# design 1

design_1/clocks.png
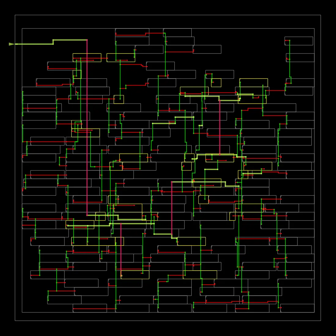
design_1/io_placement.png
Bar = 20 um. Pins as bars across the die edge, other pins in grey.
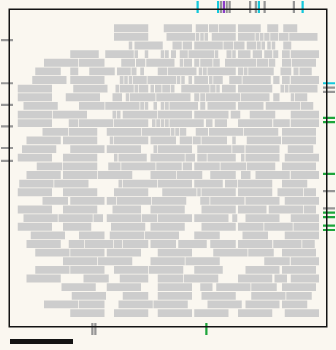
design_1/detail.png
Bar = 5 um. Region (40, 60) to (60, 80) um. Cells in grey, sequential cells in the stronger grey; small squares are vias.
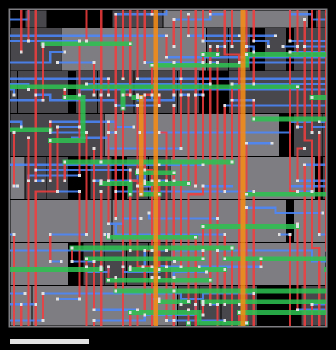
===== src/rtl/sync_fifo_param.sv =====
// ============================================================================
// Module   : sync_fifo_param
// Purpose  : Parametrised single-clock FIFO with threshold flags, sticky
//            overflow/underflow flags and synchronous flush.
//            Define SYNC_FIFO_SVA_EN to compile in full/empty/count checks.
// Revision : 1.0 - initial release
// ============================================================================
`default_nettype none

module sync_fifo_param #(
  parameter int WIDTH    = 8,
  parameter int DEPTH    = 16,
  parameter int AF_LEVEL = 14,
  parameter int AE_LEVEL = 2
) (
  input  logic                     clk,
  input  logic                     rst_n,
  input  logic                     flush,
  input  logic                     write_enable,
  input  logic [WIDTH-1:0]         write_data,
  input  logic                     read_enable,
  output logic [WIDTH-1:0]         read_data,
  output logic                     read_valid,
  output logic                     full_flag,
  output logic                     empty_flag,
  output logic                     almost_full,
  output logic                     almost_empty,
  output logic [$clog2(DEPTH):0]   word_count,
  output logic                     overflow_flag,
  output logic                     underflow_flag
);

  localparam int C_PTR_W = $clog2(DEPTH);
  localparam int C_CNT_W = C_PTR_W + 1;
  localparam logic [C_CNT_W-1:0] C_DEPTH_CNT = C_CNT_W'(DEPTH);

  logic [WIDTH-1:0]   r_mem [DEPTH];
  logic [C_PTR_W-1:0] r_wr_ptr;
  logic [C_PTR_W-1:0] r_rd_ptr;
  logic [C_CNT_W-1:0] r_count;
  logic [WIDTH-1:0]   r_read_data;
  logic               r_read_valid;
  logic               r_overflow;
  logic               r_underflow;

  logic w_full;
  logic w_empty;
  logic w_wr_acc;
  logic w_rd_acc;

  // Status is decoded only from the registered count, so it cannot glitch on
  // request inputs.
  assign w_full  = (r_count == C_DEPTH_CNT);
  assign w_empty = (r_count == '0);

  assign w_wr_acc = write_enable && !w_full && !flush;
  assign w_rd_acc = read_enable && !w_empty && !flush;

  always_ff @(posedge clk) begin
    if (w_wr_acc) begin
      r_mem[r_wr_ptr] <= write_data;
    end
  end

  always_ff @(posedge clk or negedge rst_n) begin
    if (!rst_n) begin
      r_wr_ptr     <= '0;
      r_rd_ptr     <= '0;
      r_count      <= '0;
      r_read_data  <= '0;
      r_read_valid <= 1'b0;
      r_overflow   <= 1'b0;
      r_underflow  <= 1'b0;
    end else if (flush) begin
      // read_data and the array are intentionally left untouched.
      r_wr_ptr     <= '0;
      r_rd_ptr     <= '0;
      r_count      <= '0;
      r_read_valid <= 1'b0;
      r_overflow   <= 1'b0;
      r_underflow  <= 1'b0;
    end else begin
      r_read_valid <= w_rd_acc;
      if (w_wr_acc) begin
        r_wr_ptr <= r_wr_ptr + C_PTR_W'(1);
      end
      if (w_rd_acc) begin
        r_rd_ptr    <= r_rd_ptr + C_PTR_W'(1);
        r_read_data <= r_mem[r_rd_ptr];
      end
      case ({w_wr_acc, w_rd_acc})
        2'b10:   r_count <= r_count + C_CNT_W'(1);
        2'b01:   r_count <= r_count - C_CNT_W'(1);
        default: r_count <= r_count;
      endcase
      if (write_enable && w_full) begin
        r_overflow <= 1'b1;
      end
      if (read_enable && w_empty) begin
        r_underflow <= 1'b1;
      end
    end
  end

  assign read_data      = r_read_data;
  assign read_valid     = r_read_valid;
  assign full_flag      = w_full;
  assign empty_flag     = w_empty;
  assign almost_full    = (32'(r_count) >= AF_LEVEL);
  assign almost_empty   = (32'(r_count) <= AE_LEVEL);
  assign word_count     = r_count;
  assign overflow_flag  = r_overflow;
  assign underflow_flag = r_underflow;

`ifdef SYNC_FIFO_SVA_EN
  a_full_decode : assert property (@(posedge clk) disable iff (!rst_n)
    full_flag == (word_count == C_DEPTH_CNT))
    else $error("sync_fifo_param: full_flag does not match word_count");

  a_empty_decode : assert property (@(posedge clk) disable iff (!rst_n)
    empty_flag == (word_count == '0))
    else $error("sync_fifo_param: empty_flag does not match word_count");

  a_count_range : assert property (@(posedge clk) disable iff (!rst_n)
    word_count <= C_DEPTH_CNT)
    else $error("sync_fifo_param: word_count exceeds DEPTH");

  a_no_inc_full : assert property (@(posedge clk) disable iff (!rst_n)
    full_flag |=> word_count <= $past(word_count))
    else $error("sync_fifo_param: count incremented while full");

  a_no_dec_empty : assert property (@(posedge clk) disable iff (!rst_n)
    empty_flag |=> word_count >= $past(word_count))
    else $error("sync_fifo_param: count decremented while empty");

  a_not_full_and_empty : assert property (@(posedge clk) disable iff (!rst_n)
    !(full_flag && empty_flag))
    else $error("sync_fifo_param: full_flag and empty_flag both high");
`else
`endif

endmodule

`default_nettype wire


===== config.mk =====
export PLATFORM = sky130hd
export DESIGN_NAME = sync_fifo_param
export DESIGN_NICKNAME = d
export VERILOG_FILES = /design/src/rtl/sync_fifo_param.sv
export SDC_FILE = /design/constraint.sdc
export NUM_CORES = 1
export LEC_CHECK = 0
export CAP_MARGIN = 10
export CORE_MARGIN = 2
export CORE_UTILIZATION = 68
export DETAILED_ROUTE_END_ITERATION = 10
export DONT_BUFFER_PORTS = 1
export GPL_TIMING_DRIVEN = 0
export PLACE_DENSITY = 0.93
export SYNTH_ARGS = -nofsm -noshare
export SYNTH_HDL_FRONTEND = slang
export SYNTH_SLANG_ARGS = --single-unit

===== constraint.sdc =====
create_clock -name clk -period 6.9 [get_ports clk]
set_input_delay 0.69 -clock clk [delete_from_list [all_inputs] [get_ports clk]]
set_output_delay 0.69 -clock clk [all_outputs]
set_load 0.1 [all_outputs]

==> Table 3: Implementation characteristics <==
Physical design parameters

Parameter                              Value

Yosys
  Post-Synth Simple-Gate Area .................. 0.05195
  Share of synthesized cell area in full adder, half adder and majority cells .................. 0.01410
  Cells in synth_stat.txt .................. 320
  Most used standard cells in the synthesized netlist .................. edfxtp_1 (128), mux4_2 (40), nor2_1 (34), dfrtp_1 (24), nand2_1 (11)
  Main area contributors .................. edfxtp_1 (62%), mux4_2 (14%), dfrtp_1 (9.7%)
  Sequential cell area fraction in the yosys report .................. 0.7153
  Portion of synthesized cell area occupied by the leading cell type .................. 0.6186

Timing
  Worst Clk Skew .................. 0.01327 ns
  Slew of the pin with the lowest slew margin .................. 1.211 ns

Floorplan
  Die Size .................. 9918 sq um
  Starting utilization of the core area .................. 0.7056

Clocking
  Cts bufs inserted .................. 17
  Post-CTS Setup Bufs .................. 0
  Root Buffer Master .................. clkbuf_8

Final layout
  Max reg flops .................. 128
  Number of antenna cells inserted .................. 0
  Number of non-clock inverters in the layout .................. 2
  Share of layout cells above drive strength 1 .................. 0.2857
  Clock tree cell share of total cell area .................. 0.08113

Power and ir drop
  Peak supply drop .................. 238.3 uV
  Leakage component of the power .................. 2.325 nW

Worst hold path
  Hold path endpoint .................. r_mem[0][1]

Routing
  Routed wire per std cell .................. 29.39 um

Status
  Status .................. completed
## Picture notes: design_1/clocks.png
number of sinks handled by clock tree synthesis: 152
clk_buf instances: 18
Skew-Pair Late Insertion Delay: 0.52 ns

## Picture notes: design_1/io_placement.png
read_data -> green  # pins 8, direction output, edge 7 right, 1 bottom
underflow_flag -> purple  # pins 1, direction output, edge top
word_count -> cyan  # pins 5, direction output, edge 4 top, 1 right
all pins by edge = 12 top, 12 right, 6 left, 3 bottom
input/output buffers: 0
Horiz. Die Dim: 99.59 um
die extent in y: 99.59 um

## Picture notes: design_1/detail.png
metal 3 -> green
metal 2 -> red
metal 1 -> blue
metal 4 -> orange
netlist names of flops here include = r_mem (4), r_wr_ptr (2)
most frequent = nor2_1 (11), nand2_1 (5), edfxtp_1 (4)
sequential cells in the window = 7
cells with their middle in the window = 31

==> worst max-delay path: stages, from the launching register on <==
cell	delay [ns]
dfrtp_1	0.96
clkbuf_1	0.48
nand3b_1	0.15
mux2i_1	0.44
xor2_1	0.14
ha_1	0.28
o31ai_1	0.20
a21oi_1	0.07
o21a_1	0.20
nor3_2	0.20
mux2_4	0.32
==> stage by stage <==
step,setup WS (ns),std cells,instance area (sq um),power [mW]
3_5_place_dp,3.457,431,6404,2.026
2_1_floorplan,0.4112,320,6213,1.852
5_1_grt,3.173,465,7002,2.984
4_1_cts,3.361,465,7002,2.910
6_report,3.322,465,7002,2.908
3_3_place_gp,0.2870,428,6349,1.926
==> placed cells by master (no fill, tap or decap), types with 5 or more instances in the layout <==
master,synthesis,final
clkinv_4,0,5
a21oi_1,7,7
clkbuf_1,7,7
nand2_1,11,11
buf_6,5,5
clkbuf_16,0,16
edfxtp_1,128,128
dfrtp_1,24,24
mux4_2,40,40
xor2_1,6,6
mux2_2,8,8
ha_1,7,7
nor2_1,34,33

# design 2

--- src/rtl/rr_arb4_ctrl.sv ---
// Four-way round-robin arbiter with hold-limit preemption and a mandatory
// one-cycle gap between tenures. All outputs are registered.
module rr_arb4_ctrl #(
    parameter int unsigned MAX_HOLD = 8,
    parameter int unsigned CNT_W    = 8
) (
    input  logic       clk,
    input  logic       rst_n,
    input  logic [3:0] req,
    output logic [3:0] gnt,
    output logic [1:0] gnt_id,
    output logic       gnt_vld,
    output logic       preempt
);

    localparam int unsigned       NUM_REQ  = 4;
    localparam int unsigned       ID_W     = 2;
    localparam logic [CNT_W-1:0]  HOLD_LIM = CNT_W'(MAX_HOLD);
    localparam logic              LIM_EN   = (MAX_HOLD != 0);

    typedef enum logic [1:0] {
        IDLE  = 2'd0,
        GRANT = 2'd1,
        GAP   = 2'd2
    } state_t;

    state_t             state_q, state_d;
    logic [ID_W-1:0]    ptr_q, ptr_d;
    logic [CNT_W-1:0]   cnt_q, cnt_d;
    logic [3:0]         gnt_d;
    logic [ID_W-1:0]    gnt_id_d;
    logic               gnt_vld_d;
    logic               preempt_d;

    logic               win_vld;
    logic [ID_W-1:0]    win_id;
    logic [ID_W-1:0]    scan_idx;
    logic               hold_hit;

    // Circular priority scan starting at ptr; lowest offset is assigned last and wins.
    always_comb begin
        win_vld  = 1'b0;
        win_id   = ptr_q;
        scan_idx = ptr_q;
        for (int i = NUM_REQ - 1; i >= 0; i--) begin
            scan_idx = ptr_q + ID_W'(i);
            if (req[scan_idx]) begin
                win_vld = 1'b1;
                win_id  = scan_idx;
            end
        end
    end

    assign hold_hit = LIM_EN && (cnt_q == HOLD_LIM);

    // State and output registers.
    always_ff @(posedge clk or negedge rst_n) begin
        if (!rst_n) begin
            state_q <= IDLE;
            ptr_q   <= '0;
            cnt_q   <= '0;
            gnt     <= '0;
            gnt_id  <= '0;
            gnt_vld <= 1'b0;
            preempt <= 1'b0;
        end else begin
            state_q <= state_d;
            ptr_q   <= ptr_d;
            cnt_q   <= cnt_d;
            gnt     <= gnt_d;
            gnt_id  <= gnt_id_d;
            gnt_vld <= gnt_vld_d;
            preempt <= preempt_d;
        end
    end

    // Next-state and next-output logic.
    always_comb begin
        state_d   = state_q;
        ptr_d     = ptr_q;
        cnt_d     = cnt_q;
        gnt_d     = gnt;
        gnt_id_d  = gnt_id;
        gnt_vld_d = gnt_vld;
        preempt_d = 1'b0;

        unique case (state_q)
            IDLE, GAP: begin
                if (win_vld) begin
                    state_d   = GRANT;
                    gnt_d     = 4'b0001 << win_id;
                    gnt_id_d  = win_id;
                    gnt_vld_d = 1'b1;
                    cnt_d     = CNT_W'(1);
                end else begin
                    state_d   = IDLE;
                    gnt_d     = '0;
                    gnt_vld_d = 1'b0;
                end
            end
            GRANT: begin
                // Release wins over preemption; both end the tenure the same way.
                if (!req[gnt_id] || hold_hit) begin
                    state_d   = GAP;
                    gnt_d     = '0;
                    gnt_vld_d = 1'b0;
                    ptr_d     = gnt_id + ID_W'(1);
                    preempt_d = req[gnt_id];
                end else begin
                    cnt_d = cnt_q + CNT_W'(1);
                end
            end
            default: begin
                state_d   = IDLE;
                gnt_d     = '0;
                gnt_vld_d = 1'b0;
            end
        endcase
    end

endmodule
--- config.mk ---
export PLATFORM = sky130hd
export DESIGN_NAME = rr_arb4_ctrl
export DESIGN_NICKNAME = d
export VERILOG_FILES = /design/src/rtl/rr_arb4_ctrl.sv
export SDC_FILE = /design/constraint.sdc
export NUM_CORES = 1
export LEC_CHECK = 0
export CORE_MARGIN = 2
export CORE_UTILIZATION = 47
export DETAILED_ROUTE_END_ITERATION = 8
export PLACE_DENSITY = 0.7
export SYNTH_ARGS = -nofsm -noshare
export SYNTH_HDL_FRONTEND = slang
export SYNTH_SLANG_ARGS = --single-unit
--- constraint.sdc ---
create_clock -name clk -period 4.4 [get_ports clk]
set_clock_uncertainty 0.15 [all_clocks]
set_input_delay 0.44 -clock clk [delete_from_list [all_inputs] [get_ports clk]]
set_output_delay 0.44 -clock clk [all_outputs]
set_load 0.01 [all_outputs]
design_2/io_placement.png
Bar = 10 um. Pins as bars across the die edge, other pins in grey.
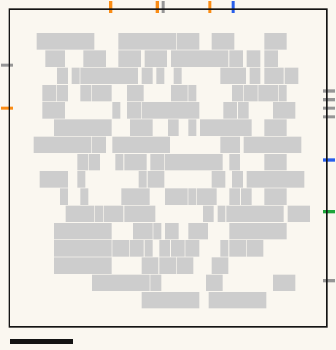
gnt_id -> blue  # pins 2, direction output, edge 1 right, 1 top
gnt -> orange  # pins 4, direction output, edge 3 top, 1 left
preempt -> green  # pins 1, direction output, edge right
all pins by edge = 7 right, 5 top, 2 left

==> Table 3: Implementation characteristics <==
Physical design parameters

Parameter                              Value

Setup path
  Highest net fanout along the worst path .................. 10
  Required time reported for the critical path endpoint .................. 4.43 ns
  Number of cells on the worst reg-to-reg path .................. 6
  Number of buffers and inverters on the critical path .................. 1

Clocking
  Number of sinks handled by clock tree synthesis .................. 19
  Max H-tree Level .................. 1

Timing
  Maximum clock rate .................. 0.4847 GHz
  Post-layout min period .................. 2.063 ns

Power and ir drop
  PwrDens .................. 591.1 nW/um^2
  Clock network fraction of total power .................. 0.130
  Combinational logic power .................. 0.310 mW
  Peak supply drop .................. 289.6 uV

Routing
  Count of TritonRoute iterations in the first routing pass .................. 4
  Overall via count from detail_route .................. 779

GRT
  Initial antenna violation count .................. 0
  GRT met2 Usage .................. 0.2956
  Global-route track usage on met3 .................. 0.03939

Floorplan
  Floorplan row count .................. 16

Status
  Status .................. completed

Yosys
  Portion of synthesized cell area occupied by the leading cell type .................. 0.4816
  Summed instance area of the synthesized netlist .................. 987.2 sq um
  Fraction of synthesis flops using an asynchronous set or reset pin .................. 1.000

Placed design
  Number of cells after detailed placement .................. 134
==> cell usage after synthesis (3+ instances only) <==
cell type	number
a21oi_1	6
dfrtp_1	19
nand2_1	13
nand3_1	3
nor2b_1	5
nor3_1	3
o211ai_1	3
o21ai_0	4
o31ai_1	3
==> worst max-delay path by stage <==
stage / start / to / slack [ns] / cells after the start
CTS: cnt_q[1] / cnt_q[0] / 2.33 / 6
detailed placement: req[3] / cnt_q[0] / 2.05 / 5
floorplan: cnt_q[1] / gnt[0] / 2.49 / 6
global placement: req[3] / cnt_q[0] / 2.08 / 5
finish: cnt_q[1] / cnt_q[0] / 2.34 / 6
global route: cnt_q[1] / cnt_q[0] / 2.24 / 6
==> state kept, by name, summed over array words and instances (netlist names) <==
name and count:
cnt_q 8, gnt 4, gnt_id 2, ptr_q 2
state_q 2, preempt 1
==> per-stage QoR <==
step / area [sq um] / power [mW] / setup WS, ns / util
floorplan: 987.2 / 0.4901 / 2.490 / -
global placement: 1136 / 0.5917 / 2.079 / 0.5791
finish: 1162 / 0.6871 / 2.337 / 0.5925
CTS: 1162 / 0.6910 / 2.329 / 0.5925
global route: 1162 / 0.7462 / 2.236 / 0.5925
detailed placement: 1136 / 0.6019 / 2.049 / 0.5791

# design 3

[src/rtl/cam_subarray_sequencer.sv]
// cam_subarray_sequencer
//   Command sequencer sitting directly in front of a CAM subarray. One
//   command is accepted at a time over cmd_valid/cmd_ready. Its fields are
//   registered onto the subarray pins and chip-enable is raised.
//   - Write/update: chip-enable is held until the subarray pulses
//     cam_write_done, then dropped so exactly one write is performed.
//   - Search: the subarray samples on the edge after acceptance, and its
//     tag result is captured one edge later.
//   Every command ends with one response on rsp_valid/rsp_ready.
//
// Ports
//   CLK, rst (async active-low)
//   cmd_*             command channel (valid/ready)
//   rsp_*             response channel (valid/ready): tag, mode, error
//   cam_*             registered drives to the subarray, cam_chip_enable
//   cam_tag_out       subarray search result
//   cam_write_done    subarray write/update complete
//   busy              sequencer not idle
//   op_count          completed non-error commands (wraps)
//
// Optional build macro
//   CAM_SEQ_TIMEOUT_EN: abort a write/update with rsp_error after
//   TIMEOUT_CYCLES cycles in WAIT_WR without cam_write_done. Without the
//   macro, WAIT_WR waits indefinitely.
module cam_subarray_sequencer #(
  parameter int TIMEOUT_CYCLES = 8,
  parameter int CNT_W          = 16
) (
  input  logic             CLK,
  input  logic             rst,
  input  logic             cmd_valid,
  output logic             cmd_ready,
  input  logic [2:0]       cmd_mode,
  input  logic             cmd_addr_select,
  input  logic [9:0]       cmd_cmp_addr,
  input  logic [3:0]       cmd_ppg_addr,
  input  logic [1:0]       cmd_cmp_data,
  input  logic [1:0]       cmd_ppg_data,
  input  logic [15:0]      cmd_data,
  input  logic [15:0]      cmd_tag,
  input  logic             cmd_update,
  output logic             rsp_valid,
  input  logic             rsp_ready,
  output logic [15:0]      rsp_tag,
  output logic [2:0]       rsp_mode,
  output logic             rsp_error,
  output logic [15:0]      cam_data_in,
  output logic             cam_update_signal,
  output logic [9:0]       cam_cmp_addr,
  output logic [3:0]       cam_ppg_addr,
  output logic [1:0]       cam_cmp_data,
  output logic [1:0]       cam_ppg_data,
  output logic [15:0]      cam_tag_in,
  output logic             cam_addr_select,
  output logic [2:0]       cam_operation_mode,
  output logic             cam_chip_enable,
  input  logic [15:0]      cam_tag_out,
  input  logic             cam_write_done,
  output logic             busy,
  output logic [CNT_W-1:0] op_count
);

  typedef enum logic [2:0] {IDLE, EXEC, WAIT_WR, CAPTURE, RESP} state_t;

  localparam logic [2:0] MODE_ILLEGAL = 3'b111;

  state_t           state_reg, state_next;
  logic [15:0]      data_reg, data_next;
  logic             upd_reg, upd_next;
  logic [9:0]       cmp_addr_reg, cmp_addr_next;
  logic [3:0]       ppg_addr_reg, ppg_addr_next;
  logic [1:0]       cmp_data_reg, cmp_data_next;
  logic [1:0]       ppg_data_reg, ppg_data_next;
  logic [15:0]      tag_in_reg, tag_in_next;
  logic             addr_sel_reg, addr_sel_next;
  logic [2:0]       mode_reg, mode_next;
  logic             ce_reg, ce_next;
  logic             rsp_valid_reg, rsp_valid_next;
  logic [15:0]      rsp_tag_reg, rsp_tag_next;
  logic [2:0]       rsp_mode_reg, rsp_mode_next;
  logic             rsp_error_reg, rsp_error_next;
  logic [CNT_W-1:0] op_count_reg, op_count_next;

`ifdef CAM_SEQ_TIMEOUT_EN
  localparam int WAIT_W = ($clog2(TIMEOUT_CYCLES + 1) > 8) ? $clog2(TIMEOUT_CYCLES + 1) : 8;
  logic [WAIT_W-1:0] wait_cnt_reg, wait_cnt_next;
`endif

  // Modes 000 (write) and 001 (update) both complete via cam_write_done.
  logic is_write_mode;
  assign is_write_mode = (mode_reg[2:1] == 2'b00);

  // Gated by rst so the command channel reads not-ready while reset is held.
  assign cmd_ready = rst & (state_reg == IDLE);
  assign busy      = (state_reg != IDLE);

  always_comb begin
    state_next     = state_reg;
    data_next      = data_reg;
    upd_next       = upd_reg;
    cmp_addr_next  = cmp_addr_reg;
    ppg_addr_next  = ppg_addr_reg;
    cmp_data_next  = cmp_data_reg;
    ppg_data_next  = ppg_data_reg;
    tag_in_next    = tag_in_reg;
    addr_sel_next  = addr_sel_reg;
    mode_next      = mode_reg;
    ce_next        = ce_reg;
    rsp_valid_next = rsp_valid_reg;
    rsp_tag_next   = rsp_tag_reg;
    rsp_mode_next  = rsp_mode_reg;
    rsp_error_next = rsp_error_reg;
    op_count_next  = op_count_reg;
`ifdef CAM_SEQ_TIMEOUT_EN
    wait_cnt_next  = wait_cnt_reg;
`endif
    case (state_reg)
      IDLE: begin
        if (cmd_valid) begin
          if (cmd_mode == MODE_ILLEGAL) begin
            // Rejected without touching the subarray.
            rsp_error_next = 1'b1;
            rsp_tag_next   = '0;
            rsp_mode_next  = cmd_mode;
            rsp_valid_next = 1'b1;
            state_next     = RESP;
          end else begin
            data_next     = cmd_data;
            upd_next      = cmd_update;
            cmp_addr_next = cmd_cmp_addr;
            ppg_addr_next = cmd_ppg_addr;
            cmp_data_next = cmd_cmp_data;
            ppg_data_next = cmd_ppg_data;
            tag_in_next   = cmd_tag;
            addr_sel_next = cmd_addr_select;
            mode_next     = cmd_mode;
            ce_next       = 1'b1;
            state_next    = EXEC;
          end
        end
      end
      EXEC: begin
        if (is_write_mode) begin
          state_next = WAIT_WR;
`ifdef CAM_SEQ_TIMEOUT_EN
          wait_cnt_next = '0;
`endif
        end else begin
          // The subarray samples a search on this edge; release it now.
          ce_next    = 1'b0;
          state_next = CAPTURE;
        end
      end
      CAPTURE: begin
        rsp_tag_next   = cam_tag_out;
        rsp_mode_next  = mode_reg;
        rsp_error_next = 1'b0;
        rsp_valid_next = 1'b1;
        op_count_next  = op_count_reg + 1'b1;
        state_next     = RESP;
      end
      WAIT_WR: begin
        if (cam_write_done) begin
          // Drop chip-enable on the very edge that sees write_done so an
          // update cannot be applied a second time.
          ce_next        = 1'b0;
          rsp_tag_next   = '0;
          rsp_mode_next  = mode_reg;
          rsp_error_next = 1'b0;
          rsp_valid_next = 1'b1;
          op_count_next  = op_count_reg + 1'b1;
          state_next     = RESP;
        end
`ifdef CAM_SEQ_TIMEOUT_EN
        else if (wait_cnt_reg == WAIT_W'(TIMEOUT_CYCLES - 1)) begin
          // Counter value TIMEOUT_CYCLES-1 marks the last allowed WAIT_WR cycle.
          ce_next        = 1'b0;
          rsp_tag_next   = '0;
          rsp_mode_next  = mode_reg;
          rsp_error_next = 1'b1;
          rsp_valid_next = 1'b1;
          state_next     = RESP;
        end else begin
          wait_cnt_next = wait_cnt_reg + 1'b1;
        end
`endif
      end
      RESP: begin
        if (rsp_ready) begin
          rsp_valid_next = 1'b0;
          state_next     = IDLE;
        end
      end
      default: state_next = IDLE;
    endcase
  end

  always_ff @(posedge CLK or negedge rst) begin
    if (!rst) begin
      state_reg     <= IDLE;
      data_reg      <= '0;
      upd_reg       <= 1'b0;
      cmp_addr_reg  <= '0;
      ppg_addr_reg  <= '0;
      cmp_data_reg  <= '0;
      ppg_data_reg  <= '0;
      tag_in_reg    <= '0;
      addr_sel_reg  <= 1'b0;
      mode_reg      <= '0;
      ce_reg        <= 1'b0;
      rsp_valid_reg <= 1'b0;
      rsp_tag_reg   <= '0;
      rsp_mode_reg  <= '0;
      rsp_error_reg <= 1'b0;
      op_count_reg  <= '0;
`ifdef CAM_SEQ_TIMEOUT_EN
      wait_cnt_reg  <= '0;
`endif
    end else begin
      state_reg     <= state_next;
      data_reg      <= data_next;
      upd_reg       <= upd_next;
      cmp_addr_reg  <= cmp_addr_next;
      ppg_addr_reg  <= ppg_addr_next;
      cmp_data_reg  <= cmp_data_next;
      ppg_data_reg  <= ppg_data_next;
      tag_in_reg    <= tag_in_next;
      addr_sel_reg  <= addr_sel_next;
      mode_reg      <= mode_next;
      ce_reg        <= ce_next;
      rsp_valid_reg <= rsp_valid_next;
      rsp_tag_reg   <= rsp_tag_next;
      rsp_mode_reg  <= rsp_mode_next;
      rsp_error_reg <= rsp_error_next;
      op_count_reg  <= op_count_next;
`ifdef CAM_SEQ_TIMEOUT_EN
      wait_cnt_reg  <= wait_cnt_next;
`endif
    end
  end

  assign cam_data_in        = data_reg;
  assign cam_update_signal  = upd_reg;
  assign cam_cmp_addr       = cmp_addr_reg;
  assign cam_ppg_addr       = ppg_addr_reg;
  assign cam_cmp_data       = cmp_data_reg;
  assign cam_ppg_data       = ppg_data_reg;
  assign cam_tag_in         = tag_in_reg;
  assign cam_addr_select    = addr_sel_reg;
  assign cam_operation_mode = mode_reg;
  assign cam_chip_enable    = ce_reg;
  assign rsp_valid          = rsp_valid_reg;
  assign rsp_tag            = rsp_tag_reg;
  assign rsp_mode           = rsp_mode_reg;
  assign rsp_error          = rsp_error_reg;
  assign op_count           = op_count_reg;

endmodule

[config.mk]
export PLATFORM = sky130hd
export DESIGN_NAME = cam_subarray_sequencer
export DESIGN_NICKNAME = d
export VERILOG_FILES = /design/src/rtl/cam_subarray_sequencer.sv
export SDC_FILE = /design/constraint.sdc
export NUM_CORES = 1
export LEC_CHECK = 0
export ABC_CLOCK_PERIOD_IN_PS = 2340
export CORE_UTILIZATION = 43
export DETAILED_ROUTE_END_ITERATION = 10
export PLACE_DENSITY = 0.92
export SLEW_MARGIN = 10
export SYNTH_ARGS = -nofsm -noshare
export SYNTH_HDL_FRONTEND = slang
export SYNTH_SLANG_ARGS = --single-unit
[constraint.sdc]
create_clock -name CLK -period 2.34 [get_ports CLK]
set_clock_uncertainty 0.2 [all_clocks]
set_input_delay 0.351 -clock CLK [delete_from_list [all_inputs] [get_ports CLK]]
set_output_delay 0.351 -clock CLK [all_outputs]
set_load 0.005 [all_outputs]
design_3/detail.png
Bar = 5 um. Region (39, 59) to (59, 79) um. Cells in grey, sequential cells in the stronger grey; small squares are vias.
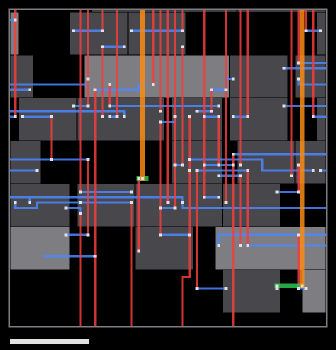
metal 3 -> green
metal 2 -> red
metal 1 -> blue
metal 4 -> orange
sequential cells in the window = 2
netlist names of flops here include = rsp_tag (2)
most frequent = clkdlybuf4s50_1 (11), a22o_1 (3), mux2_4 (3)
cells with their middle in the window = 19

design_3/clocks.png
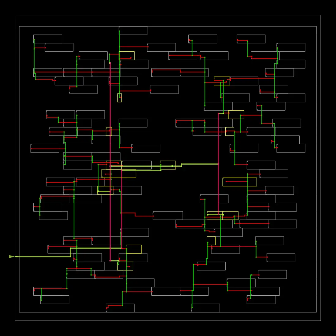
clk_buf instances: 11
seq_cells: 96
Skew-Pair Late Insertion Delay: 0.35 ns
cts bufs inserted: 9

==> Table 3: Implementation characteristics <==
Physical design parameters

Parameter                              Value

Yosys
  Share of synthesized cell area in full adder, half adder and majority cells .................. 0.003101
  Cell count after synthesis .................. 258
  Summed instance area of the synthesized netlist .................. 4035 sq um
  Distinct lib cells .................. 31
  Main area contributors .................. dfrtp_1 (60%), mux2_4 (19%), a22o_1 (3.5%)
  Fraction of synthesis flops using an asynchronous set or reset pin .................. 1.000
  Synth top cell by count .................. dfrtp_1
  Total cell area reported by yosys after synthesis .................. 4035 sq um
  Cells in synth_stat.txt .................. 258

Timing
  Setup repair after global routing missed its margin .................. no
  Headroom to the max-slew limit .................. 0.5615
  Worst path setup slack after routing .................. 0.08854 ns
  Total count of hold-check failures in the final report .................. 0
  Portion of the clock cycle consumed by the worst path in the final layout .................. 0.9622

Final layout
  Area delta synth->final .................. 51.78%
  Seq area share .................. 0.3926
  Highest-count cells in the layout ignoring fill and taps .................. clkdlybuf4s50_1 (169), dfrtp_1 (94), mux2_4 (51)
  FILL cells .................. 635
  Multi-input logic cell count .................. 145
  Number of non-clock inverters in the layout .................. 6
  Share of layout cells above drive strength 1 .................. 0.2116
  Final design area excluding fillers .................. 6125 sq um

Power and ir drop
  Sequential cell power .................. 2.91 mW
  Pwr Total .................. 7.698 mW
  Sw power .................. 2.201 mW

Worst hold path
  Tightest Hold Check Type .................. flop to flop

GRT
  First-pass GRT wire length .................. 15.53 mm
  Initial antenna violation count .................. 0
  Total global routing track utilization .................. 0.2063
  Global route total overflow .................. 0

Routing
  Final WL .................. 9.819 mm
  Detailed-route vias per instance .................. 5.077
  Overall via count from detail_route .................. 2828

Placed design
  Number of cells after detailed placement .................. 535

Clocking
  Post-cts resize count .................. 1
  Number of sinks handled by clock tree synthesis .................. 96
  Maximum number of buffers from clock root to sink .................. 2

Setup path
  Nature of the critical path endpoint .................. output pin
  Highest net fanout along the worst path .................. 6
  CP Launch Type .................. flop
  Worst EP arrival .................. 1.70 ns

Status
  Status .................. completed
design_3/logic_types.png
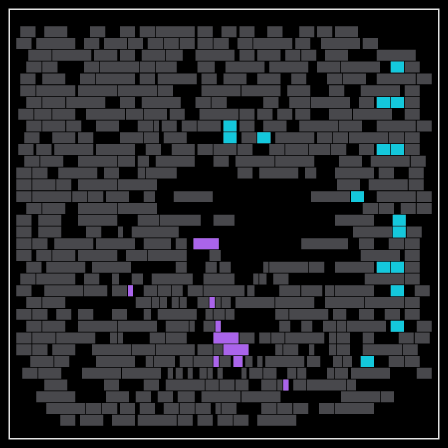
AND-OR and OR-AND gates -> cyan  # cells 16
NOR gates -> purple  # cells 9, where bottom centre
Comb/total area: 0.2439
most used logic cell in the final layout: clkdlybuf4s50_1
Post-Layout Cell Count: 557

-- cells by family after synthesis --
group                    after synthesis
AND-OR/OR-AND                         29
AND/OR/NAND/NOR                       40
XOR/XNOR                              15
flip-flops                            96
buffers and inverters                 17
adder cells (fa/ha/maj)                1
multiplexers                          60
-- worst paths after layout --
path                                   end         start  slack [ns]  cells after the start
max                              cmd_ready  state_reg[1]        0.09                      3
min                           op_count[15]  op_count[15]        0.31                      1
max reg2reg                     rsp_tag[8]  state_reg[1]        0.43                      6
min reg2reg                   op_count[15]  op_count[15]        0.31                      1
max in group asynchronous  cam_data_in[13]           rst        1.01                      3
min in group asynchronous      op_count[6]           rst        0.45                      3
-- per-layer routing --
layer  up-vias  GRT usage  share of wire
met4         0    0.09414          0.024
met5         -          0              0
met1      1407     0.2572           0.41
met2       119     0.3480           0.51
li1       1283          -              -
met3        19    0.03972          0.052
-- critical path: stages, from the launching register on --
cell	delay, ns
dfrtp_2	0.46
nor3_4	0.23
and2_1	0.16
clkdlybuf4s50_1	0.49

# design 4

design_4/logic_types.png
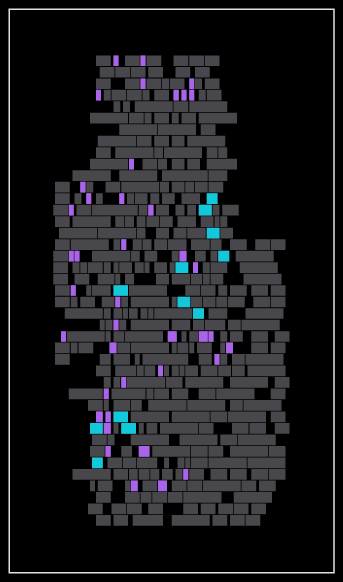
## config.mk

```make
export PLATFORM = sky130hd
export DESIGN_NAME = alu_arbiter_flat
export DESIGN_NICKNAME = d
export VERILOG_FILES = /design/src/rtl/alu_arbiter_pkg.sv /design/src/rtl/alu_arbiter_if.sv /design/src/rtl/alu_arbiter_alu.sv /design/src/rtl/alu_arbiter.sv /design/src/flat_wrapper.sv
export SDC_FILE = /design/constraint.sdc
export NUM_CORES = 1
export LEC_CHECK = 0
export ABC_CLOCK_PERIOD_IN_PS = 3700
export CORE_ASPECT_RATIO = 2
export CORE_MARGIN = 10
export CORE_UTILIZATION = 51
export DETAILED_ROUTE_END_ITERATION = 12
export HOLD_SLACK_MARGIN = 0.06
export PLACE_DENSITY = 0.92
export SETUP_SLACK_MARGIN = 0.1
export SYNTH_ARGS = -nofsm -noshare
export SYNTH_HDL_FRONTEND = slang
export SYNTH_HIERARCHICAL = 1
export SYNTH_SLANG_ARGS = --single-unit
```

## constraint.sdc

```tcl
create_clock -name clk -period 3.7 [get_ports clk]
set_clock_uncertainty 0.05 [all_clocks]
set_input_delay 0.555 -clock clk [delete_from_list [all_inputs] [get_ports clk]]
set_output_delay 0.555 -clock clk [all_outputs]
set_load 0.05 [all_outputs]
```

## src/rtl/alu_arbiter_pkg.sv

```systemverilog
// alu_arbiter_pkg: shared constants and types for the two-port ALU arbiter.
//   - OP_* function indices (0..17), OP_COUNT
//   - CTRL_TABLE: op index -> {zx,nx,zy,ny,f,no}
//   - CTRL_ILLEGAL: control word used for out-of-range ops (constant 0)
//   - decode_op / op_illegal helpers
package alu_arbiter_pkg;

    localparam int OP_COUNT = 18;

    localparam logic [4:0] OP_ZERO  = 5'd0;
    localparam logic [4:0] OP_ONE   = 5'd1;
    localparam logic [4:0] OP_NEG1  = 5'd2;
    localparam logic [4:0] OP_X     = 5'd3;
    localparam logic [4:0] OP_Y     = 5'd4;
    localparam logic [4:0] OP_NOTX  = 5'd5;
    localparam logic [4:0] OP_NOTY  = 5'd6;
    localparam logic [4:0] OP_NEGX  = 5'd7;
    localparam logic [4:0] OP_NEGY  = 5'd8;
    localparam logic [4:0] OP_XP1   = 5'd9;
    localparam logic [4:0] OP_YP1   = 5'd10;
    localparam logic [4:0] OP_XM1   = 5'd11;
    localparam logic [4:0] OP_YM1   = 5'd12;
    localparam logic [4:0] OP_ADD   = 5'd13;
    localparam logic [4:0] OP_XSUBY = 5'd14;
    localparam logic [4:0] OP_YSUBX = 5'd15;
    localparam logic [4:0] OP_AND   = 5'd16;
    localparam logic [4:0] OP_OR    = 5'd17;

    typedef struct packed {
        logic zx;
        logic nx;
        logic zy;
        logic ny;
        logic f;
        logic no;
    } ctrl_t;

    localparam logic [5:0] CTRL_ILLEGAL = 6'b101010;

    // Entry k is the control word for op k (leftmost entry is op 17).
    localparam logic [OP_COUNT-1:0][5:0] CTRL_TABLE = {
        6'b010101,  // 17 x|y
        6'b000000,  // 16 x&y
        6'b000111,  // 15 y-x
        6'b010011,  // 14 x-y
        6'b000010,  // 13 x+y
        6'b110010,  // 12 y-1
        6'b001110,  // 11 x-1
        6'b110111,  // 10 y+1
        6'b011111,  //  9 x+1
        6'b110011,  //  8 -y
        6'b001111,  //  7 -x
        6'b110001,  //  6 !y
        6'b001101,  //  5 !x
        6'b110000,  //  4 y
        6'b001100,  //  3 x
        6'b111010,  //  2 -1
        6'b111111,  //  1 1
        6'b101010   //  0 0
    };

    function automatic logic op_illegal(input logic [4:0] op);
        return op >= 5'(OP_COUNT);
    endfunction

    function automatic ctrl_t decode_op(input logic [4:0] op);
        if (op_illegal(op))
            return ctrl_t'(CTRL_ILLEGAL);
        return ctrl_t'(CTRL_TABLE[op]);
    endfunction

endpackage

```

## src/rtl/alu_arbiter_if.sv

```systemverilog
// alu_arbiter_if: request/response handshake bundle for both requesters.
//   reqN_valid/ready/op/x/y   : requester N -> arbiter operation
//   respN_valid/ready/out/zr/ng/err : arbiter -> requester N result
//   modport slave  : arbiter side
//   modport master : requester side
interface alu_arbiter_if #(parameter int W = 8);

    logic         req0_valid, req1_valid;
    logic         req0_ready, req1_ready;
    logic [4:0]   req0_op, req1_op;
    logic [W-1:0] req0_x, req0_y, req1_x, req1_y;

    logic         resp0_valid, resp1_valid;
    logic         resp0_ready, resp1_ready;
    logic [W-1:0] resp0_out, resp1_out;
    logic         resp0_zr, resp0_ng, resp0_err;
    logic         resp1_zr, resp1_ng, resp1_err;

    modport slave (
        input  req0_valid, req0_op, req0_x, req0_y,
        input  req1_valid, req1_op, req1_x, req1_y,
        output req0_ready, req1_ready,
        output resp0_valid, resp0_out, resp0_zr, resp0_ng, resp0_err,
        output resp1_valid, resp1_out, resp1_zr, resp1_ng, resp1_err,
        input  resp0_ready, resp1_ready
    );

    modport master (
        output req0_valid, req0_op, req0_x, req0_y,
        output req1_valid, req1_op, req1_x, req1_y,
        input  req0_ready, req1_ready,
        input  resp0_valid, resp0_out, resp0_zr, resp0_ng, resp0_err,
        input  resp1_valid, resp1_out, resp1_zr, resp1_ng, resp1_err,
        output resp0_ready, resp1_ready
    );

endinterface

```

## src/rtl/alu_arbiter_alu.sv

```systemverilog
// alu: combinational control-word ALU (zx,nx,zy,ny,f,no).
//   x, y        : operands
//   zx..no      : zero/negate x, zero/negate y, add(1)/and(0), negate out
//   out, zr, ng : result, result==0, result MSB
module alu #(
    parameter int W = 8
) (
    input  logic [W-1:0] x,
    input  logic [W-1:0] y,
    input  logic         zx,
    input  logic         nx,
    input  logic         zy,
    input  logic         ny,
    input  logic         f,
    input  logic         no,
    output logic [W-1:0] out,
    output logic         zr,
    output logic         ng
);

    logic [W-1:0] xa, ya, r;

    always_comb begin
        xa  = zx ? '0 : x;
        xa  = nx ? ~xa : xa;
        ya  = zy ? '0 : y;
        ya  = ny ? ~ya : ya;
        r   = f ? (xa + ya) : (xa & ya);
        out = no ? ~r : r;
        zr  = (out == '0);
        ng  = out[W-1];
    end

endmodule

```

## src/rtl/alu_arbiter.sv

```systemverilog
// alu_arbiter: shares one alu between two requesters.
//   clk, reset : clock, async active-high reset
//   bus        : alu_arbiter_if slave (req/resp handshakes for ports 0 and 1)
// Pipeline: grant (decode+register into stage 1) -> compute (alu from stage 1,
// capture into the port's response register) -> response held until consumed.
// Each port is busy from its grant until its response is consumed, so at most
// one operation per port is ever in flight.
module alu_arbiter
    import alu_arbiter_pkg::*;
#(
    parameter int W = 8
) (
    input logic         clk,
    input logic         reset,
    alu_arbiter_if.slave bus
);

    logic [1:0]        req_valid, resp_ready;
    logic [1:0][4:0]   req_op;
    logic [1:0][W-1:0] req_x, req_y;

    assign req_valid  = {bus.req1_valid, bus.req0_valid};
    assign resp_ready = {bus.resp1_ready, bus.resp0_ready};
    assign req_op     = {bus.req1_op, bus.req0_op};
    assign req_x      = {bus.req1_x, bus.req0_x};
    assign req_y      = {bus.req1_y, bus.req0_y};

    logic [1:0] busy_q, busy_d;
    logic       ptr_q, ptr_d;

    logic         s1_v_q, s1_v_d;
    logic         s1_id_q, s1_id_d;
    ctrl_t        s1_ctrl_q, s1_ctrl_d;
    logic         s1_err_q, s1_err_d;
    logic [W-1:0] s1_x_q, s1_x_d, s1_y_q, s1_y_d;

    logic [1:0]        resp_valid_q, resp_valid_d;
    logic [1:0][W-1:0] resp_out_q, resp_out_d;
    logic [1:0]        resp_zr_q, resp_zr_d;
    logic [1:0]        resp_ng_q, resp_ng_d;
    logic [1:0]        resp_err_q, resp_err_d;

    logic [1:0]   elig, ready, grant, consume;
    logic         gsel;
    logic [W-1:0] alu_out;
    logic         alu_zr, alu_ng;

    // Arbitration. A port's ready looks only at the other port's valid, so
    // ready never combinationally depends on its own valid.
    always_comb begin
        elig     = ~busy_q;
        ready[0] = !reset && elig[0] && (!(elig[1] && req_valid[1]) || !ptr_q);
        ready[1] = !reset && elig[1] && (!(elig[0] && req_valid[0]) ||  ptr_q);
        grant    = req_valid & ready;
        gsel     = grant[1];
        consume  = resp_valid_q & resp_ready;
        ptr_d    = ptr_q;
        if (|grant)
            ptr_d = ~gsel;
        busy_d   = (busy_q | grant) & ~consume;
    end

    // Stage 1: decoded controls, operands and owner of the granted request.
    always_comb begin
        s1_v_d    = |grant;
        s1_id_d   = s1_id_q;
        s1_ctrl_d = s1_ctrl_q;
        s1_err_d  = s1_err_q;
        s1_x_d    = s1_x_q;
        s1_y_d    = s1_y_q;
        if (|grant) begin
            s1_id_d   = gsel;
            s1_ctrl_d = decode_op(req_op[gsel]);
            s1_err_d  = op_illegal(req_op[gsel]);
            s1_x_d    = req_x[gsel];
            s1_y_d    = req_y[gsel];
        end
    end

    alu #(.W(W)) u_alu (
        .x  (s1_x_q),
        .y  (s1_y_q),
        .zx (s1_ctrl_q.zx),
        .nx (s1_ctrl_q.nx),
        .zy (s1_ctrl_q.zy),
        .ny (s1_ctrl_q.ny),
        .f  (s1_ctrl_q.f),
        .no (s1_ctrl_q.no),
        .out(alu_out),
        .zr (alu_zr),
        .ng (alu_ng)
    );

    // Response registers: capture from stage 1, hold until consumed.
    always_comb begin
        resp_valid_d = resp_valid_q & ~resp_ready;
        resp_out_d   = resp_out_q;
        resp_zr_d    = resp_zr_q;
        resp_ng_d    = resp_ng_q;
        resp_err_d   = resp_err_q;
        for (int n = 0; n < 2; n++) begin
            if (s1_v_q && s1_id_q == 1'(n)) begin
                resp_valid_d[n] = 1'b1;
                resp_out_d[n]   = alu_out;
                resp_zr_d[n]    = alu_zr;
                resp_ng_d[n]    = alu_ng;
                resp_err_d[n]   = s1_err_q;
            end
        end
    end

    always_ff @(posedge clk or posedge reset) begin
        if (reset) begin
            busy_q       <= '0;
            ptr_q        <= 1'b0;
            s1_v_q       <= 1'b0;
            s1_id_q      <= 1'b0;
            s1_ctrl_q    <= '0;
            s1_err_q     <= 1'b0;
            s1_x_q       <= '0;
            s1_y_q       <= '0;
            resp_valid_q <= '0;
            resp_out_q   <= '0;
            resp_zr_q    <= '0;
            resp_ng_q    <= '0;
            resp_err_q   <= '0;
        end else begin
            busy_q       <= busy_d;
            ptr_q        <= ptr_d;
            s1_v_q       <= s1_v_d;
            s1_id_q      <= s1_id_d;
            s1_ctrl_q    <= s1_ctrl_d;
            s1_err_q     <= s1_err_d;
            s1_x_q       <= s1_x_d;
            s1_y_q       <= s1_y_d;
            resp_valid_q <= resp_valid_d;
            resp_out_q   <= resp_out_d;
            resp_zr_q    <= resp_zr_d;
            resp_ng_q    <= resp_ng_d;
            resp_err_q   <= resp_err_d;
        end
    end

    assign bus.req0_ready  = ready[0];
    assign bus.req1_ready  = ready[1];
    assign bus.resp0_valid = resp_valid_q[0];
    assign bus.resp1_valid = resp_valid_q[1];
    assign bus.resp0_out   = resp_out_q[0];
    assign bus.resp1_out   = resp_out_q[1];
    assign bus.resp0_zr    = resp_zr_q[0];
    assign bus.resp1_zr    = resp_zr_q[1];
    assign bus.resp0_ng    = resp_ng_q[0];
    assign bus.resp1_ng    = resp_ng_q[1];
    assign bus.resp0_err   = resp_err_q[0];
    assign bus.resp1_err   = resp_err_q[1];

endmodule

```

## src/flat_wrapper.sv

```systemverilog
// flat-port wrapper written by rule: the top's interface ports become plain ports
module alu_arbiter_flat import alu_arbiter_pkg::*;
#(
    parameter int W = 8
)
  (clk, reset, bus_req0_valid, bus_req0_op, bus_req0_x, bus_req0_y, bus_req1_valid, bus_req1_op, bus_req1_x, bus_req1_y, bus_req0_ready, bus_req1_ready, bus_resp0_valid, bus_resp0_out, bus_resp0_zr, bus_resp0_ng, bus_resp0_err, bus_resp1_valid, bus_resp1_out, bus_resp1_zr, bus_resp1_ng, bus_resp1_err, bus_resp0_ready, bus_resp1_ready);
  alu_arbiter_if #(.W(W)) bus_i ();
  input logic clk;
  input logic reset;
  input wire logic [$bits(bus_i.req0_valid)-1:0] bus_req0_valid;
  input wire logic [$bits(bus_i.req0_op)-1:0] bus_req0_op;
  input wire logic [$bits(bus_i.req0_x)-1:0] bus_req0_x;
  input wire logic [$bits(bus_i.req0_y)-1:0] bus_req0_y;
  input wire logic [$bits(bus_i.req1_valid)-1:0] bus_req1_valid;
  input wire logic [$bits(bus_i.req1_op)-1:0] bus_req1_op;
  input wire logic [$bits(bus_i.req1_x)-1:0] bus_req1_x;
  input wire logic [$bits(bus_i.req1_y)-1:0] bus_req1_y;
  output wire logic [$bits(bus_i.req0_ready)-1:0] bus_req0_ready;
  output wire logic [$bits(bus_i.req1_ready)-1:0] bus_req1_ready;
  output wire logic [$bits(bus_i.resp0_valid)-1:0] bus_resp0_valid;
  output wire logic [$bits(bus_i.resp0_out)-1:0] bus_resp0_out;
  output wire logic [$bits(bus_i.resp0_zr)-1:0] bus_resp0_zr;
  output wire logic [$bits(bus_i.resp0_ng)-1:0] bus_resp0_ng;
  output wire logic [$bits(bus_i.resp0_err)-1:0] bus_resp0_err;
  output wire logic [$bits(bus_i.resp1_valid)-1:0] bus_resp1_valid;
  output wire logic [$bits(bus_i.resp1_out)-1:0] bus_resp1_out;
  output wire logic [$bits(bus_i.resp1_zr)-1:0] bus_resp1_zr;
  output wire logic [$bits(bus_i.resp1_ng)-1:0] bus_resp1_ng;
  output wire logic [$bits(bus_i.resp1_err)-1:0] bus_resp1_err;
  input wire logic [$bits(bus_i.resp0_ready)-1:0] bus_resp0_ready;
  input wire logic [$bits(bus_i.resp1_ready)-1:0] bus_resp1_ready;
  assign bus_i.req0_valid = bus_req0_valid;
  assign bus_i.req0_op = bus_req0_op;
  assign bus_i.req0_x = bus_req0_x;
  assign bus_i.req0_y = bus_req0_y;
  assign bus_i.req1_valid = bus_req1_valid;
  assign bus_i.req1_op = bus_req1_op;
  assign bus_i.req1_x = bus_req1_x;
  assign bus_i.req1_y = bus_req1_y;
  assign bus_req0_ready = bus_i.req0_ready;
  assign bus_req1_ready = bus_i.req1_ready;
  assign bus_resp0_valid = bus_i.resp0_valid;
  assign bus_resp0_out = bus_i.resp0_out;
  assign bus_resp0_zr = bus_i.resp0_zr;
  assign bus_resp0_ng = bus_i.resp0_ng;
  assign bus_resp0_err = bus_i.resp0_err;
  assign bus_resp1_valid = bus_i.resp1_valid;
  assign bus_resp1_out = bus_i.resp1_out;
  assign bus_resp1_zr = bus_i.resp1_zr;
  assign bus_resp1_ng = bus_i.resp1_ng;
  assign bus_resp1_err = bus_i.resp1_err;
  assign bus_i.resp0_ready = bus_resp0_ready;
  assign bus_i.resp1_ready = bus_resp1_ready;
  alu_arbiter #(.W(W)) u_core (.clk(clk), .reset(reset), .bus(bus_i));
endmodule
```

==> Table 3: Implementation characteristics <==
Physical design parameters

Parameter                              Value

Timing
  Maximum clock rate .................. 0.3043 GHz
  Final setup vio count .................. 0
  Headroom to the max-slew limit .................. 0.3022
  Setup repair after global routing missed its margin .................. no
  Slew of the pin with the lowest slew margin .................. 1.045 ns
  Total count of hold-check failures in the final report .................. 0
  Post-layout min period .................. 3.286 ns

Floorplan
  Starting utilization of the core area .................. 0.5208
  Area inside the core boundary .................. 6259 sq um
  Die Size .................. 10180 sq um
  Horiz. Die Dim .................. 76.53 um

Yosys
  Total cell area reported by yosys after synthesis .................. 3259 sq um
  Distinct lib cells .................. 51
  EDFF count, synth .................. 0
  Syn_nets .................. 379

Job
  Max_cap viols .................. 0

Setup path
  Worst EP arrival .................. 3.47 ns
  Timing endpoint of the critical path .................. u_core/resp_zr_q[0]
  Required time reported for the critical path endpoint .................. 3.89 ns
  Number of buffers and inverters on the critical path .................. 0
  Number of cells on the worst reg-to-reg path .................. 11
  Slowest stage delay, CP .................. 0.53 ns

Final layout
  Number of antenna cells inserted .................. 0
  Area delta synth->final .................. 30.90%
  Highest-count cells in the layout ignoring fill and taps .................. clkdlybuf4s50_1 (73), dfrtp_1 (52), nor2_1 (30)

GRT
  Maximum number of pins on one net before global-route repair .................. 53
  Vias in the first global route .................. 2917
  Total global routing track utilization .................. 0.1706

Placed design
  HPWL after DPL .................. 6.557 mm
  Gp weighted congestion .................. 0.9236

Clocking
  CTS clock-pin slew for the worst setup and hold paths .................. 0.07 ns
  Post-cts resize count .................. 0
  Max H-tree Level .................. 2
  Hold-fix buffers, CTS .................. 0

Routing
  Detailed-route vias per instance .................. 5.607
  Routed wire per std cell .................. 18.05 um

Worst hold path
  Number of instances on the worst hold path .................. 1

Status
  Status .................. completed
Notes on design_4/logic_types.png above:
AND-OR and OR-AND gates -> cyan  # cells 12, where centre
NOR gates -> purple  # cells 40
Post-Layout Cell Count: 476
most used logic cell in the final layout: clkdlybuf4s50_1

## per-layer routing
layer,GRT usage,share of wire
met1,0.1566,0.33
met4,0.09044,0.033
met2,0.3417,0.60
met3,0.02374,0.033
met5,0,0
## logic make-up after synthesis
kind of cell               synth area share
adders and majority gates           0.04415
AOI/OAI and AO/OA                    0.1351
xor gates and xnor gates            0.06987
DFF                                  0.3992
muxes                                0.1789
and+or+nand+nor                      0.1278
buffers and inverters               0.04491
## stage by stage
stage / instance area, sq um / utilization
2_1_floorplan: 3259 / -
3_3_place_gp: 4051 / 0.6473
3_5_place_dp: 4051 / 0.6473
4_1_cts: 4267 / 0.6817
5_1_grt: 4267 / 0.6817
6_report: 4267 / 0.6817
## area by class of cell
type,count,area [sq um]
sequential,52,1301
clock inverter,3,90.09
timing repair buffer,77,760.7
clock buffer,5,125.1
multi-input combinational,238,1826
tap,86,107.6
fill,465,1992
inverter,15,56.30

# design 5

**src/rtl/imem_arbiter.sv**
```systemverilog
// Single-port instruction-memory arbiter: fetch vs. loader/debug, loader lock, NOP for out-of-range reads.
// Optional macro IMEM_ARB_PERF_EN adds saturating grant/stall performance counters.
module imem_arbiter #(
   parameter int ALEN         = 32,
   parameter int XLEN         = 32,
   parameter int DEPTH        = 1024,
   parameter int STARVE_LIMIT = 4
) (
   input  logic            clk,
   input  logic            rst,
   input  logic            if_req,
   input  logic [ALEN-1:0] if_addr,
   output logic            if_gnt,
   output logic            if_rvalid,
   output logic [XLEN-1:0] if_rdata,
   input  logic            ld_req,
   input  logic            ld_we,
   input  logic [ALEN-1:0] ld_addr,
   input  logic [XLEN-1:0] ld_wdata,
   input  logic            ld_lock,
   output logic            ld_gnt,
   output logic            ld_rvalid,
   output logic [XLEN-1:0] ld_rdata,
   output logic            locked,
   output logic            mem_en,
   output logic            mem_we,
   output logic [ALEN-1:0] mem_addr,
   output logic [XLEN-1:0] mem_wdata,
   input  logic [XLEN-1:0] mem_rdata
`ifdef IMEM_ARB_PERF_EN
   ,
   output logic [31:0]     perf_if_grants,
   output logic [31:0]     perf_ld_grants,
   output logic [31:0]     perf_if_stall
`endif
);

   typedef enum logic {ST_ARB, ST_LOCK} state_t;
   typedef enum logic [1:0] {OWN_NONE, OWN_FETCH, OWN_LOAD} owner_t;

   localparam logic [XLEN-1:0] NOP_INSN = XLEN'(32'h0000_0013);
   localparam logic [3:0]      LIMIT    = 4'(STARVE_LIMIT);

   state_t          state_r;
   owner_t          owner_r;
   logic            oor_r;
   logic            wr_r;
   logic [3:0]      starve_r;

   logic            if_gnt_s;
   logic            ld_gnt_s;
   logic [ALEN-1:0] if_word_s;
   logic [ALEN-1:0] ld_word_s;
   logic            if_inr_s;
   logic            ld_inr_s;

   assign if_word_s = if_addr >> 2;
   assign ld_word_s = ld_addr >> 2;
   assign if_inr_s  = (if_word_s < ALEN'(DEPTH));
   assign ld_inr_s  = (ld_word_s < ALEN'(DEPTH));

   // Grant selection from current requests and state; nothing is granted while in reset.
   always_comb begin
      if_gnt_s = 1'b0;
      ld_gnt_s = 1'b0;
      if (rst) begin
         if_gnt_s = 1'b0;
      end else begin
         case (state_r)
            ST_ARB: begin
               // A pending lock withholds fetch so LOCK can be entered on the next edge.
               if (ld_lock) begin
                  ld_gnt_s = ld_req;
               end else if (ld_req && (starve_r == LIMIT)) begin
                  ld_gnt_s = 1'b1;
               end else if (if_req) begin
                  if_gnt_s = 1'b1;
               end else begin
                  ld_gnt_s = ld_req;
               end
            end
            ST_LOCK: ld_gnt_s = ld_req;
            default: begin
               if_gnt_s = 1'b0;
               ld_gnt_s = 1'b0;
            end
         endcase
      end
   end

   assign if_gnt    = if_gnt_s;
   assign ld_gnt    = ld_gnt_s;
   assign mem_en    = (if_gnt_s & if_inr_s) | (ld_gnt_s & ld_inr_s);
   assign mem_we    = ld_gnt_s & ld_we & ld_inr_s;
   assign mem_addr  = if_gnt_s ? if_word_s : (ld_gnt_s ? ld_word_s : {ALEN{1'b0}});
   assign mem_wdata = mem_we ? ld_wdata : {XLEN{1'b0}};

   // State, starvation counter and response-owner tracking.
   always_ff @(posedge clk) begin
      if (rst) begin
         state_r  <= ST_ARB;
         owner_r  <= OWN_NONE;
         oor_r    <= 1'b0;
         wr_r     <= 1'b0;
         starve_r <= 4'd0;
      end else begin
         if (if_gnt_s) begin
            owner_r <= OWN_FETCH;
            oor_r   <= ~if_inr_s;
         end else if (ld_gnt_s) begin
            owner_r <= OWN_LOAD;
            oor_r   <= ~ld_inr_s;
         end else begin
            owner_r <= OWN_NONE;
            oor_r   <= 1'b0;
         end
         wr_r <= ld_gnt_s & ld_we;

         case (state_r)
            ST_ARB: begin
               if (!ld_req || ld_gnt_s) begin
                  starve_r <= 4'd0;
               end else if (starve_r < LIMIT) begin
                  starve_r <= starve_r + 4'd1;
               end else begin
                  starve_r <= starve_r;
               end
               if (ld_lock && !if_gnt_s) begin
                  state_r <= ST_LOCK;
               end else begin
                  state_r <= ST_ARB;
               end
            end
            ST_LOCK: begin
               starve_r <= 4'd0;
               if (!ld_lock && !ld_gnt_s) begin
                  state_r <= ST_ARB;
               end else begin
                  state_r <= ST_LOCK;
               end
            end
            default: begin
               state_r  <= ST_ARB;
               starve_r <= 4'd0;
            end
         endcase
      end
   end

   // Responses are gated by rst so an in-flight access never surfaces during reset.
   assign locked    = ~rst & (state_r == ST_LOCK);
   assign if_rvalid = ~rst & (owner_r == OWN_FETCH);
   assign ld_rvalid = ~rst & (owner_r == OWN_LOAD);
   assign if_rdata  = if_rvalid ? (oor_r ? NOP_INSN : mem_rdata) : {XLEN{1'b0}};
   assign ld_rdata  = ld_rvalid ? (wr_r ? {XLEN{1'b0}} : (oor_r ? NOP_INSN : mem_rdata))
                                : {XLEN{1'b0}};

`ifdef IMEM_ARB_PERF_EN
   logic [31:0] perf_if_grants_r;
   logic [31:0] perf_ld_grants_r;
   logic [31:0] perf_if_stall_r;

   // Saturating grant and fetch-stall counters.
   always_ff @(posedge clk) begin
      if (rst) begin
         perf_if_grants_r <= 32'd0;
         perf_ld_grants_r <= 32'd0;
         perf_if_stall_r  <= 32'd0;
      end else begin
         if (if_gnt_s && (perf_if_grants_r != {32{1'b1}})) begin
            perf_if_grants_r <= perf_if_grants_r + 32'd1;
         end else begin
            perf_if_grants_r <= perf_if_grants_r;
         end
         if (ld_gnt_s && (perf_ld_grants_r != {32{1'b1}})) begin
            perf_ld_grants_r <= perf_ld_grants_r + 32'd1;
         end else begin
            perf_ld_grants_r <= perf_ld_grants_r;
         end
         if (if_req && !if_gnt_s && (perf_if_stall_r != {32{1'b1}})) begin
            perf_if_stall_r <= perf_if_stall_r + 32'd1;
         end else begin
            perf_if_stall_r <= perf_if_stall_r;
         end
      end
   end

   assign perf_if_grants = perf_if_grants_r;
   assign perf_ld_grants = perf_ld_grants_r;
   assign perf_if_stall  = perf_if_stall_r;
`endif

endmodule

```
**config.mk**
```make
export PLATFORM = sky130hd
export DESIGN_NAME = imem_arbiter
export DESIGN_NICKNAME = d
export VERILOG_FILES = /design/src/rtl/imem_arbiter.sv
export SDC_FILE = /design/constraint.sdc
export NUM_CORES = 1
export LEC_CHECK = 0
export CAP_MARGIN = 25
export CORE_AREA = 3 3 105 107
export DETAILED_ROUTE_END_ITERATION = 8
export DIE_AREA = 0 0 108 110
export GPL_ROUTABILITY_DRIVEN = 0
export PLACE_DENSITY_LB_ADDON = 0.08
export RECOVER_POWER = 25
export SETUP_SLACK_MARGIN = 0.2
export SLEW_MARGIN = 20
export SYNTH_ARGS = -nofsm -noshare
export SYNTH_HDL_FRONTEND = slang
export SYNTH_SLANG_ARGS = --single-unit
```
**constraint.sdc**
```tcl
create_clock -name clk -period 2.05 [get_ports clk]
set_clock_uncertainty 0.15 [all_clocks]
set_input_delay 0.41 -clock clk [delete_from_list [all_inputs] [get_ports clk]]
set_output_delay 0.41 -clock clk [all_outputs]
set_load 0.02 [all_outputs]
```
==> Table 3: Implementation characteristics <==
Physical design parameters

Parameter                              Value

Status
  Status .................. complete, but fails checks
  Failing checks .................. negative setup slack

Power and ir drop
  Combinational logic power .................. 0.991 mW
  Net Sw Frac .................. 0.3517
  Pwr Total .................. 1.383 mW
  Clock group .................. 0.207 mW
  Largest power group .................. combinational logic

Job
  Number of warning messages in the logs .................. 34

Worst hold path
  Worst Min Path Start .................. ld_lock

Yosys
  Portion of synthesized cell area occupied by the leading cell type .................. 0.1776
  EDFF count, synth .................. 0
  Main kind of combinational logic by area .................. simple AND/OR/NAND/NOR gates
  AND-OR/OR-AND Cells, Area Fraction .................. 0.2186
  Synth top cell by count .................. nor2_1
  Sequential cell area fraction in the yosys report .................. 0.1137
  Post-Synth Simple-Gate Area .................. 0.5454
  Yosys top cell by area .................. nor2_1
  Cells in synth_stat.txt .................. 243
  Main area contributors .................. nor2_1 (18%), a22o_1 (17%), nand2b_1 (12%)

Placed design
  Placed inst area .................. 5445 sq um
  Placement Setup Slack .................. -1.329 ns
  HPWL after DPL .................. 8.724 mm

Setup path
  Nature of the critical path endpoint .................. output pin
  Required time reported for the critical path endpoint .................. 1.49 ns
  Critical path startpoint .................. ld_addr[23]
  Path type of the worst setup path .................. primary input to output pin

GRT
  Initial antenna violation count .................. 1

Final layout
  Number of antenna cells inserted .................. 1
  Clk_buf instances .................. 4
  Top register by number of flip-flops .................. starve_r
  Clock tree cell share of total cell area .................. 0.006549
  FILL cells .................. 791
  Count of non-CTS buffers in the layout .................. 391

Timing
  Setup repair after global routing missed its margin .................. yes
  Worst path setup slack after routing .................. -0.5633 ns
  Setup TNS .................. -36.77 ns
  Total count of hold-check failures in the final report .................. 0
  Final setup vio count .................. 123

Routing
  Final WL .................. 12.54 mm

Floorplan
  Starting utilization of the core area .................. 0.1549

Clocking
  Maximum number of buffers from clock root to sink .................. 2
-- layout by cell type, fill, tap and decap left out, drive strengths merged --
cell type / netlist / layout
and3b: 1 / 1
nor2b: 1 / 1
or3b: 2 / 2
inv: 7 / 7
o21ai: 4 / 4
a22o: 31 / 31
conb: 1 / 2
nand2b: 30 / 30
a211oi: 2 / 2
xnor2: 1 / 1
clkdlybuf4s50: 0 / 105
dfxtp: 9 / 9
nand2: 3 / 3
diode: 0 / 1
nor2: 75 / 75
a21oi: 3 / 3
and2: 32 / 32
clkdlybuf4s15: 0 / 5
dlygate4sd2: 0 / 17
nor3b: 2 / 2
nor4: 11 / 11
buf: 9 / 259
nand3: 4 / 4
clkbuf: 12 / 9
and2b: 1 / 1
ha: 2 / 2
-- timing repair --
action,in CTS,in global routing
buffers inserted,44,19
endpoints found under the setup margin,134,133
resized,867,76
pin swaps,38,43
cloned,10,4
-- worst max-delay path, cell delays in order --
cell           delay, ns
dlygate4sd2_1       0.27
nor4_4              0.28
nand3_2             0.14
nor4_4              0.31
buf_4               0.18
buf_6               0.10
buf_16              0.11
and2_4              0.14
buf_6               0.11
design_5/logic_types.png
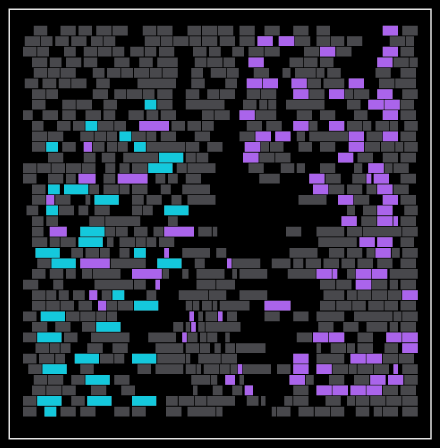
AND-OR and OR-AND gates -> cyan  # cells 31
NOR gates -> purple  # cells 89
Post-Layout Cell Count: 755
Comb/total area: 0.3034
most used logic cell in the final layout: buf_6

design_5/io_placement.png
Bar = 20 um. Pins as bars across the die edge, other pins in grey.
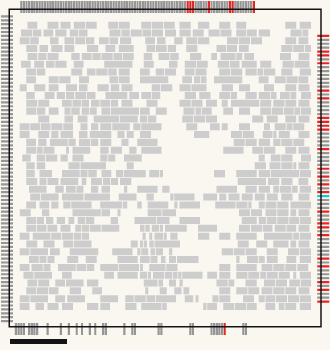
if_rdata -> red  # pins 32, direction output, edge 24 right, 7 top, 1 bottom
ld_rvalid -> cyan  # pins 1, direction output, edge right
all pins by edge = 89 top, 79 left, 69 right, 32 bottom
die extent in y: 110 um
input/output buffers: 262
Horiz. Die Dim: 108 um


# design 6

**src/rtl/pipe_pkg.sv**
```systemverilog
// Shared widths, vector types and helpers for the elastic pipeline chain.
package pipe_pkg;

  localparam int unsigned DEF_WIDTH  = 32;
  localparam int unsigned DEF_STAGES = 4;
  localparam int unsigned DEF_CNT_W  = 16;
  localparam int unsigned MAX_STAGES = 64;

  typedef logic [MAX_STAGES-1:0] stageVec_t;

  function automatic int unsigned popcount(input stageVec_t v);
    int unsigned n;
    n = 0;
    for (int unsigned i = 0; i < MAX_STAGES; i++) begin
      if (v[i]) n++;
    end
    return n;
  endfunction

endpackage

```
**src/rtl/pipe_stage.sv**
```systemverilog
// One elastic register slot: kill beats load, load beats hold.
module pipe_stage #(
  parameter int unsigned WIDTH = 32
) (
  input  logic             clk,
  input  logic             rst,
  input  logic             ld,
  input  logic             kill,
  input  logic             v_in,
  input  logic [WIDTH-1:0] d_in,
  output logic             v_q,
  output logic [WIDTH-1:0] d_q
);

  always_ff @(posedge clk) begin
    if (rst)       v_q <= 1'b0;
    else if (kill) v_q <= 1'b0;
    else if (ld)   v_q <= v_in;
  end

  // Payload carries no reset; it is only meaningful while v_q is set.
  always_ff @(posedge clk) begin
    if (ld) d_q <= d_in;
  end

endmodule

```
**src/rtl/pipe_chain.sv**
```systemverilog
// Parametrised elastic pipeline: STAGES slots with valid/ready, per-slot flush,
// global stall, registered occupancy and a saturating count of flushed items.
module pipe_chain
  import pipe_pkg::*;
#(
  parameter int unsigned WIDTH  = DEF_WIDTH,
  parameter int unsigned STAGES = DEF_STAGES,
  parameter int unsigned CNT_W  = DEF_CNT_W
) (
  input  logic                         clk,
  input  logic                         rst,
  input  logic                         in_valid,
  output logic                         in_ready,
  input  logic [WIDTH-1:0]             in_data,
  output logic                         out_valid,
  input  logic                         out_ready,
  output logic [WIDTH-1:0]             out_data,
  input  logic                         stall,
  input  logic [STAGES-1:0]            flush,
  output logic [STAGES-1:0]            stage_valid,
  output logic [$clog2(STAGES+1)-1:0]  occupancy,
  output logic [CNT_W-1:0]             flush_cnt
);

  localparam int unsigned OCC_W = $clog2(STAGES+1);
  localparam int unsigned SUM_W = CNT_W + OCC_W;
  localparam logic [CNT_W-1:0] CNT_MAX = '1;

  logic [STAGES:0]   rdy;
  logic [STAGES-1:0] vq;
  logic [STAGES-1:0] vIn;
  logic [STAGES-1:0] vNext;
  logic [WIDTH-1:0]  dq  [STAGES];
  logic [WIDTH-1:0]  dIn [STAGES];
  logic [OCC_W-1:0]  killed;
  logic [SUM_W-1:0]  cntSum;

  // Ready ripples from the output back to slot 0; walked downward so the
  // block never reads a bit it has not yet written.
  always_comb begin
    logic r;
    rdy         = '0;
    r           = out_ready;
    rdy[STAGES] = out_ready;
    for (int unsigned i = 0; i < STAGES; i++) begin
      r                  = !stall && (!vq[STAGES-1-i] || r);
      rdy[STAGES-1-i]    = r;
    end
  end

  always_comb begin
    vIn    = '0;
    dIn    = '{default: '0};
    vNext  = '0;
    killed = '0;
    vIn[0] = in_valid;
    dIn[0] = in_data;
    for (int unsigned k = 1; k < STAGES; k++) begin
      vIn[k] = vq[k-1];
      dIn[k] = dq[k-1];
    end
    // A kill counts whatever the slot would otherwise have held after the edge.
    for (int unsigned k = 0; k < STAGES; k++) begin
      vNext[k] = flush[k] ? 1'b0 : (rdy[k] ? vIn[k] : vq[k]);
      if (flush[k] && (rdy[k] ? vIn[k] : vq[k])) killed = killed + OCC_W'(1);
    end
  end

  for (genvar k = 0; k < STAGES; k++) begin : gStage
    pipe_stage #(.WIDTH(WIDTH)) uStage (
      .clk  (clk),
      .rst  (rst),
      .ld   (rdy[k]),
      .kill (flush[k]),
      .v_in (vIn[k]),
      .d_in (dIn[k]),
      .v_q  (vq[k]),
      .d_q  (dq[k])
    );
  end

  assign cntSum = SUM_W'(flush_cnt) + SUM_W'(killed);

  always_ff @(posedge clk) begin
    if (rst) begin
      occupancy <= '0;
      flush_cnt <= '0;
    end else begin
      occupancy <= OCC_W'(popcount(stageVec_t'(vNext)));
      flush_cnt <= (cntSum > SUM_W'(CNT_MAX)) ? CNT_MAX : cntSum[CNT_W-1:0];
    end
  end

  assign in_ready    = rdy[0];
  assign out_valid   = vq[STAGES-1];
  assign out_data    = dq[STAGES-1];
  assign stage_valid = vq;

endmodule

```
**config.mk**
```make
export PLATFORM = sky130hd
export DESIGN_NAME = pipe_chain
export DESIGN_NICKNAME = d
export VERILOG_FILES = /design/src/rtl/pipe_pkg.sv /design/src/rtl/pipe_stage.sv /design/src/rtl/pipe_chain.sv
export SDC_FILE = /design/constraint.sdc
export NUM_CORES = 1
export LEC_CHECK = 0
export CAP_MARGIN = 20
export CORE_MARGIN = 4
export CORE_UTILIZATION = 45
export DETAILED_ROUTE_END_ITERATION = 7
export GPL_TIMING_DRIVEN = 0
export PLACE_DENSITY = 0.68
export SLEW_MARGIN = 20
export SYNTH_ARGS = -nofsm -noshare
export SYNTH_HDL_FRONTEND = slang
export SYNTH_HIERARCHICAL = 1
export SYNTH_SLANG_ARGS = --single-unit
```
**constraint.sdc**
```tcl
create_clock -name clk -period 6.2 [get_ports clk]
set_input_delay 0.62 -clock clk [delete_from_list [all_inputs] [get_ports clk]]
set_output_delay 0.62 -clock clk [all_outputs]
set_load 0.1 [all_outputs]
```
design_6/logic_types.png
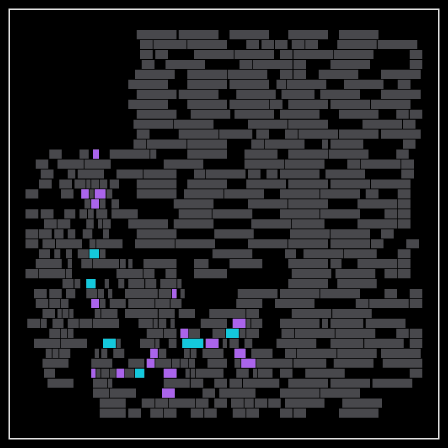
AND-OR and OR-AND gates -> cyan  # cells 6
NOR gates -> purple  # cells 17

design_6/clocks.png
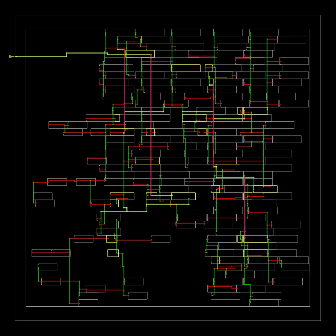
cts bufs inserted: 17
seq_cells: 151
number of sinks handled by clock tree synthesis: 151
clk_buf instances: 17

==> Table 3: Implementation characteristics <==
Physical design parameters

Parameter                              Value

Status
  Status .................. completed

Setup path
  Nature of the critical path endpoint .................. flop
  Path type of the worst setup path .................. primary input to flop
  Critical-path top delay cell .................. clkdlybuf4s50_1
  Instance count on the critical path .................. 17
  Required time reported for the critical path endpoint .................. 6.53 ns
  CP dominant cell by count .................. ha_1
  Endpoint of the worst-slack reg-to-reg timing path .................. flush_cnt[13]
  Critical path startpoint .................. out_ready
  Number of cells on the worst reg-to-reg path .................. 16
  Number of buffers and inverters on the critical path .................. 4
  Kind of cell with the highest combined delay on the critical path .................. AND-OR/OR-AND gates
  CP Launch Type .................. primary input
  Timing endpoint of the critical path .................. flush_cnt[13]

GRT
  Global-route track usage on met1 .................. 0.1679
  Global route total overflow .................. 0
  Maximum number of pins on one net before global-route repair .................. 22
  Initial antenna violation count .................. 0
  Total global routing track utilization .................. 0.1378
  GRT Max-Usage Layer .................. met2

Yosys
  Most used flip-flop cell .................. edfxtp_1
  Distinct lib cells .................. 48
  Share of synthesized cell area in full adder, half adder and majority cells .................. 0.02721
  Number of warnings issued by yosys .................. 6
  Post-Synth Simple-Gate Area .................. 0.05231
  XOR/XNOR share of the synthesized area .................. 0.02275

Job
  Number of warning messages in the logs .................. 29

Final layout
  Share of layout cells above drive strength 1 .................. 0.1238
  Count of non-CTS buffers in the layout .................. 107
  Number of non-clock inverters in the layout .................. 11
  Final design area excluding fillers .................. 7233 sq um

Timing
  Total count of hold-check failures in the final report .................. 0
  Headroom to the max-slew limit .................. 0.3326
  Worst path setup slack after routing .................. 1.453 ns

Routing
  Final WL .................. 8.746 mm
  Routed wire per std cell .................. 15.32 um
  Overall via count from detail_route .................. 2825

Power and ir drop
  Peak supply drop .................. 209.9 uV

Clocking
  CTS tree .................. done
  Skew-Pair Late Insertion Delay .................. 0.41 ns

Floorplan
  Floorplan row count .................. 39
  Area inside the core boundary .................. 11520 sq um
  # IOs .................. 98

Placed design
  Gp weighted congestion .................. 0.7991

Worst hold path
  Worst Min Path Start .................. gStage[1].uStage/d_q[8]
design_6/io_placement.png
Bar = 20 um. Pins as bars across the die edge, other pins in grey.
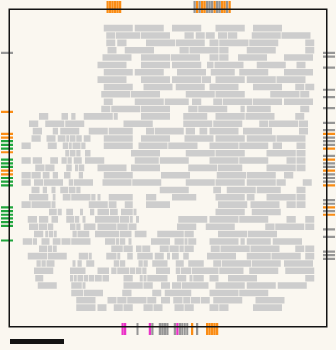
in_data -> orange  # pins 32, direction input, edge 13 top, 7 right, 6 left, 6 bottom
flush_cnt -> green  # pins 16, direction output, edge left
flush -> magenta  # pins 4, direction input, edge bottom
input/output buffers: 97
die extent in y: 116.9 um
Horiz. Die Dim: 116.9 um

==> per-layer routing <==
metal  share of wire  vias up
li1                -     1382
met1            0.43     1344
met2            0.50       88
met3           0.055       11
met4           0.016        0
met5               0        -
==> state kept, by name, indices dropped and copies added, names as in the netlist <==
name,count
flush_cnt,16
gStage.uStage/d_q,128
gStage.uStage/v_q,4
occupancy,3
==> layout by cell type, fill, tap and decap left out, types with 3 or more instances in the layout <==
cell type	n
xnor2_1	6
nand2_1	10
clkinv_2	3
a21oi_1	16
inv_1	11
inv_8	3
o21ai_0	7
mux2i_1	6
clkinv_4	4
dfxtp_1	23
nor2b_1	5
nor3_2	4
a31oi_1	3
edfxtp_1	128
nand3_1	3
ha_1	10
buf_16	4
nand2b_1	4
clkdlybuf4s50_1	97
xor2_1	6
o211ai_1	3
a211oi_1	3
clkbuf_16	17
==> power breakdown <==
part           leakage (nW)  switching (mW)  internal (mW)
logic                 0.780           0.138         0.0581
clock network         0.293           0.399          0.602
registers              1.44          0.0148           1.17
==> per-stage QoR <==
stage          instances    util
2_1_floorplan        295       -
3_3_place_gp         535  0.5630
3_5_place_dp         539  0.5765
4_1_cts              571  0.6281
5_1_grt              571  0.6281
6_report             571  0.6281

# design 7

File: config.mk
export PLATFORM = sky130hd
export DESIGN_NAME = pet_needs_engine
export DESIGN_NICKNAME = d
export VERILOG_FILES = /design/src/rtl/pet_needs_engine.sv
export SDC_FILE = /design/constraint.sdc
export NUM_CORES = 1
export LEC_CHECK = 0
export CAP_MARGIN = 25
export CORE_UTILIZATION = 63
export CTS_BUF_LIST = sky130_fd_sc_hd__clkbuf_8
export CTS_CLUSTER_SIZE = 30
export DETAILED_ROUTE_END_ITERATION = 8
export PLACE_DENSITY = 0.87
export SLEW_MARGIN = 30
export SYNTH_ARGS = -nofsm -noshare
export SYNTH_HDL_FRONTEND = slang
export SYNTH_SLANG_ARGS = --single-unit
export TNS_END_PERCENT = 5
File: constraint.sdc
create_clock -name clk -period 9.2 [get_ports clk]
set_input_delay 2.76 -clock clk [delete_from_list [all_inputs] [get_ports clk]]
set_output_delay 2.76 -clock clk [all_outputs]
set_load 0.01 [all_outputs]
File: src/rtl/pet_needs_engine.sv
// Need/health engine for the virtual pet: per-channel decaying needs, shared health,
// channel select, hold-to-toggle test mode and care events.
module pet_needs_engine #(
   parameter int unsigned N_NEEDS       = 5,
   parameter int unsigned LVL_W         = 3,
   parameter int unsigned PER_W         = 16,
   parameter int unsigned TICK_CYCLES   = 50_000_000,
   parameter int unsigned HOLD_CYCLES   = 250_000_000,
   parameter int unsigned HEALTH_PERIOD = 60,
   parameter int unsigned CARE_STEP     = 2
) (
   input  logic                       clk,
   input  logic                       reset,
   input  logic                       btn_test,
   input  logic                       btn_next,
   input  logic                       btn_dec,
   input  logic                       care_valid,
   input  logic [2:0]                 care_ch,
   input  logic [N_NEEDS*PER_W-1:0]   decay_period,
   output logic [N_NEEDS*LVL_W-1:0]   levels,
   output logic [LVL_W-1:0]           health,
   output logic [2:0]                 sel,
   output logic                       test_mode,
   output logic                       dead,
   output logic [N_NEEDS-1:0]         alarm,
   output logic                       tick
);

   localparam int unsigned TICK_W = (TICK_CYCLES > 1) ? $clog2(TICK_CYCLES) : 1;
   localparam int unsigned HOLD_W = (HOLD_CYCLES > 1) ? $clog2(HOLD_CYCLES) : 1;
   localparam int unsigned HP_W   = (HEALTH_PERIOD > 1) ? $clog2(HEALTH_PERIOD) : 1;
   localparam logic [LVL_W-1:0] MAX = {LVL_W{1'b1}};

   logic [TICK_W-1:0] tick_cnt;
   logic [HOLD_W-1:0] hold_cnt, hold_cnt_n;
   logic [HP_W-1:0]   hcnt, hcnt_n;
   logic [PER_W-1:0]  dcnt   [N_NEEDS];
   logic [PER_W-1:0]  dcnt_n [N_NEEDS];
   logic [LVL_W-1:0]  lvl    [N_NEEDS];
   logic [LVL_W-1:0]  lvl_n  [N_NEEDS];
   logic [LVL_W-1:0]  health_n, sel_lvl;
   logic [2:0]        sel_n;
   logic              test_mode_n;
   logic              prev_next, prev_dec;
   logic              tick_evt, next_rise, dec_rise, care_hit;
   logic              dec_lvl, dec_health, hstep_evt;
   logic [N_NEEDS-1:0] decay_hit;
   int                h_tmp;

   assign tick_evt  = (tick_cnt == TICK_W'(TICK_CYCLES - 1));
   assign next_rise = btn_next & ~prev_next;
   assign dec_rise  = btn_dec & ~prev_dec;
   assign care_hit  = care_valid && ({1'b0, care_ch} < 4'(N_NEEDS));
   assign hstep_evt = tick_evt && (hcnt == HP_W'(HEALTH_PERIOD - 1));

   // Level of the selected channel decides whether a test decrement hits the need or health.
   always_comb begin
      sel_lvl = '0;
      for (int i = 0; i < N_NEEDS; i++) begin
         if (sel == 3'(i)) sel_lvl = lvl[i];
      end
   end

   assign dec_lvl    = test_mode && dec_rise && (sel_lvl != '0);
   assign dec_health = test_mode && dec_rise && (sel_lvl == '0);

   // Output packing and alarms straight from the level registers.
   always_comb begin
      levels = '0;
      alarm  = '0;
      for (int i = 0; i < N_NEEDS; i++) begin
         levels[i*LVL_W +: LVL_W] = lvl[i];
         alarm[i]                 = (lvl[i] == '0);
      end
   end

   // Per-channel next state: care beats test decrement beats decay.
   always_comb begin
      decay_hit = '0;
      for (int i = 0; i < N_NEEDS; i++) begin
         lvl_n[i]  = lvl[i];
         dcnt_n[i] = dcnt[i];
         if (decay_period[i*PER_W +: PER_W] == '0) begin
            dcnt_n[i] = '0;
         end else if (tick_evt) begin
            if (dcnt[i] >= decay_period[i*PER_W +: PER_W] - PER_W'(1)) begin
               dcnt_n[i]    = '0;
               decay_hit[i] = 1'b1;
            end else begin
               dcnt_n[i] = dcnt[i] + PER_W'(1);
            end
         end
         if (care_hit && (care_ch == 3'(i))) begin
            dcnt_n[i] = '0;
            if (32'(lvl[i]) + CARE_STEP >= 32'(MAX)) lvl_n[i] = MAX;
            else lvl_n[i] = lvl[i] + LVL_W'(CARE_STEP);
         end else if (dec_lvl && (sel == 3'(i))) begin
            lvl_n[i] = lvl[i] - LVL_W'(1);
         end else if (decay_hit[i] && (lvl[i] != '0)) begin
            lvl_n[i] = lvl[i] - LVL_W'(1);
         end
      end
   end

   // Health, selection and test-mode next state.
   always_comb begin
      hcnt_n      = hcnt;
      hold_cnt_n  = hold_cnt;
      test_mode_n = test_mode;
      sel_n       = sel;
      h_tmp       = int'(health);
      if (tick_evt) hcnt_n = hstep_evt ? '0 : hcnt + HP_W'(1);
      if (hstep_evt) h_tmp = (alarm != '0) ? h_tmp - 1 : h_tmp + 1;
      if (dec_health) h_tmp = h_tmp - 1;
      if (h_tmp < 0) health_n = '0;
      else if (h_tmp > int'(MAX)) health_n = MAX;
      else health_n = LVL_W'(h_tmp);
      if (!btn_test) begin
         hold_cnt_n = '0;
      end else if (hold_cnt == HOLD_W'(HOLD_CYCLES - 1)) begin
         hold_cnt_n  = '0;
         test_mode_n = ~test_mode;
      end else begin
         hold_cnt_n = hold_cnt + HOLD_W'(1);
      end
      if (next_rise) sel_n = (sel == 3'(N_NEEDS - 1)) ? 3'd0 : sel + 3'd1;
   end

   // State registers; everything but the tick timebase freezes once dead.
   always_ff @(posedge clk) begin
      if (reset) begin
         tick_cnt  <= '0;
         tick      <= 1'b0;
         prev_next <= 1'b0;
         prev_dec  <= 1'b0;
         hold_cnt  <= '0;
         hcnt      <= '0;
         health    <= MAX;
         sel       <= '0;
         test_mode <= 1'b0;
         dead      <= 1'b0;
         for (int i = 0; i < N_NEEDS; i++) begin
            lvl[i]  <= MAX;
            dcnt[i] <= '0;
         end
      end else begin
         tick_cnt  <= tick_evt ? '0 : tick_cnt + TICK_W'(1);
         tick      <= tick_evt;
         prev_next <= btn_next;
         prev_dec  <= btn_dec;
         if (!dead) begin
            hold_cnt  <= hold_cnt_n;
            hcnt      <= hcnt_n;
            health    <= health_n;
            sel       <= sel_n;
            test_mode <= test_mode_n;
            dead      <= (health_n == '0);
            for (int i = 0; i < N_NEEDS; i++) begin
               lvl[i]  <= lvl_n[i];
               dcnt[i] <= dcnt_n[i];
            end
         end
      end
   end

endmodule

design_7/logic_types.png
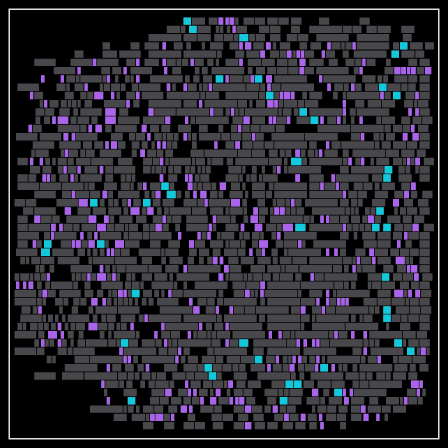
NOR gates -> purple  # cells 317, where spread over the die
AND-OR and OR-AND gates -> cyan  # cells 43, where spread over the die

design_7/detail.png
Bar = 5 um. Region (61, 89) to (81, 109) um. Cells in grey, sequential cells in the stronger grey; small squares are vias.
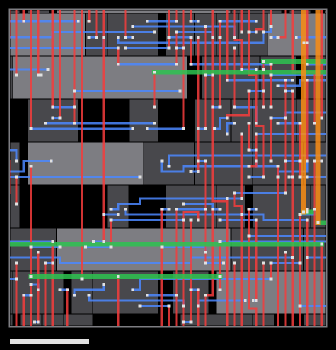
metal 4 -> orange
metal 1 -> blue
metal 3 -> green
metal 2 -> red
sequential cells in the window = 4
netlist names of flops here include = lvl (2)
most frequent = nor2_1 (5)
cells with their middle in the window = 32

==> Table 3: Implementation characteristics <==
Physical design parameters

Parameter                              Value

Status
  Status .................. completed

Setup path
  Kind of cell with the highest combined delay on the critical path .................. simple AND/OR/NAND/NOR gates
  Nature of the critical path endpoint .................. flop
  Instance count on the critical path .................. 14
  Number of cells on the worst reg-to-reg path .................. 15

Clocking
  Maximum number of buffers from clock root to sink .................. 2
  Hold-fix buffers, CTS .................. 0
  Post-CTS Setup Bufs .................. 0

Power and ir drop
  Internal power consumption .................. 1.212 mW
  Peak supply drop .................. 89.90 uV
  Combinational logic power .................. 0.332 mW
  Clock group .................. 0.494 mW
  Net Sw Frac .................. 0.2917

Floorplan
  Horiz. Die Dim .................. 141.0 um

Routing
  Count of TritonRoute iterations in the first routing pass .................. 8

Timing
  Worst Clk Skew .................. 0.01795 ns
  Worst path setup slack after routing .................. 2.960 ns

Yosys
  Most used standard cells in the synthesized netlist .................. nor2_1 (212), ha_1 (133), nand2_1 (96), edfxtp_1 (95), xnor2_1 (93)
  Summed instance area of the synthesized netlist .................. 12180 sq um
  Post-Synth Simple-Gate Area .................. 0.2478
  Portion of synthesized cell area occupied by the leading cell type .................. 0.2343
  AND-OR/OR-AND Cells, Area Fraction .................. 0.09968

Final layout
  Post-Layout Cell Count .................. 1773
  Top register by number of flip-flops .................. dcnt
  Max reg flops .................. 80

GRT
  Initial antenna violation count .................. 1
  Maximum number of pins on one net before global-route repair .................. 41
  First-pass GRT wire length .................. 45.62 mm
[routing by layer]
metal  track usage  vias to the layer above  wire length [um]
li1              -                     5191                 -
met1        0.3633                     4908             12080
met2        0.4784                      326             13220
met3       0.04416                       48              1632
met4        0.1104                        2               628
met5             0                        -                 9
[logic make-up after synthesis]
kind of cell	count (synthesis)
buf+inv	84
fa+ha+maj	133
mux	8
flops	166
compound gates	196
simple gates	613
xor+xnor	182
[final cells by class]
type | instances | area, sq um
timing repair buffer | 128 | 1249
sequential | 166 | 4274
clock buffer | 18 | 247.7
tap | 260 | 325.3
multi-input combinational | 1132 | 7576
fill | 1372 | 4842
clock inverter | 14 | 110.1
inverter | 55 | 206.4
[cells in the final DEF (no fill, tap or decap), types with 17 or more instances in the layout]
cell               n
ha_1             133
nand2_1           96
o21ai_0           50
clkbuf_8          18
nor4_1            21
clkdlybuf4s50_1  117
nand4_1           33
nor2_1           212
a21oi_1           60
inv_1             57
nand2b_1          17
xor2_1            89
xnor2_1           93
dfxtp_1           71
nand3_1           71
a21o_1            37
edfxtp_1          95
and3_1            30
nor3_1            54

# design 8

<file path="config.mk">
export PLATFORM = sky130hd
export DESIGN_NAME = sram_write_ctrl
export DESIGN_NICKNAME = d
export VERILOG_FILES = /design/src/rtl/sobel_pkg.sv /design/src/rtl/sync_fifo.sv /design/src/rtl/sram_write_ctrl.sv
export SDC_FILE = /design/constraint.sdc
export NUM_CORES = 1
export LEC_CHECK = 0
export CAP_MARGIN = 20
export CORE_MARGIN = 5
export CORE_UTILIZATION = 55
export CTS_CLUSTER_DIAMETER = 30
export DETAILED_ROUTE_END_ITERATION = 6
export PLACE_DENSITY_LB_ADDON = 0.08
export SETUP_SLACK_MARGIN = 0.02
export SYNTH_ARGS = -nofsm -noshare
export SYNTH_HDL_FRONTEND = slang
export SYNTH_SLANG_ARGS = --single-unit
</file>
<file path="constraint.sdc">
create_clock -name clk -period 3.74 [get_ports clk]
set_input_delay 0.561 -clock clk [delete_from_list [all_inputs] [get_ports clk]]
set_output_delay 0.561 -clock clk [all_outputs]
set_load 0.02 [all_outputs]
</file>
<file path="src/rtl/sobel_pkg.sv">
// Shared types and defaults for the Sobel SRAM write path.
package sobel_pkg;

    typedef logic [31:0] word_t;
    typedef logic [31:0] addr_t;

    typedef enum logic [2:0] {
        IDLE     = 3'd0,
        WRITE    = 3'd1,
        FLUSH    = 3'd2,
        DONE_WR  = 3'd3,
        COMPLETE = 3'd4
    } wr_state_e;

    localparam int    DEPTH_DEF     = 4;
    localparam addr_t DONE_ADDR_DEF = 32'd4;
    localparam word_t DONE_WORD_DEF = 32'd1;
    localparam int    ENTRY_W       = 64;

    // FIFO entries carry the address in the upper half, data in the lower half.
    function automatic logic [ENTRY_W-1:0] pack_entry(input addr_t addr, input word_t data);
        return {addr, data};
    endfunction

endpackage

</file>
<file path="src/rtl/sync_fifo.sv">
// Circular synchronous FIFO; head entry is presented combinationally on rdata.
module sync_fifo #(
    parameter int DEPTH = 4,
    parameter int WIDTH = 64
) (
    input  logic                     clk,
    input  logic                     n_rst,
    input  logic                     push,
    input  logic                     pop,
    input  logic [WIDTH-1:0]         wdata,
    output logic [WIDTH-1:0]         rdata,
    output logic [$clog2(DEPTH):0]   count,
    output logic                     full,
    output logic                     empty
);
    localparam int AW = $clog2(DEPTH);
    localparam int CW = AW + 1;

    logic [WIDTH-1:0] mem_r [DEPTH];
    logic [AW-1:0]    wr_ptr_r;
    logic [AW-1:0]    rd_ptr_r;
    logic [CW-1:0]    count_r;
    logic             push_ok_s;
    logic             pop_ok_s;

    // Qualify requests: pop needs data, push needs room unless a pop frees a slot.
    always_comb begin
        pop_ok_s  = pop && (count_r != {CW{1'b0}});
        push_ok_s = push && ((count_r != CW'(DEPTH)) || pop_ok_s);
    end

    // Pointer and occupancy registers.
    always_ff @(posedge clk or negedge n_rst) begin
        if (!n_rst) begin
            wr_ptr_r <= {AW{1'b0}};
            rd_ptr_r <= {AW{1'b0}};
            count_r  <= {CW{1'b0}};
        end else begin
            if (push_ok_s) wr_ptr_r <= wr_ptr_r + AW'(1);
            if (pop_ok_s)  rd_ptr_r <= rd_ptr_r + AW'(1);
            case ({push_ok_s, pop_ok_s})
                2'b10:   count_r <= count_r + CW'(1);
                2'b01:   count_r <= count_r - CW'(1);
                default: count_r <= count_r;
            endcase
        end
    end

    // Storage array.
    always_ff @(posedge clk) begin
        if (push_ok_s) mem_r[wr_ptr_r] <= wdata;
    end

    assign rdata = mem_r[rd_ptr_r];
    assign count = count_r;
    assign full  = (count_r == CW'(DEPTH));
    assign empty = (count_r == {CW{1'b0}});

endmodule

</file>
<file path="src/rtl/sram_write_ctrl.sv">
// SRAM write controller: grants words from the output buffer, queues them and writes them out.
// Optional word-write statistics output enabled by defining SRAM_WR_STATS_EN.
module sram_write_ctrl
    import sobel_pkg::*;
#(
    parameter int    DEPTH     = DEPTH_DEF,
    parameter addr_t DONE_ADDR = DONE_ADDR_DEF,
    parameter word_t DONE_WORD = DONE_WORD_DEF
) (
    input  logic        clk,
    input  logic        n_rst,
    input  logic        word_ready,
    input  logic        word_strobe,
    input  logic [31:0] word_data,
    input  logic [31:0] word_addr,
    input  logic        img_done,
    output logic        write_out_enable,
    output logic        mem_wr_en,
    output logic [31:0] mem_addr,
    output logic [31:0] mem_wdata,
    input  logic        mem_busy,
`ifdef SRAM_WR_STATS_EN
    output logic [15:0] words_written,
`endif
    output logic        done
);
    localparam int AW = $clog2(DEPTH);
    localparam int CW = AW + 1;

    wr_state_e          state_r;
    wr_state_e          state_s;
    logic               pending_r;
    logic               done_seen_r;
    logic               done_r;
    logic               grant_s;
    logic               push_s;
    logic               pop_s;
    logic               wr_en_s;
    addr_t              addr_s;
    word_t              wdata_s;
    logic [ENTRY_W-1:0] fifo_wdata_s;
    logic [ENTRY_W-1:0] fifo_rdata_s;
    logic [CW-1:0]      fifo_count_s;
    logic               fifo_full_s;
    logic               fifo_empty_s;

    sync_fifo #(
        .DEPTH (DEPTH),
        .WIDTH (ENTRY_W)
    ) u_fifo (
        .clk   (clk),
        .n_rst (n_rst),
        .push  (push_s),
        .pop   (pop_s),
        .wdata (fifo_wdata_s),
        .rdata (fifo_rdata_s),
        .count (fifo_count_s),
        .full  (fifo_full_s),
        .empty (fifo_empty_s)
    );

    assign fifo_wdata_s = pack_entry(word_addr, word_data);
    assign push_s       = word_strobe && pending_r;

    // Grant only when the word is guaranteed a FIFO slot, counting the outstanding grant.
    always_comb begin
        grant_s = 1'b0;
        if (word_ready && !pending_r && !done_seen_r && !fifo_full_s &&
            ((fifo_count_s + {{AW{1'b0}}, pending_r}) < CW'(DEPTH))) begin
            grant_s = 1'b1;
        end else begin
            grant_s = 1'b0;
        end
    end

    // Outstanding-grant flag: set by a grant, cleared by the matching strobe.
    always_ff @(posedge clk or negedge n_rst) begin
        if (!n_rst) begin
            pending_r <= 1'b0;
        end else if (push_s) begin
            pending_r <= 1'b0;
        end else if (grant_s) begin
            pending_r <= 1'b1;
        end else begin
            pending_r <= pending_r;
        end
    end

    // Sticky image-done latch.
    always_ff @(posedge clk or negedge n_rst) begin
        if (!n_rst) begin
            done_seen_r <= 1'b0;
        end else begin
            done_seen_r <= done_seen_r | img_done;
        end
    end

    // Next-state logic.
    always_comb begin
        state_s = state_r;
        case (state_r)
            IDLE: begin
                if (done_seen_r)        state_s = FLUSH;
                else if (!fifo_empty_s) state_s = WRITE;
                else                    state_s = IDLE;
            end
            WRITE: begin
                if (done_seen_r)       state_s = FLUSH;
                else if (fifo_empty_s) state_s = IDLE;
                else                   state_s = WRITE;
            end
            FLUSH: begin
                if (fifo_empty_s && !pending_r) state_s = DONE_WR;
                else                            state_s = FLUSH;
            end
            DONE_WR: begin
                if (!mem_busy) state_s = COMPLETE;
                else           state_s = DONE_WR;
            end
            COMPLETE: state_s = COMPLETE;
            default:  state_s = IDLE;
        endcase
    end

    // Head entry drives the SRAM port in data states; the completion word once drained.
    always_comb begin
        wr_en_s = 1'b0;
        addr_s  = 32'd0;
        wdata_s = 32'd0;
        pop_s   = 1'b0;
        case (state_r)
            IDLE, WRITE, FLUSH: begin
                if (!fifo_empty_s) begin
                    wr_en_s = 1'b1;
                    addr_s  = fifo_rdata_s[ENTRY_W-1:32];
                    wdata_s = fifo_rdata_s[31:0];
                    pop_s   = !mem_busy;
                end else begin
                    wr_en_s = 1'b0;
                    pop_s   = 1'b0;
                end
            end
            DONE_WR: begin
                wr_en_s = 1'b1;
                addr_s  = DONE_ADDR;
                wdata_s = DONE_WORD;
            end
            default: begin
                wr_en_s = 1'b0;
            end
        endcase
    end

    // State and completion-flag registers.
    always_ff @(posedge clk or negedge n_rst) begin
        if (!n_rst) begin
            state_r <= IDLE;
            done_r  <= 1'b0;
        end else begin
            state_r <= state_s;
            done_r  <= (state_s == COMPLETE);
        end
    end

`ifdef SRAM_WR_STATS_EN
    logic [15:0] words_written_r;

    // Saturating count of accepted data writes.
    always_ff @(posedge clk or negedge n_rst) begin
        if (!n_rst) begin
            words_written_r <= 16'd0;
        end else if (pop_s && (words_written_r != 16'hFFFF)) begin
            words_written_r <= words_written_r + 16'd1;
        end else begin
            words_written_r <= words_written_r;
        end
    end

    assign words_written = words_written_r;
`endif

    assign write_out_enable = grant_s;
    assign mem_wr_en        = wr_en_s;
    assign mem_addr         = addr_s;
    assign mem_wdata        = wdata_s;
    assign done             = done_r;

endmodule

</file>
design_8/logic_types.png
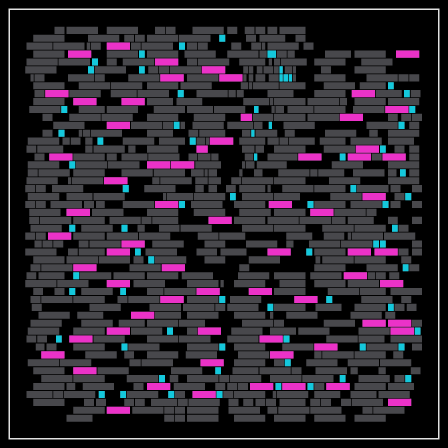
NOR gates -> cyan  # cells 71, where spread over the die
multiplexers -> magenta  # cells 66, where spread over the die
most used logic cell in the final layout: edfxtp_1
Post-Layout Cell Count: 918
Comb/total area: 0.1616

design_8/io_placement.png
Bar = 50 um. Pins as bars across the die edge, other pins in grey.
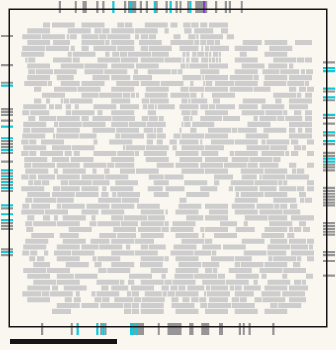
word_ready -> purple  # pins 1, direction input, edge top
mem_wdata -> cyan  # pins 32, direction output, edge 12 left, 9 right, 6 bottom, 5 top
all pins by edge = 37 right, 34 left, 34 bottom, 32 top

==> Table 3: Implementation characteristics <==
Physical design parameters

Parameter                              Value

Status
  Status .................. completed

Routing
  Routed wire per std cell .................. 21.61 um

Setup path
  Nature of the critical path endpoint .................. output pin
  Worst EP arrival .................. 2.90 ns
  Timing endpoint of the critical path .................. mem_wdata[29]
  Required time reported for the critical path endpoint .................. 3.18 ns
  Number of cells on the worst reg-to-reg path .................. 8
  Flop-to-flop setup slack .................. 1.42 ns
  CP Launch Type .................. flop

Power and ir drop
  Leakage component of the power .................. 4.538 nW

Floorplan
  Die extent in y .................. 147.1 um
  Die Size .................. 21630 sq um

Clocking
  Hold-fix buffers, CTS .................. 0

GRT
  GRT Max-Usage Layer .................. met2

Yosys
  Cells in synth_stat.txt .................. 468
  Portion of synthesized cell area occupied by the leading cell type .................. 0.7439
  Number of warnings issued by yosys .................. 0

Timing
  Worst hold margin .................. 0.4392 ns

Final layout
  Number of antenna cells inserted .................. 0
==> synthesized netlist by cell type, types with 2 or more instances <==
| cell | n |
|---|---|
| buf_2 | 8 |
| buf_4 | 5 |
| o31ai_1 | 2 |
| xnor2_1 | 4 |
| clkbuf_1 | 8 |
| inv_1 | 3 |
| dfrtp_1 | 13 |
| xor2_1 | 2 |
| nor2_1 | 6 |
| nand2_1 | 6 |
| edfxtp_1 | 256 |
| mux4_2 | 64 |
| nor2b_1 | 62 |
| ha_1 | 5 |
| a21oi_1 | 3 |
| and2_1 | 4 |
| nor3_1 | 2 |
==> final cells by class <==
cell class                 count  area (sq um)
multi-input combinational    174          2208
fill                        1031          4918
clock inverter                32         346.6
sequential                   269          8020
timing repair buffer         150          1541
inverter                       4         15.01
clock buffer                  55          1237
tap                          234         292.8
==> power breakdown <==
part	internal, mW	switching, mW
combinational	1.98	1.83
clock	2.73	1.42
sequential	3.36	0.244
total	8.07	3.50
==> worst max-delay path, stage by stage, from the launching register on <==
cell	delay, ns
dfrtp_4	0.92
buf_4	0.40
mux4_2	0.34
nor2b_1	0.15
clkdlybuf4s50_1	0.57

# design 9

### src/rtl/dsp_core.sv
// Single-issue scalar compute core: runs a latched program of fixed-size slots
// from slot 0 until READY, with LD/ST through a request/ready memory handshake.
module dsp_core #(
  parameter int unsigned REG_W    = 8,
  parameter int unsigned ADDR_W   = 8,
  parameter int unsigned INSN_W   = 16,
  parameter int unsigned OPC_W    = 4,
  parameter int unsigned INSN_NUM = 16,
  parameter int unsigned REG_NUM  = 16
) (
  input  logic                       clk,
  input  logic                       reset,
  input  logic                       init_R0_flag,
  input  logic [REG_W-1:0]           init_R0_data,
  input  logic [INSN_W*INSN_NUM-1:0] insn_data,
  input  logic                       Start,
  output logic                       Ready,
  input  logic [REG_W-1:0]           rd_data_M,
  input  logic                       ready_M,
  output logic [REG_W-1:0]           wr_data_M,
  output logic [ADDR_W-1:0]          addr_M,
  output logic [1:0]                 enable_M
);

  localparam int unsigned PC_W  = $clog2(INSN_NUM);
  localparam int unsigned IDX_W = $clog2(REG_NUM);

  localparam logic [OPC_W-1:0] OP_ADD   = OPC_W'(0);
  localparam logic [OPC_W-1:0] OP_SUB   = OPC_W'(1);
  localparam logic [OPC_W-1:0] OP_AND   = OPC_W'(2);
  localparam logic [OPC_W-1:0] OP_OR    = OPC_W'(3);
  localparam logic [OPC_W-1:0] OP_XOR   = OPC_W'(4);
  localparam logic [OPC_W-1:0] OP_CMPGE = OPC_W'(5);
  localparam logic [OPC_W-1:0] OP_LD    = OPC_W'(6);
  localparam logic [OPC_W-1:0] OP_ST    = OPC_W'(7);
  localparam logic [OPC_W-1:0] OP_BNZ   = OPC_W'(8);
  localparam logic [OPC_W-1:0] OP_READY = OPC_W'(15);

  typedef enum logic [1:0] {
    ST_IDLE = 2'd0,
    ST_EXEC = 2'd1,
    ST_MEM  = 2'd2
  } state_e;

  state_e              state_q, state_d;
  logic [PC_W-1:0]     pc_q, pc_d;
  logic                ready_q, ready_d;
  logic [1:0]          en_q, en_d;
  logic [ADDR_W-1:0]   addr_q, addr_d;
  logic [REG_W-1:0]    wdata_q, wdata_d;
  logic                first_q, first_d;
  logic [REG_W-1:0]    regs_q [REG_NUM];
  logic [REG_W-1:0]    regs_d [REG_NUM];
  logic [INSN_W-1:0]   prog_q [INSN_NUM];
  logic [INSN_W-1:0]   prog_d [INSN_NUM];

  logic [INSN_W-1:0]   insn_c;
  logic [OPC_W-1:0]    opc_c;
  logic [IDX_W-1:0]    a_c, b_c, c_c;
  logic [REG_W-1:0]    ra_c, rb_c, rc_c, alu_c;
  logic                adv_c;
  logic                last_c;

  // Decode of the instruction at PC; fields sit at fixed 4-bit positions.
  always_comb begin
    insn_c = prog_q[pc_q];
    opc_c  = insn_c[INSN_W-1 -: OPC_W];
    a_c    = insn_c[11:8];
    b_c    = insn_c[7:4];
    c_c    = insn_c[3:0];
    ra_c   = regs_q[a_c];
    rb_c   = regs_q[b_c];
    rc_c   = regs_q[c_c];
    last_c = (pc_q == PC_W'(INSN_NUM - 1));
  end

  always_comb begin
    alu_c = '0;
    case (opc_c)
      OP_ADD:   alu_c = REG_W'(rb_c + rc_c);
      OP_SUB:   alu_c = REG_W'(rb_c - rc_c);
      OP_AND:   alu_c = rb_c & rc_c;
      OP_OR:    alu_c = rb_c | rc_c;
      OP_XOR:   alu_c = rb_c ^ rc_c;
      OP_CMPGE: alu_c = REG_W'(rb_c >= rc_c);
      default:  alu_c = '0;
    endcase
  end

  // Next-state and datapath updates.
  always_comb begin
    state_d = state_q;
    pc_d    = pc_q;
    ready_d = ready_q;
    en_d    = en_q;
    addr_d  = addr_q;
    wdata_d = wdata_q;
    first_d = 1'b0;
    prog_d  = prog_q;
    regs_d  = regs_q;
    adv_c   = 1'b0;

    case (state_q)
      ST_IDLE: begin
        if (Start) begin
          state_d = ST_EXEC;
          pc_d    = '0;
          ready_d = 1'b0;
          for (int i = 0; i < int'(INSN_NUM); i++) begin
            prog_d[i] = insn_data[INSN_W*i +: INSN_W];
          end
          if (init_R0_flag) begin
            regs_d[0] = init_R0_data;
          end
        end
      end

      ST_EXEC: begin
        case (opc_c)
          OP_ADD, OP_SUB, OP_AND, OP_OR, OP_XOR, OP_CMPGE: begin
            regs_d[a_c] = alu_c;
            adv_c       = 1'b1;
          end
          OP_LD, OP_ST: begin
            state_d = ST_MEM;
            en_d    = (opc_c == OP_LD) ? 2'b01 : 2'b10;
            addr_d  = ADDR_W'(rb_c);
            first_d = 1'b1;
            if (opc_c == OP_ST) begin
              wdata_d = ra_c;
            end
          end
          OP_BNZ: begin
            if (ra_c != '0) begin
              pc_d = PC_W'(b_c);
            end else begin
              adv_c = 1'b1;
            end
          end
          OP_READY: begin
            state_d = ST_IDLE;
            ready_d = 1'b1;
          end
          default: adv_c = 1'b1;
        endcase
      end

      ST_MEM: begin
        // The cycle right after issue never completes, whatever ready_M says.
        if (!first_q && ready_M) begin
          if (en_q[0]) begin
            regs_d[a_c] = rd_data_M;
          end
          en_d    = 2'b00;
          state_d = ST_EXEC;
          adv_c   = 1'b1;
        end
      end

      default: begin
        state_d = ST_IDLE;
        ready_d = 1'b1;
      end
    endcase

    // Stepping past the last slot ends the program like READY.
    if (adv_c) begin
      if (last_c) begin
        state_d = ST_IDLE;
        ready_d = 1'b1;
      end else begin
        pc_d = PC_W'(pc_q + 1'b1);
      end
    end
  end

  always_ff @(posedge clk) begin
    if (reset) begin
      state_q <= ST_IDLE;
      pc_q    <= '0;
      ready_q <= 1'b1;
      en_q    <= 2'b00;
      addr_q  <= '0;
      wdata_q <= '0;
      first_q <= 1'b0;
      for (int i = 0; i < int'(REG_NUM); i++) begin
        regs_q[i] <= '0;
      end
      for (int i = 0; i < int'(INSN_NUM); i++) begin
        prog_q[i] <= '0;
      end
    end else begin
      state_q <= state_d;
      pc_q    <= pc_d;
      ready_q <= ready_d;
      en_q    <= en_d;
      addr_q  <= addr_d;
      wdata_q <= wdata_d;
      first_q <= first_d;
      regs_q  <= regs_d;
      prog_q  <= prog_d;
    end
  end

  assign Ready     = ready_q;
  assign enable_M  = en_q;
  assign addr_M    = addr_q;
  assign wr_data_M = wdata_q;

endmodule

### config.mk
export PLATFORM = sky130hd
export DESIGN_NAME = dsp_core
export DESIGN_NICKNAME = d
export VERILOG_FILES = /design/src/rtl/dsp_core.sv
export SDC_FILE = /design/constraint.sdc
export NUM_CORES = 1
export LEC_CHECK = 0
export ABC_AREA = 1
export CAP_MARGIN = 20
export CORE_MARGIN = 4
export CORE_UTILIZATION = 33
export CTS_CLUSTER_SIZE = 40
export DETAILED_ROUTE_END_ITERATION = 10
export PLACE_DENSITY = 0.62
export SETUP_SLACK_MARGIN = 0.15
export SYNTH_ARGS = -nofsm -noshare
export SYNTH_HDL_FRONTEND = slang
export SYNTH_SLANG_ARGS = --single-unit
### constraint.sdc
create_clock -name clk -period 6.4 [get_ports clk]
set_input_delay 0.64 -clock clk [delete_from_list [all_inputs] [get_ports clk]]
set_output_delay 0.64 -clock clk [all_outputs]
set_load 0.005 [all_outputs]
design_9/clocks.png
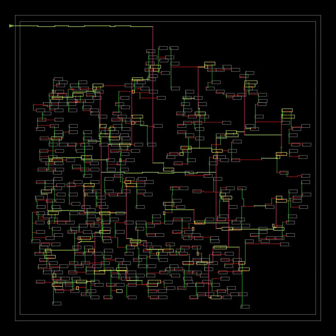
Skew-Pair Late Insertion Delay: 0.63 ns
Clock group: 2.76 mW
number of sinks handled by clock tree synthesis: 410
seq_cells: 410

==> Table 3: Implementation characteristics <==
Physical design parameters

Parameter                              Value

Timing
  Maximum clock rate .................. 0.1733 GHz
  Worst Clk Skew .................. 0.05667 ns
  Worst path setup slack after routing .................. 0.6306 ns
  Count of pins over their slew limit .................. 0

Yosys
  Avg Cell Area, Syn .................. 6.518 sq um
  Share of synthesized cell area in full adder, half adder and majority cells .................. 0.01826
  Total cell area reported by yosys after synthesis .................. 22060 sq um

Routing
  DR WL met2 .................. 36.30 mm
  Count of TritonRoute iterations in the first routing pass .................. 5

Setup path
  Worst EP arrival .................. 6.21 ns
  CP dominant cell by count .................. nand2_1

Final layout
  Leading cell kind .................. multi-input combinational cells
  Area delta synth->final .................. 23.07%
  Clock tree cell share of total cell area .................. 0.05806
  Multi-input logic cell count .................. 2508

GRT
  GRT Max-Usage Layer .................. met2
  Global-route track usage on met3 .................. 0.03494

Job
  Number of warning messages in the logs .................. 53

Power and ir drop
  Internal power consumption .................. 5.624 mW

Status
  Status .................. completed

Floorplan
  Die Size .................. 71060 sq um

Placed design
  Placed inst area .................. 25570 sq um
  HPWL after DPL .................. 58.28 mm

Clocking
  Max H-tree Level .................. 2
design_9/logic_types.png
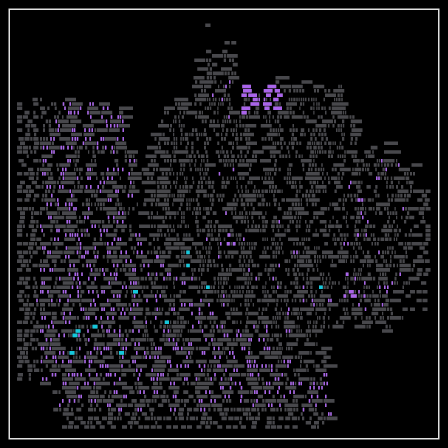
AND-OR and OR-AND gates -> cyan  # cells 11
NOR gates -> purple  # cells 670
Post-Layout Cell Count: 4440
most used logic cell in the final layout: nor2_1
Comb/total area: 0.4412

==> synthesized netlist by cell type, drive strengths merged (2+ instances only) <==
cell type / count
a21oi: 274
o31ai: 8
nor3: 20
nand4: 3
nand3: 182
nor2: 648
ha: 29
clkinv: 4
a22oi: 12
a31oi: 3
inv: 213
dfxtp: 410
fa: 2
o21a: 4
a21boi: 2
o21bai: 4
nand2: 579
a32oi: 6
buf: 92
o22ai: 25
xor2: 10
o221ai: 7
a32o: 6
or2: 6
clkbuf: 158
o211ai: 85
o21ai: 587
==> worst min-delay path: cells and delay by family (launching register included) <==
family	cells	cell delay, ns
AOI/OAI and AO/OA	1	0.05
buffers and inverters	1	0.06
DFF	1	0.30
==> registers in the layout (all words and copies together) (netlist names) <==
register and flops:
Ready 1, addr_M 8, enable_M 2, first_q 1, pc_q 4, prog_q 256, regs_q 128, state_q 2
wr_data_M 8
==> path summary, 6_finish.rpt <==
path,startpoint,cells after the start,slack [ns],end
max,pc_q[0],29,0.63,regs_q[72]
min,prog_q[184],2,0.45,prog_q[184]
max reg2reg,pc_q[0],29,0.63,regs_q[72]
min reg2reg,prog_q[184],2,0.45,prog_q[184]

# design 10

<file path="src/rtl/mips_pkg.sv">
// Shared encodings for the multicycle MIPS control path: FSM states, opcode
// and funct constants, ALU control codes, ALU op classes and mux selects.
// Used by the controller, its ALU decoder and the datapath ALU.
package mips_pkg;

  localparam int unsigned OP_W    = 6;
  localparam int unsigned FUNCT_W = 6;
  localparam int unsigned ALUC_W  = 4;

  // Supported opcodes (instruction[31:26])
  localparam logic [OP_W-1:0] OP_RTYPE = 6'b000000;
  localparam logic [OP_W-1:0] OP_J     = 6'b000010;
  localparam logic [OP_W-1:0] OP_BEQ   = 6'b000100;
  localparam logic [OP_W-1:0] OP_BNE   = 6'b000101;
  localparam logic [OP_W-1:0] OP_ADDI  = 6'b001000;
  localparam logic [OP_W-1:0] OP_LW    = 6'b100011;
  localparam logic [OP_W-1:0] OP_SW    = 6'b101011;

  // Supported R-type funct fields (instruction[5:0])
  localparam logic [FUNCT_W-1:0] FN_ADD = 6'b100000;
  localparam logic [FUNCT_W-1:0] FN_SUB = 6'b100010;
  localparam logic [FUNCT_W-1:0] FN_AND = 6'b100100;
  localparam logic [FUNCT_W-1:0] FN_OR  = 6'b100101;
  localparam logic [FUNCT_W-1:0] FN_NOR = 6'b100111;
  localparam logic [FUNCT_W-1:0] FN_SLT = 6'b101010;

  // ALU function select codes
  localparam logic [ALUC_W-1:0] ALUC_ADD = 4'b1010;
  localparam logic [ALUC_W-1:0] ALUC_SUB = 4'b1110;
  localparam logic [ALUC_W-1:0] ALUC_AND = 4'b0000;
  localparam logic [ALUC_W-1:0] ALUC_OR  = 4'b0001;
  localparam logic [ALUC_W-1:0] ALUC_NOR = 4'b0011;
  localparam logic [ALUC_W-1:0] ALUC_SLT = 4'b0101;

  // ALU source B select
  localparam logic [1:0] SRCB_B      = 2'b00;
  localparam logic [1:0] SRCB_FOUR   = 2'b01;
  localparam logic [1:0] SRCB_IMM    = 2'b10;
  localparam logic [1:0] SRCB_IMM_SH = 2'b11;

  // PC source select
  localparam logic [1:0] PCSRC_ALU    = 2'b00;
  localparam logic [1:0] PCSRC_ALUOUT = 2'b01;
  localparam logic [1:0] PCSRC_JUMP   = 2'b10;

  // Operation class handed from the FSM to the ALU decoder
  typedef enum logic [1:0] {
    ALUOP_ADD   = 2'b00,
    ALUOP_SUB   = 2'b01,
    ALUOP_FUNCT = 2'b10
  } aluop_e;

  typedef enum logic [3:0] {
    S_FETCH    = 4'd0,
    S_DECODE   = 4'd1,
    S_MEMADR   = 4'd2,
    S_MEMRD    = 4'd3,
    S_MEMWB    = 4'd4,
    S_MEMWR    = 4'd5,
    S_RTYPE_EX = 4'd6,
    S_RTYPE_WB = 4'd7,
    S_BEQ_EX   = 4'd8,
    S_ADDI_EX  = 4'd9,
    S_ADDI_WB  = 4'd10,
    S_J_EX     = 4'd11,
    S_BNE_EX   = 4'd12
  } state_e;

endpackage

</file>
<file path="src/rtl/mips_multicycle_ctrl_alu_decoder.sv">
// ALU decoder: maps the FSM's operation class and the funct field to an ALU
// control code.
//   aluop       in   operation class (add / sub / decode funct)
//   funct       in   instruction[5:0]
//   alu_control out  ALU function select (combinational)
//   funct_ok    out  funct is a supported R-type function (1 outside funct mode)
module alu_decoder
  import mips_pkg::*;
(
  input  aluop_e              aluop,
  input  logic [FUNCT_W-1:0]  funct,
  output logic [ALUC_W-1:0]   alu_control,
  output logic                funct_ok
);

  always_comb begin
    alu_control = ALUC_ADD;
    funct_ok    = 1'b1;
    case (aluop)
      ALUOP_SUB:   alu_control = ALUC_SUB;
      ALUOP_FUNCT: begin
        case (funct)
          FN_ADD:  alu_control = ALUC_ADD;
          FN_SUB:  alu_control = ALUC_SUB;
          FN_AND:  alu_control = ALUC_AND;
          FN_OR:   alu_control = ALUC_OR;
          FN_NOR:  alu_control = ALUC_NOR;
          FN_SLT:  alu_control = ALUC_SLT;
          default: funct_ok    = 1'b0;
        endcase
      end
      default: alu_control = ALUC_ADD;
    endcase
  end

endmodule

</file>
<file path="src/rtl/mips_multicycle_ctrl.sv">
// Multicycle MIPS control unit: Moore FSM sequencing fetch, decode, execute,
// memory and writeback. Outputs decode from the state register (plus
// mem_ready in FETCH, zero for branches, opcode/funct for the illegal pulse).
// Build option: define BNE_SUPPORT_EN to execute bne; otherwise bne is illegal.
//   clk, reset           clock, asynchronous active-low reset
//   opcode, funct        instruction fields from the IR
//   zero, mem_ready      ALU zero flag, memory completion
//   alu_control, alu_src_a, alu_src_b, pc_src   datapath selects
//   pc_en, iord, mem_read, mem_write, ir_write, reg_write, reg_dst,
//   mem_to_reg           datapath strobes
//   illegal_op           one-cycle pulse on unsupported opcode/funct
module mips_multicycle_ctrl
  import mips_pkg::*;
(
  input  logic               clk,
  input  logic               reset,
  input  logic [OP_W-1:0]    opcode,
  input  logic [FUNCT_W-1:0] funct,
  input  logic               zero,
  input  logic               mem_ready,
  output logic [ALUC_W-1:0]  alu_control,
  output logic               alu_src_a,
  output logic [1:0]         alu_src_b,
  output logic [1:0]         pc_src,
  output logic               pc_en,
  output logic               iord,
  output logic               mem_read,
  output logic               mem_write,
  output logic               ir_write,
  output logic               reg_write,
  output logic               reg_dst,
  output logic               mem_to_reg,
  output logic               illegal_op
);

  state_e state, state_nxt;
  aluop_e aluop;
  logic   funct_ok;
  logic   pc_write_c, branch_c;
  logic   mem_write_c, ir_write_c, reg_write_c, illegal_c;

  // State register
  always_ff @(posedge clk or negedge reset) begin
    if (!reset) state <= S_FETCH;
    else        state <= state_nxt;
  end

  alu_decoder u_alu_decoder (
    .aluop       (aluop),
    .funct       (funct),
    .alu_control (alu_control),
    .funct_ok    (funct_ok)
  );

  // Next-state and output decode
  always_comb begin
    state_nxt   = S_FETCH;
    aluop       = ALUOP_ADD;
    alu_src_a   = 1'b0;
    alu_src_b   = SRCB_B;
    pc_src      = PCSRC_ALU;
    pc_write_c  = 1'b0;
    branch_c    = 1'b0;
    iord        = 1'b0;
    mem_read    = 1'b0;
    mem_write_c = 1'b0;
    ir_write_c  = 1'b0;
    reg_write_c = 1'b0;
    reg_dst     = 1'b0;
    mem_to_reg  = 1'b0;
    illegal_c   = 1'b0;
    case (state)
      S_FETCH: begin
        mem_read  = 1'b1;
        alu_src_b = SRCB_FOUR;
        if (mem_ready) begin
          ir_write_c = 1'b1;
          pc_write_c = 1'b1;
          state_nxt  = S_DECODE;
        end else begin
          state_nxt  = S_FETCH;
        end
      end
      S_DECODE: begin
        // Branch target computed speculatively while the opcode is decoded
        alu_src_b = SRCB_IMM_SH;
        case (opcode)
          OP_LW, OP_SW: state_nxt = S_MEMADR;
          OP_RTYPE:     state_nxt = S_RTYPE_EX;
          OP_BEQ:       state_nxt = S_BEQ_EX;
          OP_ADDI:      state_nxt = S_ADDI_EX;
          OP_J:         state_nxt = S_J_EX;
`ifdef BNE_SUPPORT_EN
          OP_BNE:       state_nxt = S_BNE_EX;
`endif
          default:      illegal_c = 1'b1;
        endcase
      end
      S_MEMADR: begin
        alu_src_a = 1'b1;
        alu_src_b = SRCB_IMM;
        state_nxt = (opcode == OP_LW) ? S_MEMRD : S_MEMWR;
      end
      S_MEMRD: begin
        iord      = 1'b1;
        mem_read  = 1'b1;
        state_nxt = mem_ready ? S_MEMWB : S_MEMRD;
      end
      S_MEMWB: begin
        reg_write_c = 1'b1;
        mem_to_reg  = 1'b1;
      end
      S_MEMWR: begin
        iord        = 1'b1;
        mem_write_c = 1'b1;
        state_nxt   = mem_ready ? S_FETCH : S_MEMWR;
      end
      S_RTYPE_EX: begin
        alu_src_a = 1'b1;
        aluop     = ALUOP_FUNCT;
        illegal_c = !funct_ok;
        state_nxt = funct_ok ? S_RTYPE_WB : S_FETCH;
      end
      S_RTYPE_WB: begin
        reg_write_c = 1'b1;
        reg_dst     = 1'b1;
      end
      S_BEQ_EX: begin
        alu_src_a = 1'b1;
        aluop     = ALUOP_SUB;
        pc_src    = PCSRC_ALUOUT;
        branch_c  = zero;
      end
`ifdef BNE_SUPPORT_EN
      S_BNE_EX: begin
        alu_src_a = 1'b1;
        aluop     = ALUOP_SUB;
        pc_src    = PCSRC_ALUOUT;
        branch_c  = !zero;
      end
`endif
      S_ADDI_EX: begin
        alu_src_a = 1'b1;
        alu_src_b = SRCB_IMM;
        state_nxt = S_ADDI_WB;
      end
      S_ADDI_WB: reg_write_c = 1'b1;
      S_J_EX: begin
        pc_src     = PCSRC_JUMP;
        pc_write_c = 1'b1;
      end
      default: state_nxt = S_FETCH;
    endcase
  end

  // Write strobes are forced low while reset is held, independent of the clock
  assign pc_en      = reset & (pc_write_c | branch_c);
  assign ir_write   = reset & ir_write_c;
  assign mem_write  = reset & mem_write_c;
  assign reg_write  = reset & reg_write_c;
  assign illegal_op = reset & illegal_c;

endmodule

</file>
<file path="config.mk">
export PLATFORM = sky130hd
export DESIGN_NAME = mips_multicycle_ctrl
export DESIGN_NICKNAME = d
export VERILOG_FILES = /design/src/rtl/mips_pkg.sv /design/src/rtl/mips_multicycle_ctrl_alu_decoder.sv /design/src/rtl/mips_multicycle_ctrl.sv
export SDC_FILE = /design/constraint.sdc
export NUM_CORES = 1
export LEC_CHECK = 0
export CORE_ASPECT_RATIO = 0.9
export CORE_UTILIZATION = 40
export DETAILED_ROUTE_END_ITERATION = 16
export PLACE_DENSITY = 0.78
export SYNTH_ARGS = -nofsm -noshare
export SYNTH_HDL_FRONTEND = slang
export SYNTH_SLANG_ARGS = --single-unit
</file>
<file path="constraint.sdc">
create_clock -name clk -period 6.2 [get_ports clk]
set_clock_uncertainty 0.15 [all_clocks]
set_input_delay 1.86 -clock clk [delete_from_list [all_inputs] [get_ports clk]]
set_output_delay 1.86 -clock clk [all_outputs]
set_load 0.05 [all_outputs]
</file>
design_10/clocks.png
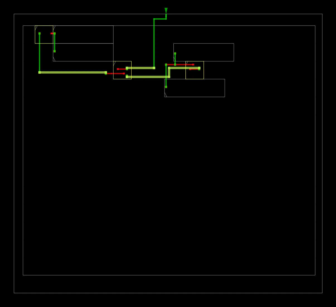
Clock group: 0.0313 mW
clk_buf instances: 3
Skew-Pair Late Insertion Delay: 0.23 ns
number of sinks handled by clock tree synthesis: 4

design_10/logic_types.png
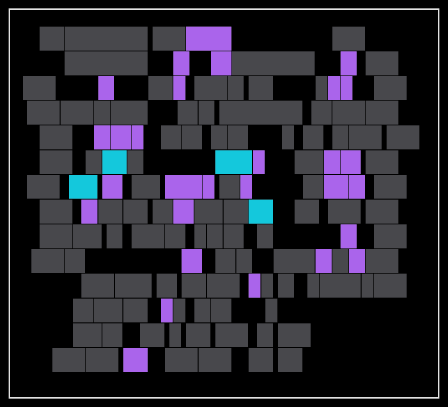
NOR gates -> purple  # cells 29
AND-OR and OR-AND gates -> cyan  # cells 4

==> Table 3: Implementation characteristics <==
Physical design parameters

Parameter                              Value

Status
  Status .................. completed

Yosys
  EDFF count, synth .................. 0
  Total cell area reported by yosys after synthesis .................. 732.0 sq um
  Fraction of synthesis flops using an asynchronous set or reset pin .................. 1.000
  Yosys top cell by area .................. dfrtp_1
  Number of warnings issued by yosys .................. 0

GRT
  Global route total overflow .................. 0
  Global-route track usage on met1 .................. 0.3307
  First-pass GRT wire length .................. 3.229 mm

Final layout
  Number of non-clock inverters in the layout .................. 4
  Logic cell area .................. 579.3 sq um
  Most used logic cell in the final layout .................. clkdlybuf4s50_1
  Biggest registers after layout .................. state x4
  Top register by number of flip-flops .................. state
  Net count, final .................. 155
  FILL cells .................. 159
  Clock tree cell share of total cell area .................. 0.02086

Power and ir drop
  Combinational logic power .................. 0.0984 mW
  Sequential cell power .................. 0.0375 mW
  Net Sw Frac .................. 0.4606
  Internal power consumption .................. 0.09023 mW

Floorplan
  # IOs .................. 34
  Die Size .................. 2005 sq um
  Die extent in y .................. 42.58 um

Timing
  Setup repair after global routing missed its margin .................. no
  Headroom to the max-slew limit .................. 0.6211

Routing
  Uppermost layer routed .................. met3
  Tally of nets with antenna violations remaining after routing .................. 0
  DR WL met2 .................. 900 um

Placed design
  Placement Setup Slack .................. 0.2372 ns

Clocking
  Max H-tree Level .................. 1
  Post-cts resize count .................. 0
  Maximum number of buffers from clock root to sink .................. 2
  Post-CTS Setup Bufs .................. 0
==> stage by stage <==
stage / hold WS (ns) / std cells / utilization
floorplan: 0.4327 / 103 / -
global placement: 0.6121 / 156 / 0.6222
detailed placement: 0.5995 / 156 / 0.6222
CTS: 0.6089 / 159 / 0.6355
global route: 0.6539 / 159 / 0.6355
finish: 0.6041 / 159 / 0.6355
==> cells by family after synthesis <==
family / Yosys count
XOR/XNOR: 2
flip-flops: 4
adder cells (fa/ha/maj): 2
buffers and inverters: 9
multiplexers: 5
AND-OR/OR-AND: 24
AND/OR/NAND/NOR: 57
==> worst min-delay path by stage <==
stage	cells past startpoint	slack, ns	startpoint	to
detailed placement	1	0.60	state[2]	state[3]
CTS	1	0.61	state[2]	state[3]
global route	1	0.65	state[2]	state[3]
finish	1	0.60	state[2]	state[3]
floorplan	2	0.43	state[2]	state[3]
global placement	1	0.61	state[2]	state[3]
==> critical path, cell delays in order <==
cell,delay (ns)
clkdlybuf4s50_1,0.53
mux2_2,0.36
o221ai_1,0.23
o32ai_1,0.12
and2_1,0.16
clkdlybuf4s50_1,0.69


==> screenshots <==
Close-up of the layout.
panel A
Bar = 5 um. Region (28, 83) to (48, 103) um. Cells in grey, sequential cells in the stronger grey; small squares are vias.
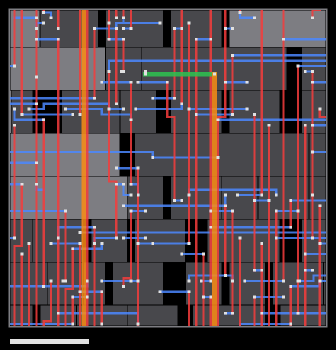
panel B
Bar = 5 um. Region (44, 67) to (64, 87) um. Cells in grey, sequential cells in the stronger grey; small squares are vias.
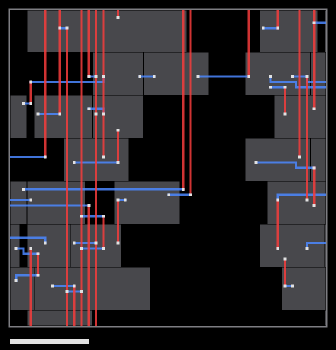
panel C
Bar = 5 um. Region (15, 25) to (35, 45) um. Cells in grey, sequential cells in the stronger grey; small squares are vias.
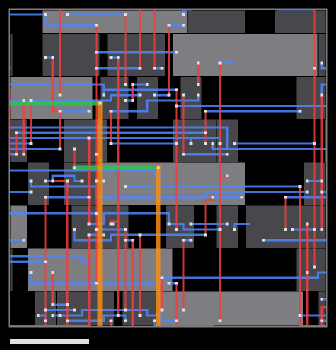
panel D
Bar = 5 um. Region (48, 72) to (68, 92) um. Cells in grey, sequential cells in the stronger grey; small squares are vias.
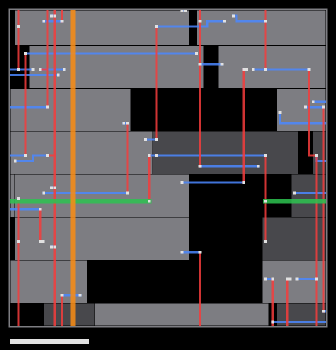
panel E
Bar = 5 um. Region (123, 177) to (143, 197) um. Cells in grey, sequential cells in the stronger grey; small squares are vias.
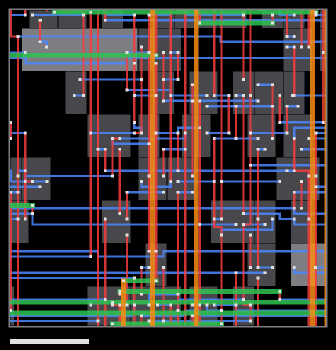
panel F
Bar = 5 um. Region (14, 20) to (34, 40) um. Cells in grey, sequential cells in the stronger grey; small squares are vias.
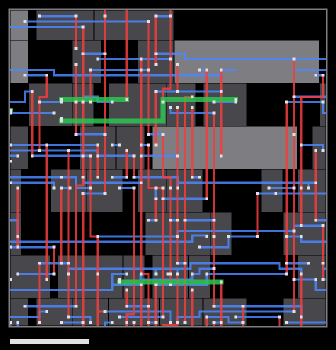
The one with the largest die is panel E.
Panel C is design 2.
Panel F is design 10.
Panel E is design 9.
Panel B is design 5.
Panel D is design 6.
Panel A is design 4.

Key to panel E:
metal 4 -> orange
metal 2 -> red
metal 1 -> blue
metal 3 -> green
most frequent = nand2_1 (8), a21oi_1 (6), o211ai_1 (5)
cells with their middle in the window = 30
sequential cells in the window = 1
netlist names of flops here include = regs_q (1)


==> layout pictures side by side <==
Pin map.
(a)
Bar = 100 um. Pins as bars across the die edge, other pins in grey.
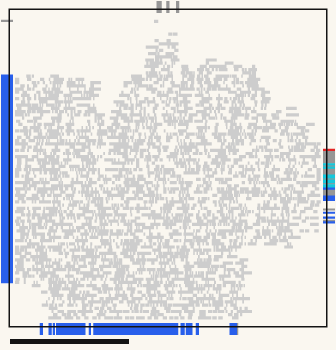
(b)
Bar = 20 um. Pins as bars across the die edge, other pins in grey.
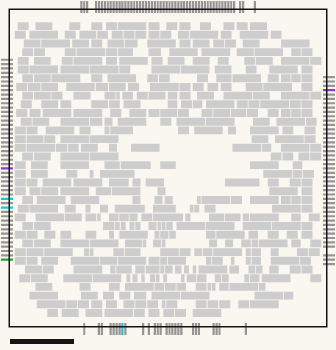
(c)
Bar = 10 um. Pins as bars across the die edge, other pins in grey.
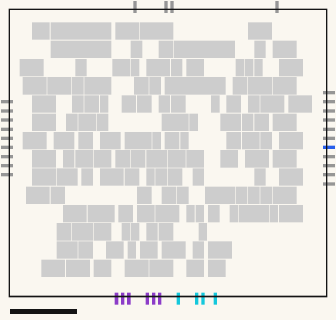
(d)
Bar = 50 um. Pins as bars across the die edge, other pins in grey.
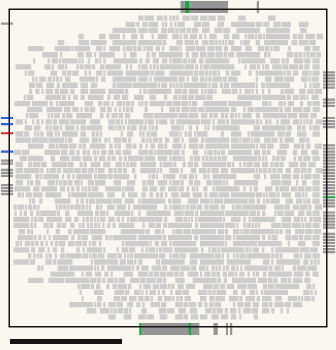
(e)
Bar = 20 um. Pins as bars across the die edge, other pins in grey.
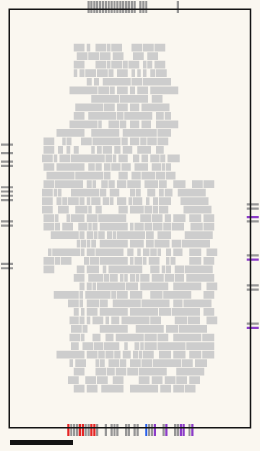
(c) comes from design 10.
(e) comes from design 4.
(b) comes from design 3.
(a) comes from design 9.
(d) comes from design 7.
- most pins: (a)

Key to (b):
cam_ppg_data -> purple  # pins 2, direction output, edge 1 right, 1 left
cmd_mode -> cyan  # pins 3, direction input, edge 2 left, 1 bottom
CLK -> green  # pins 1, direction input, edge left

No activity file was given, so power comes from the tool's default toggle rates.
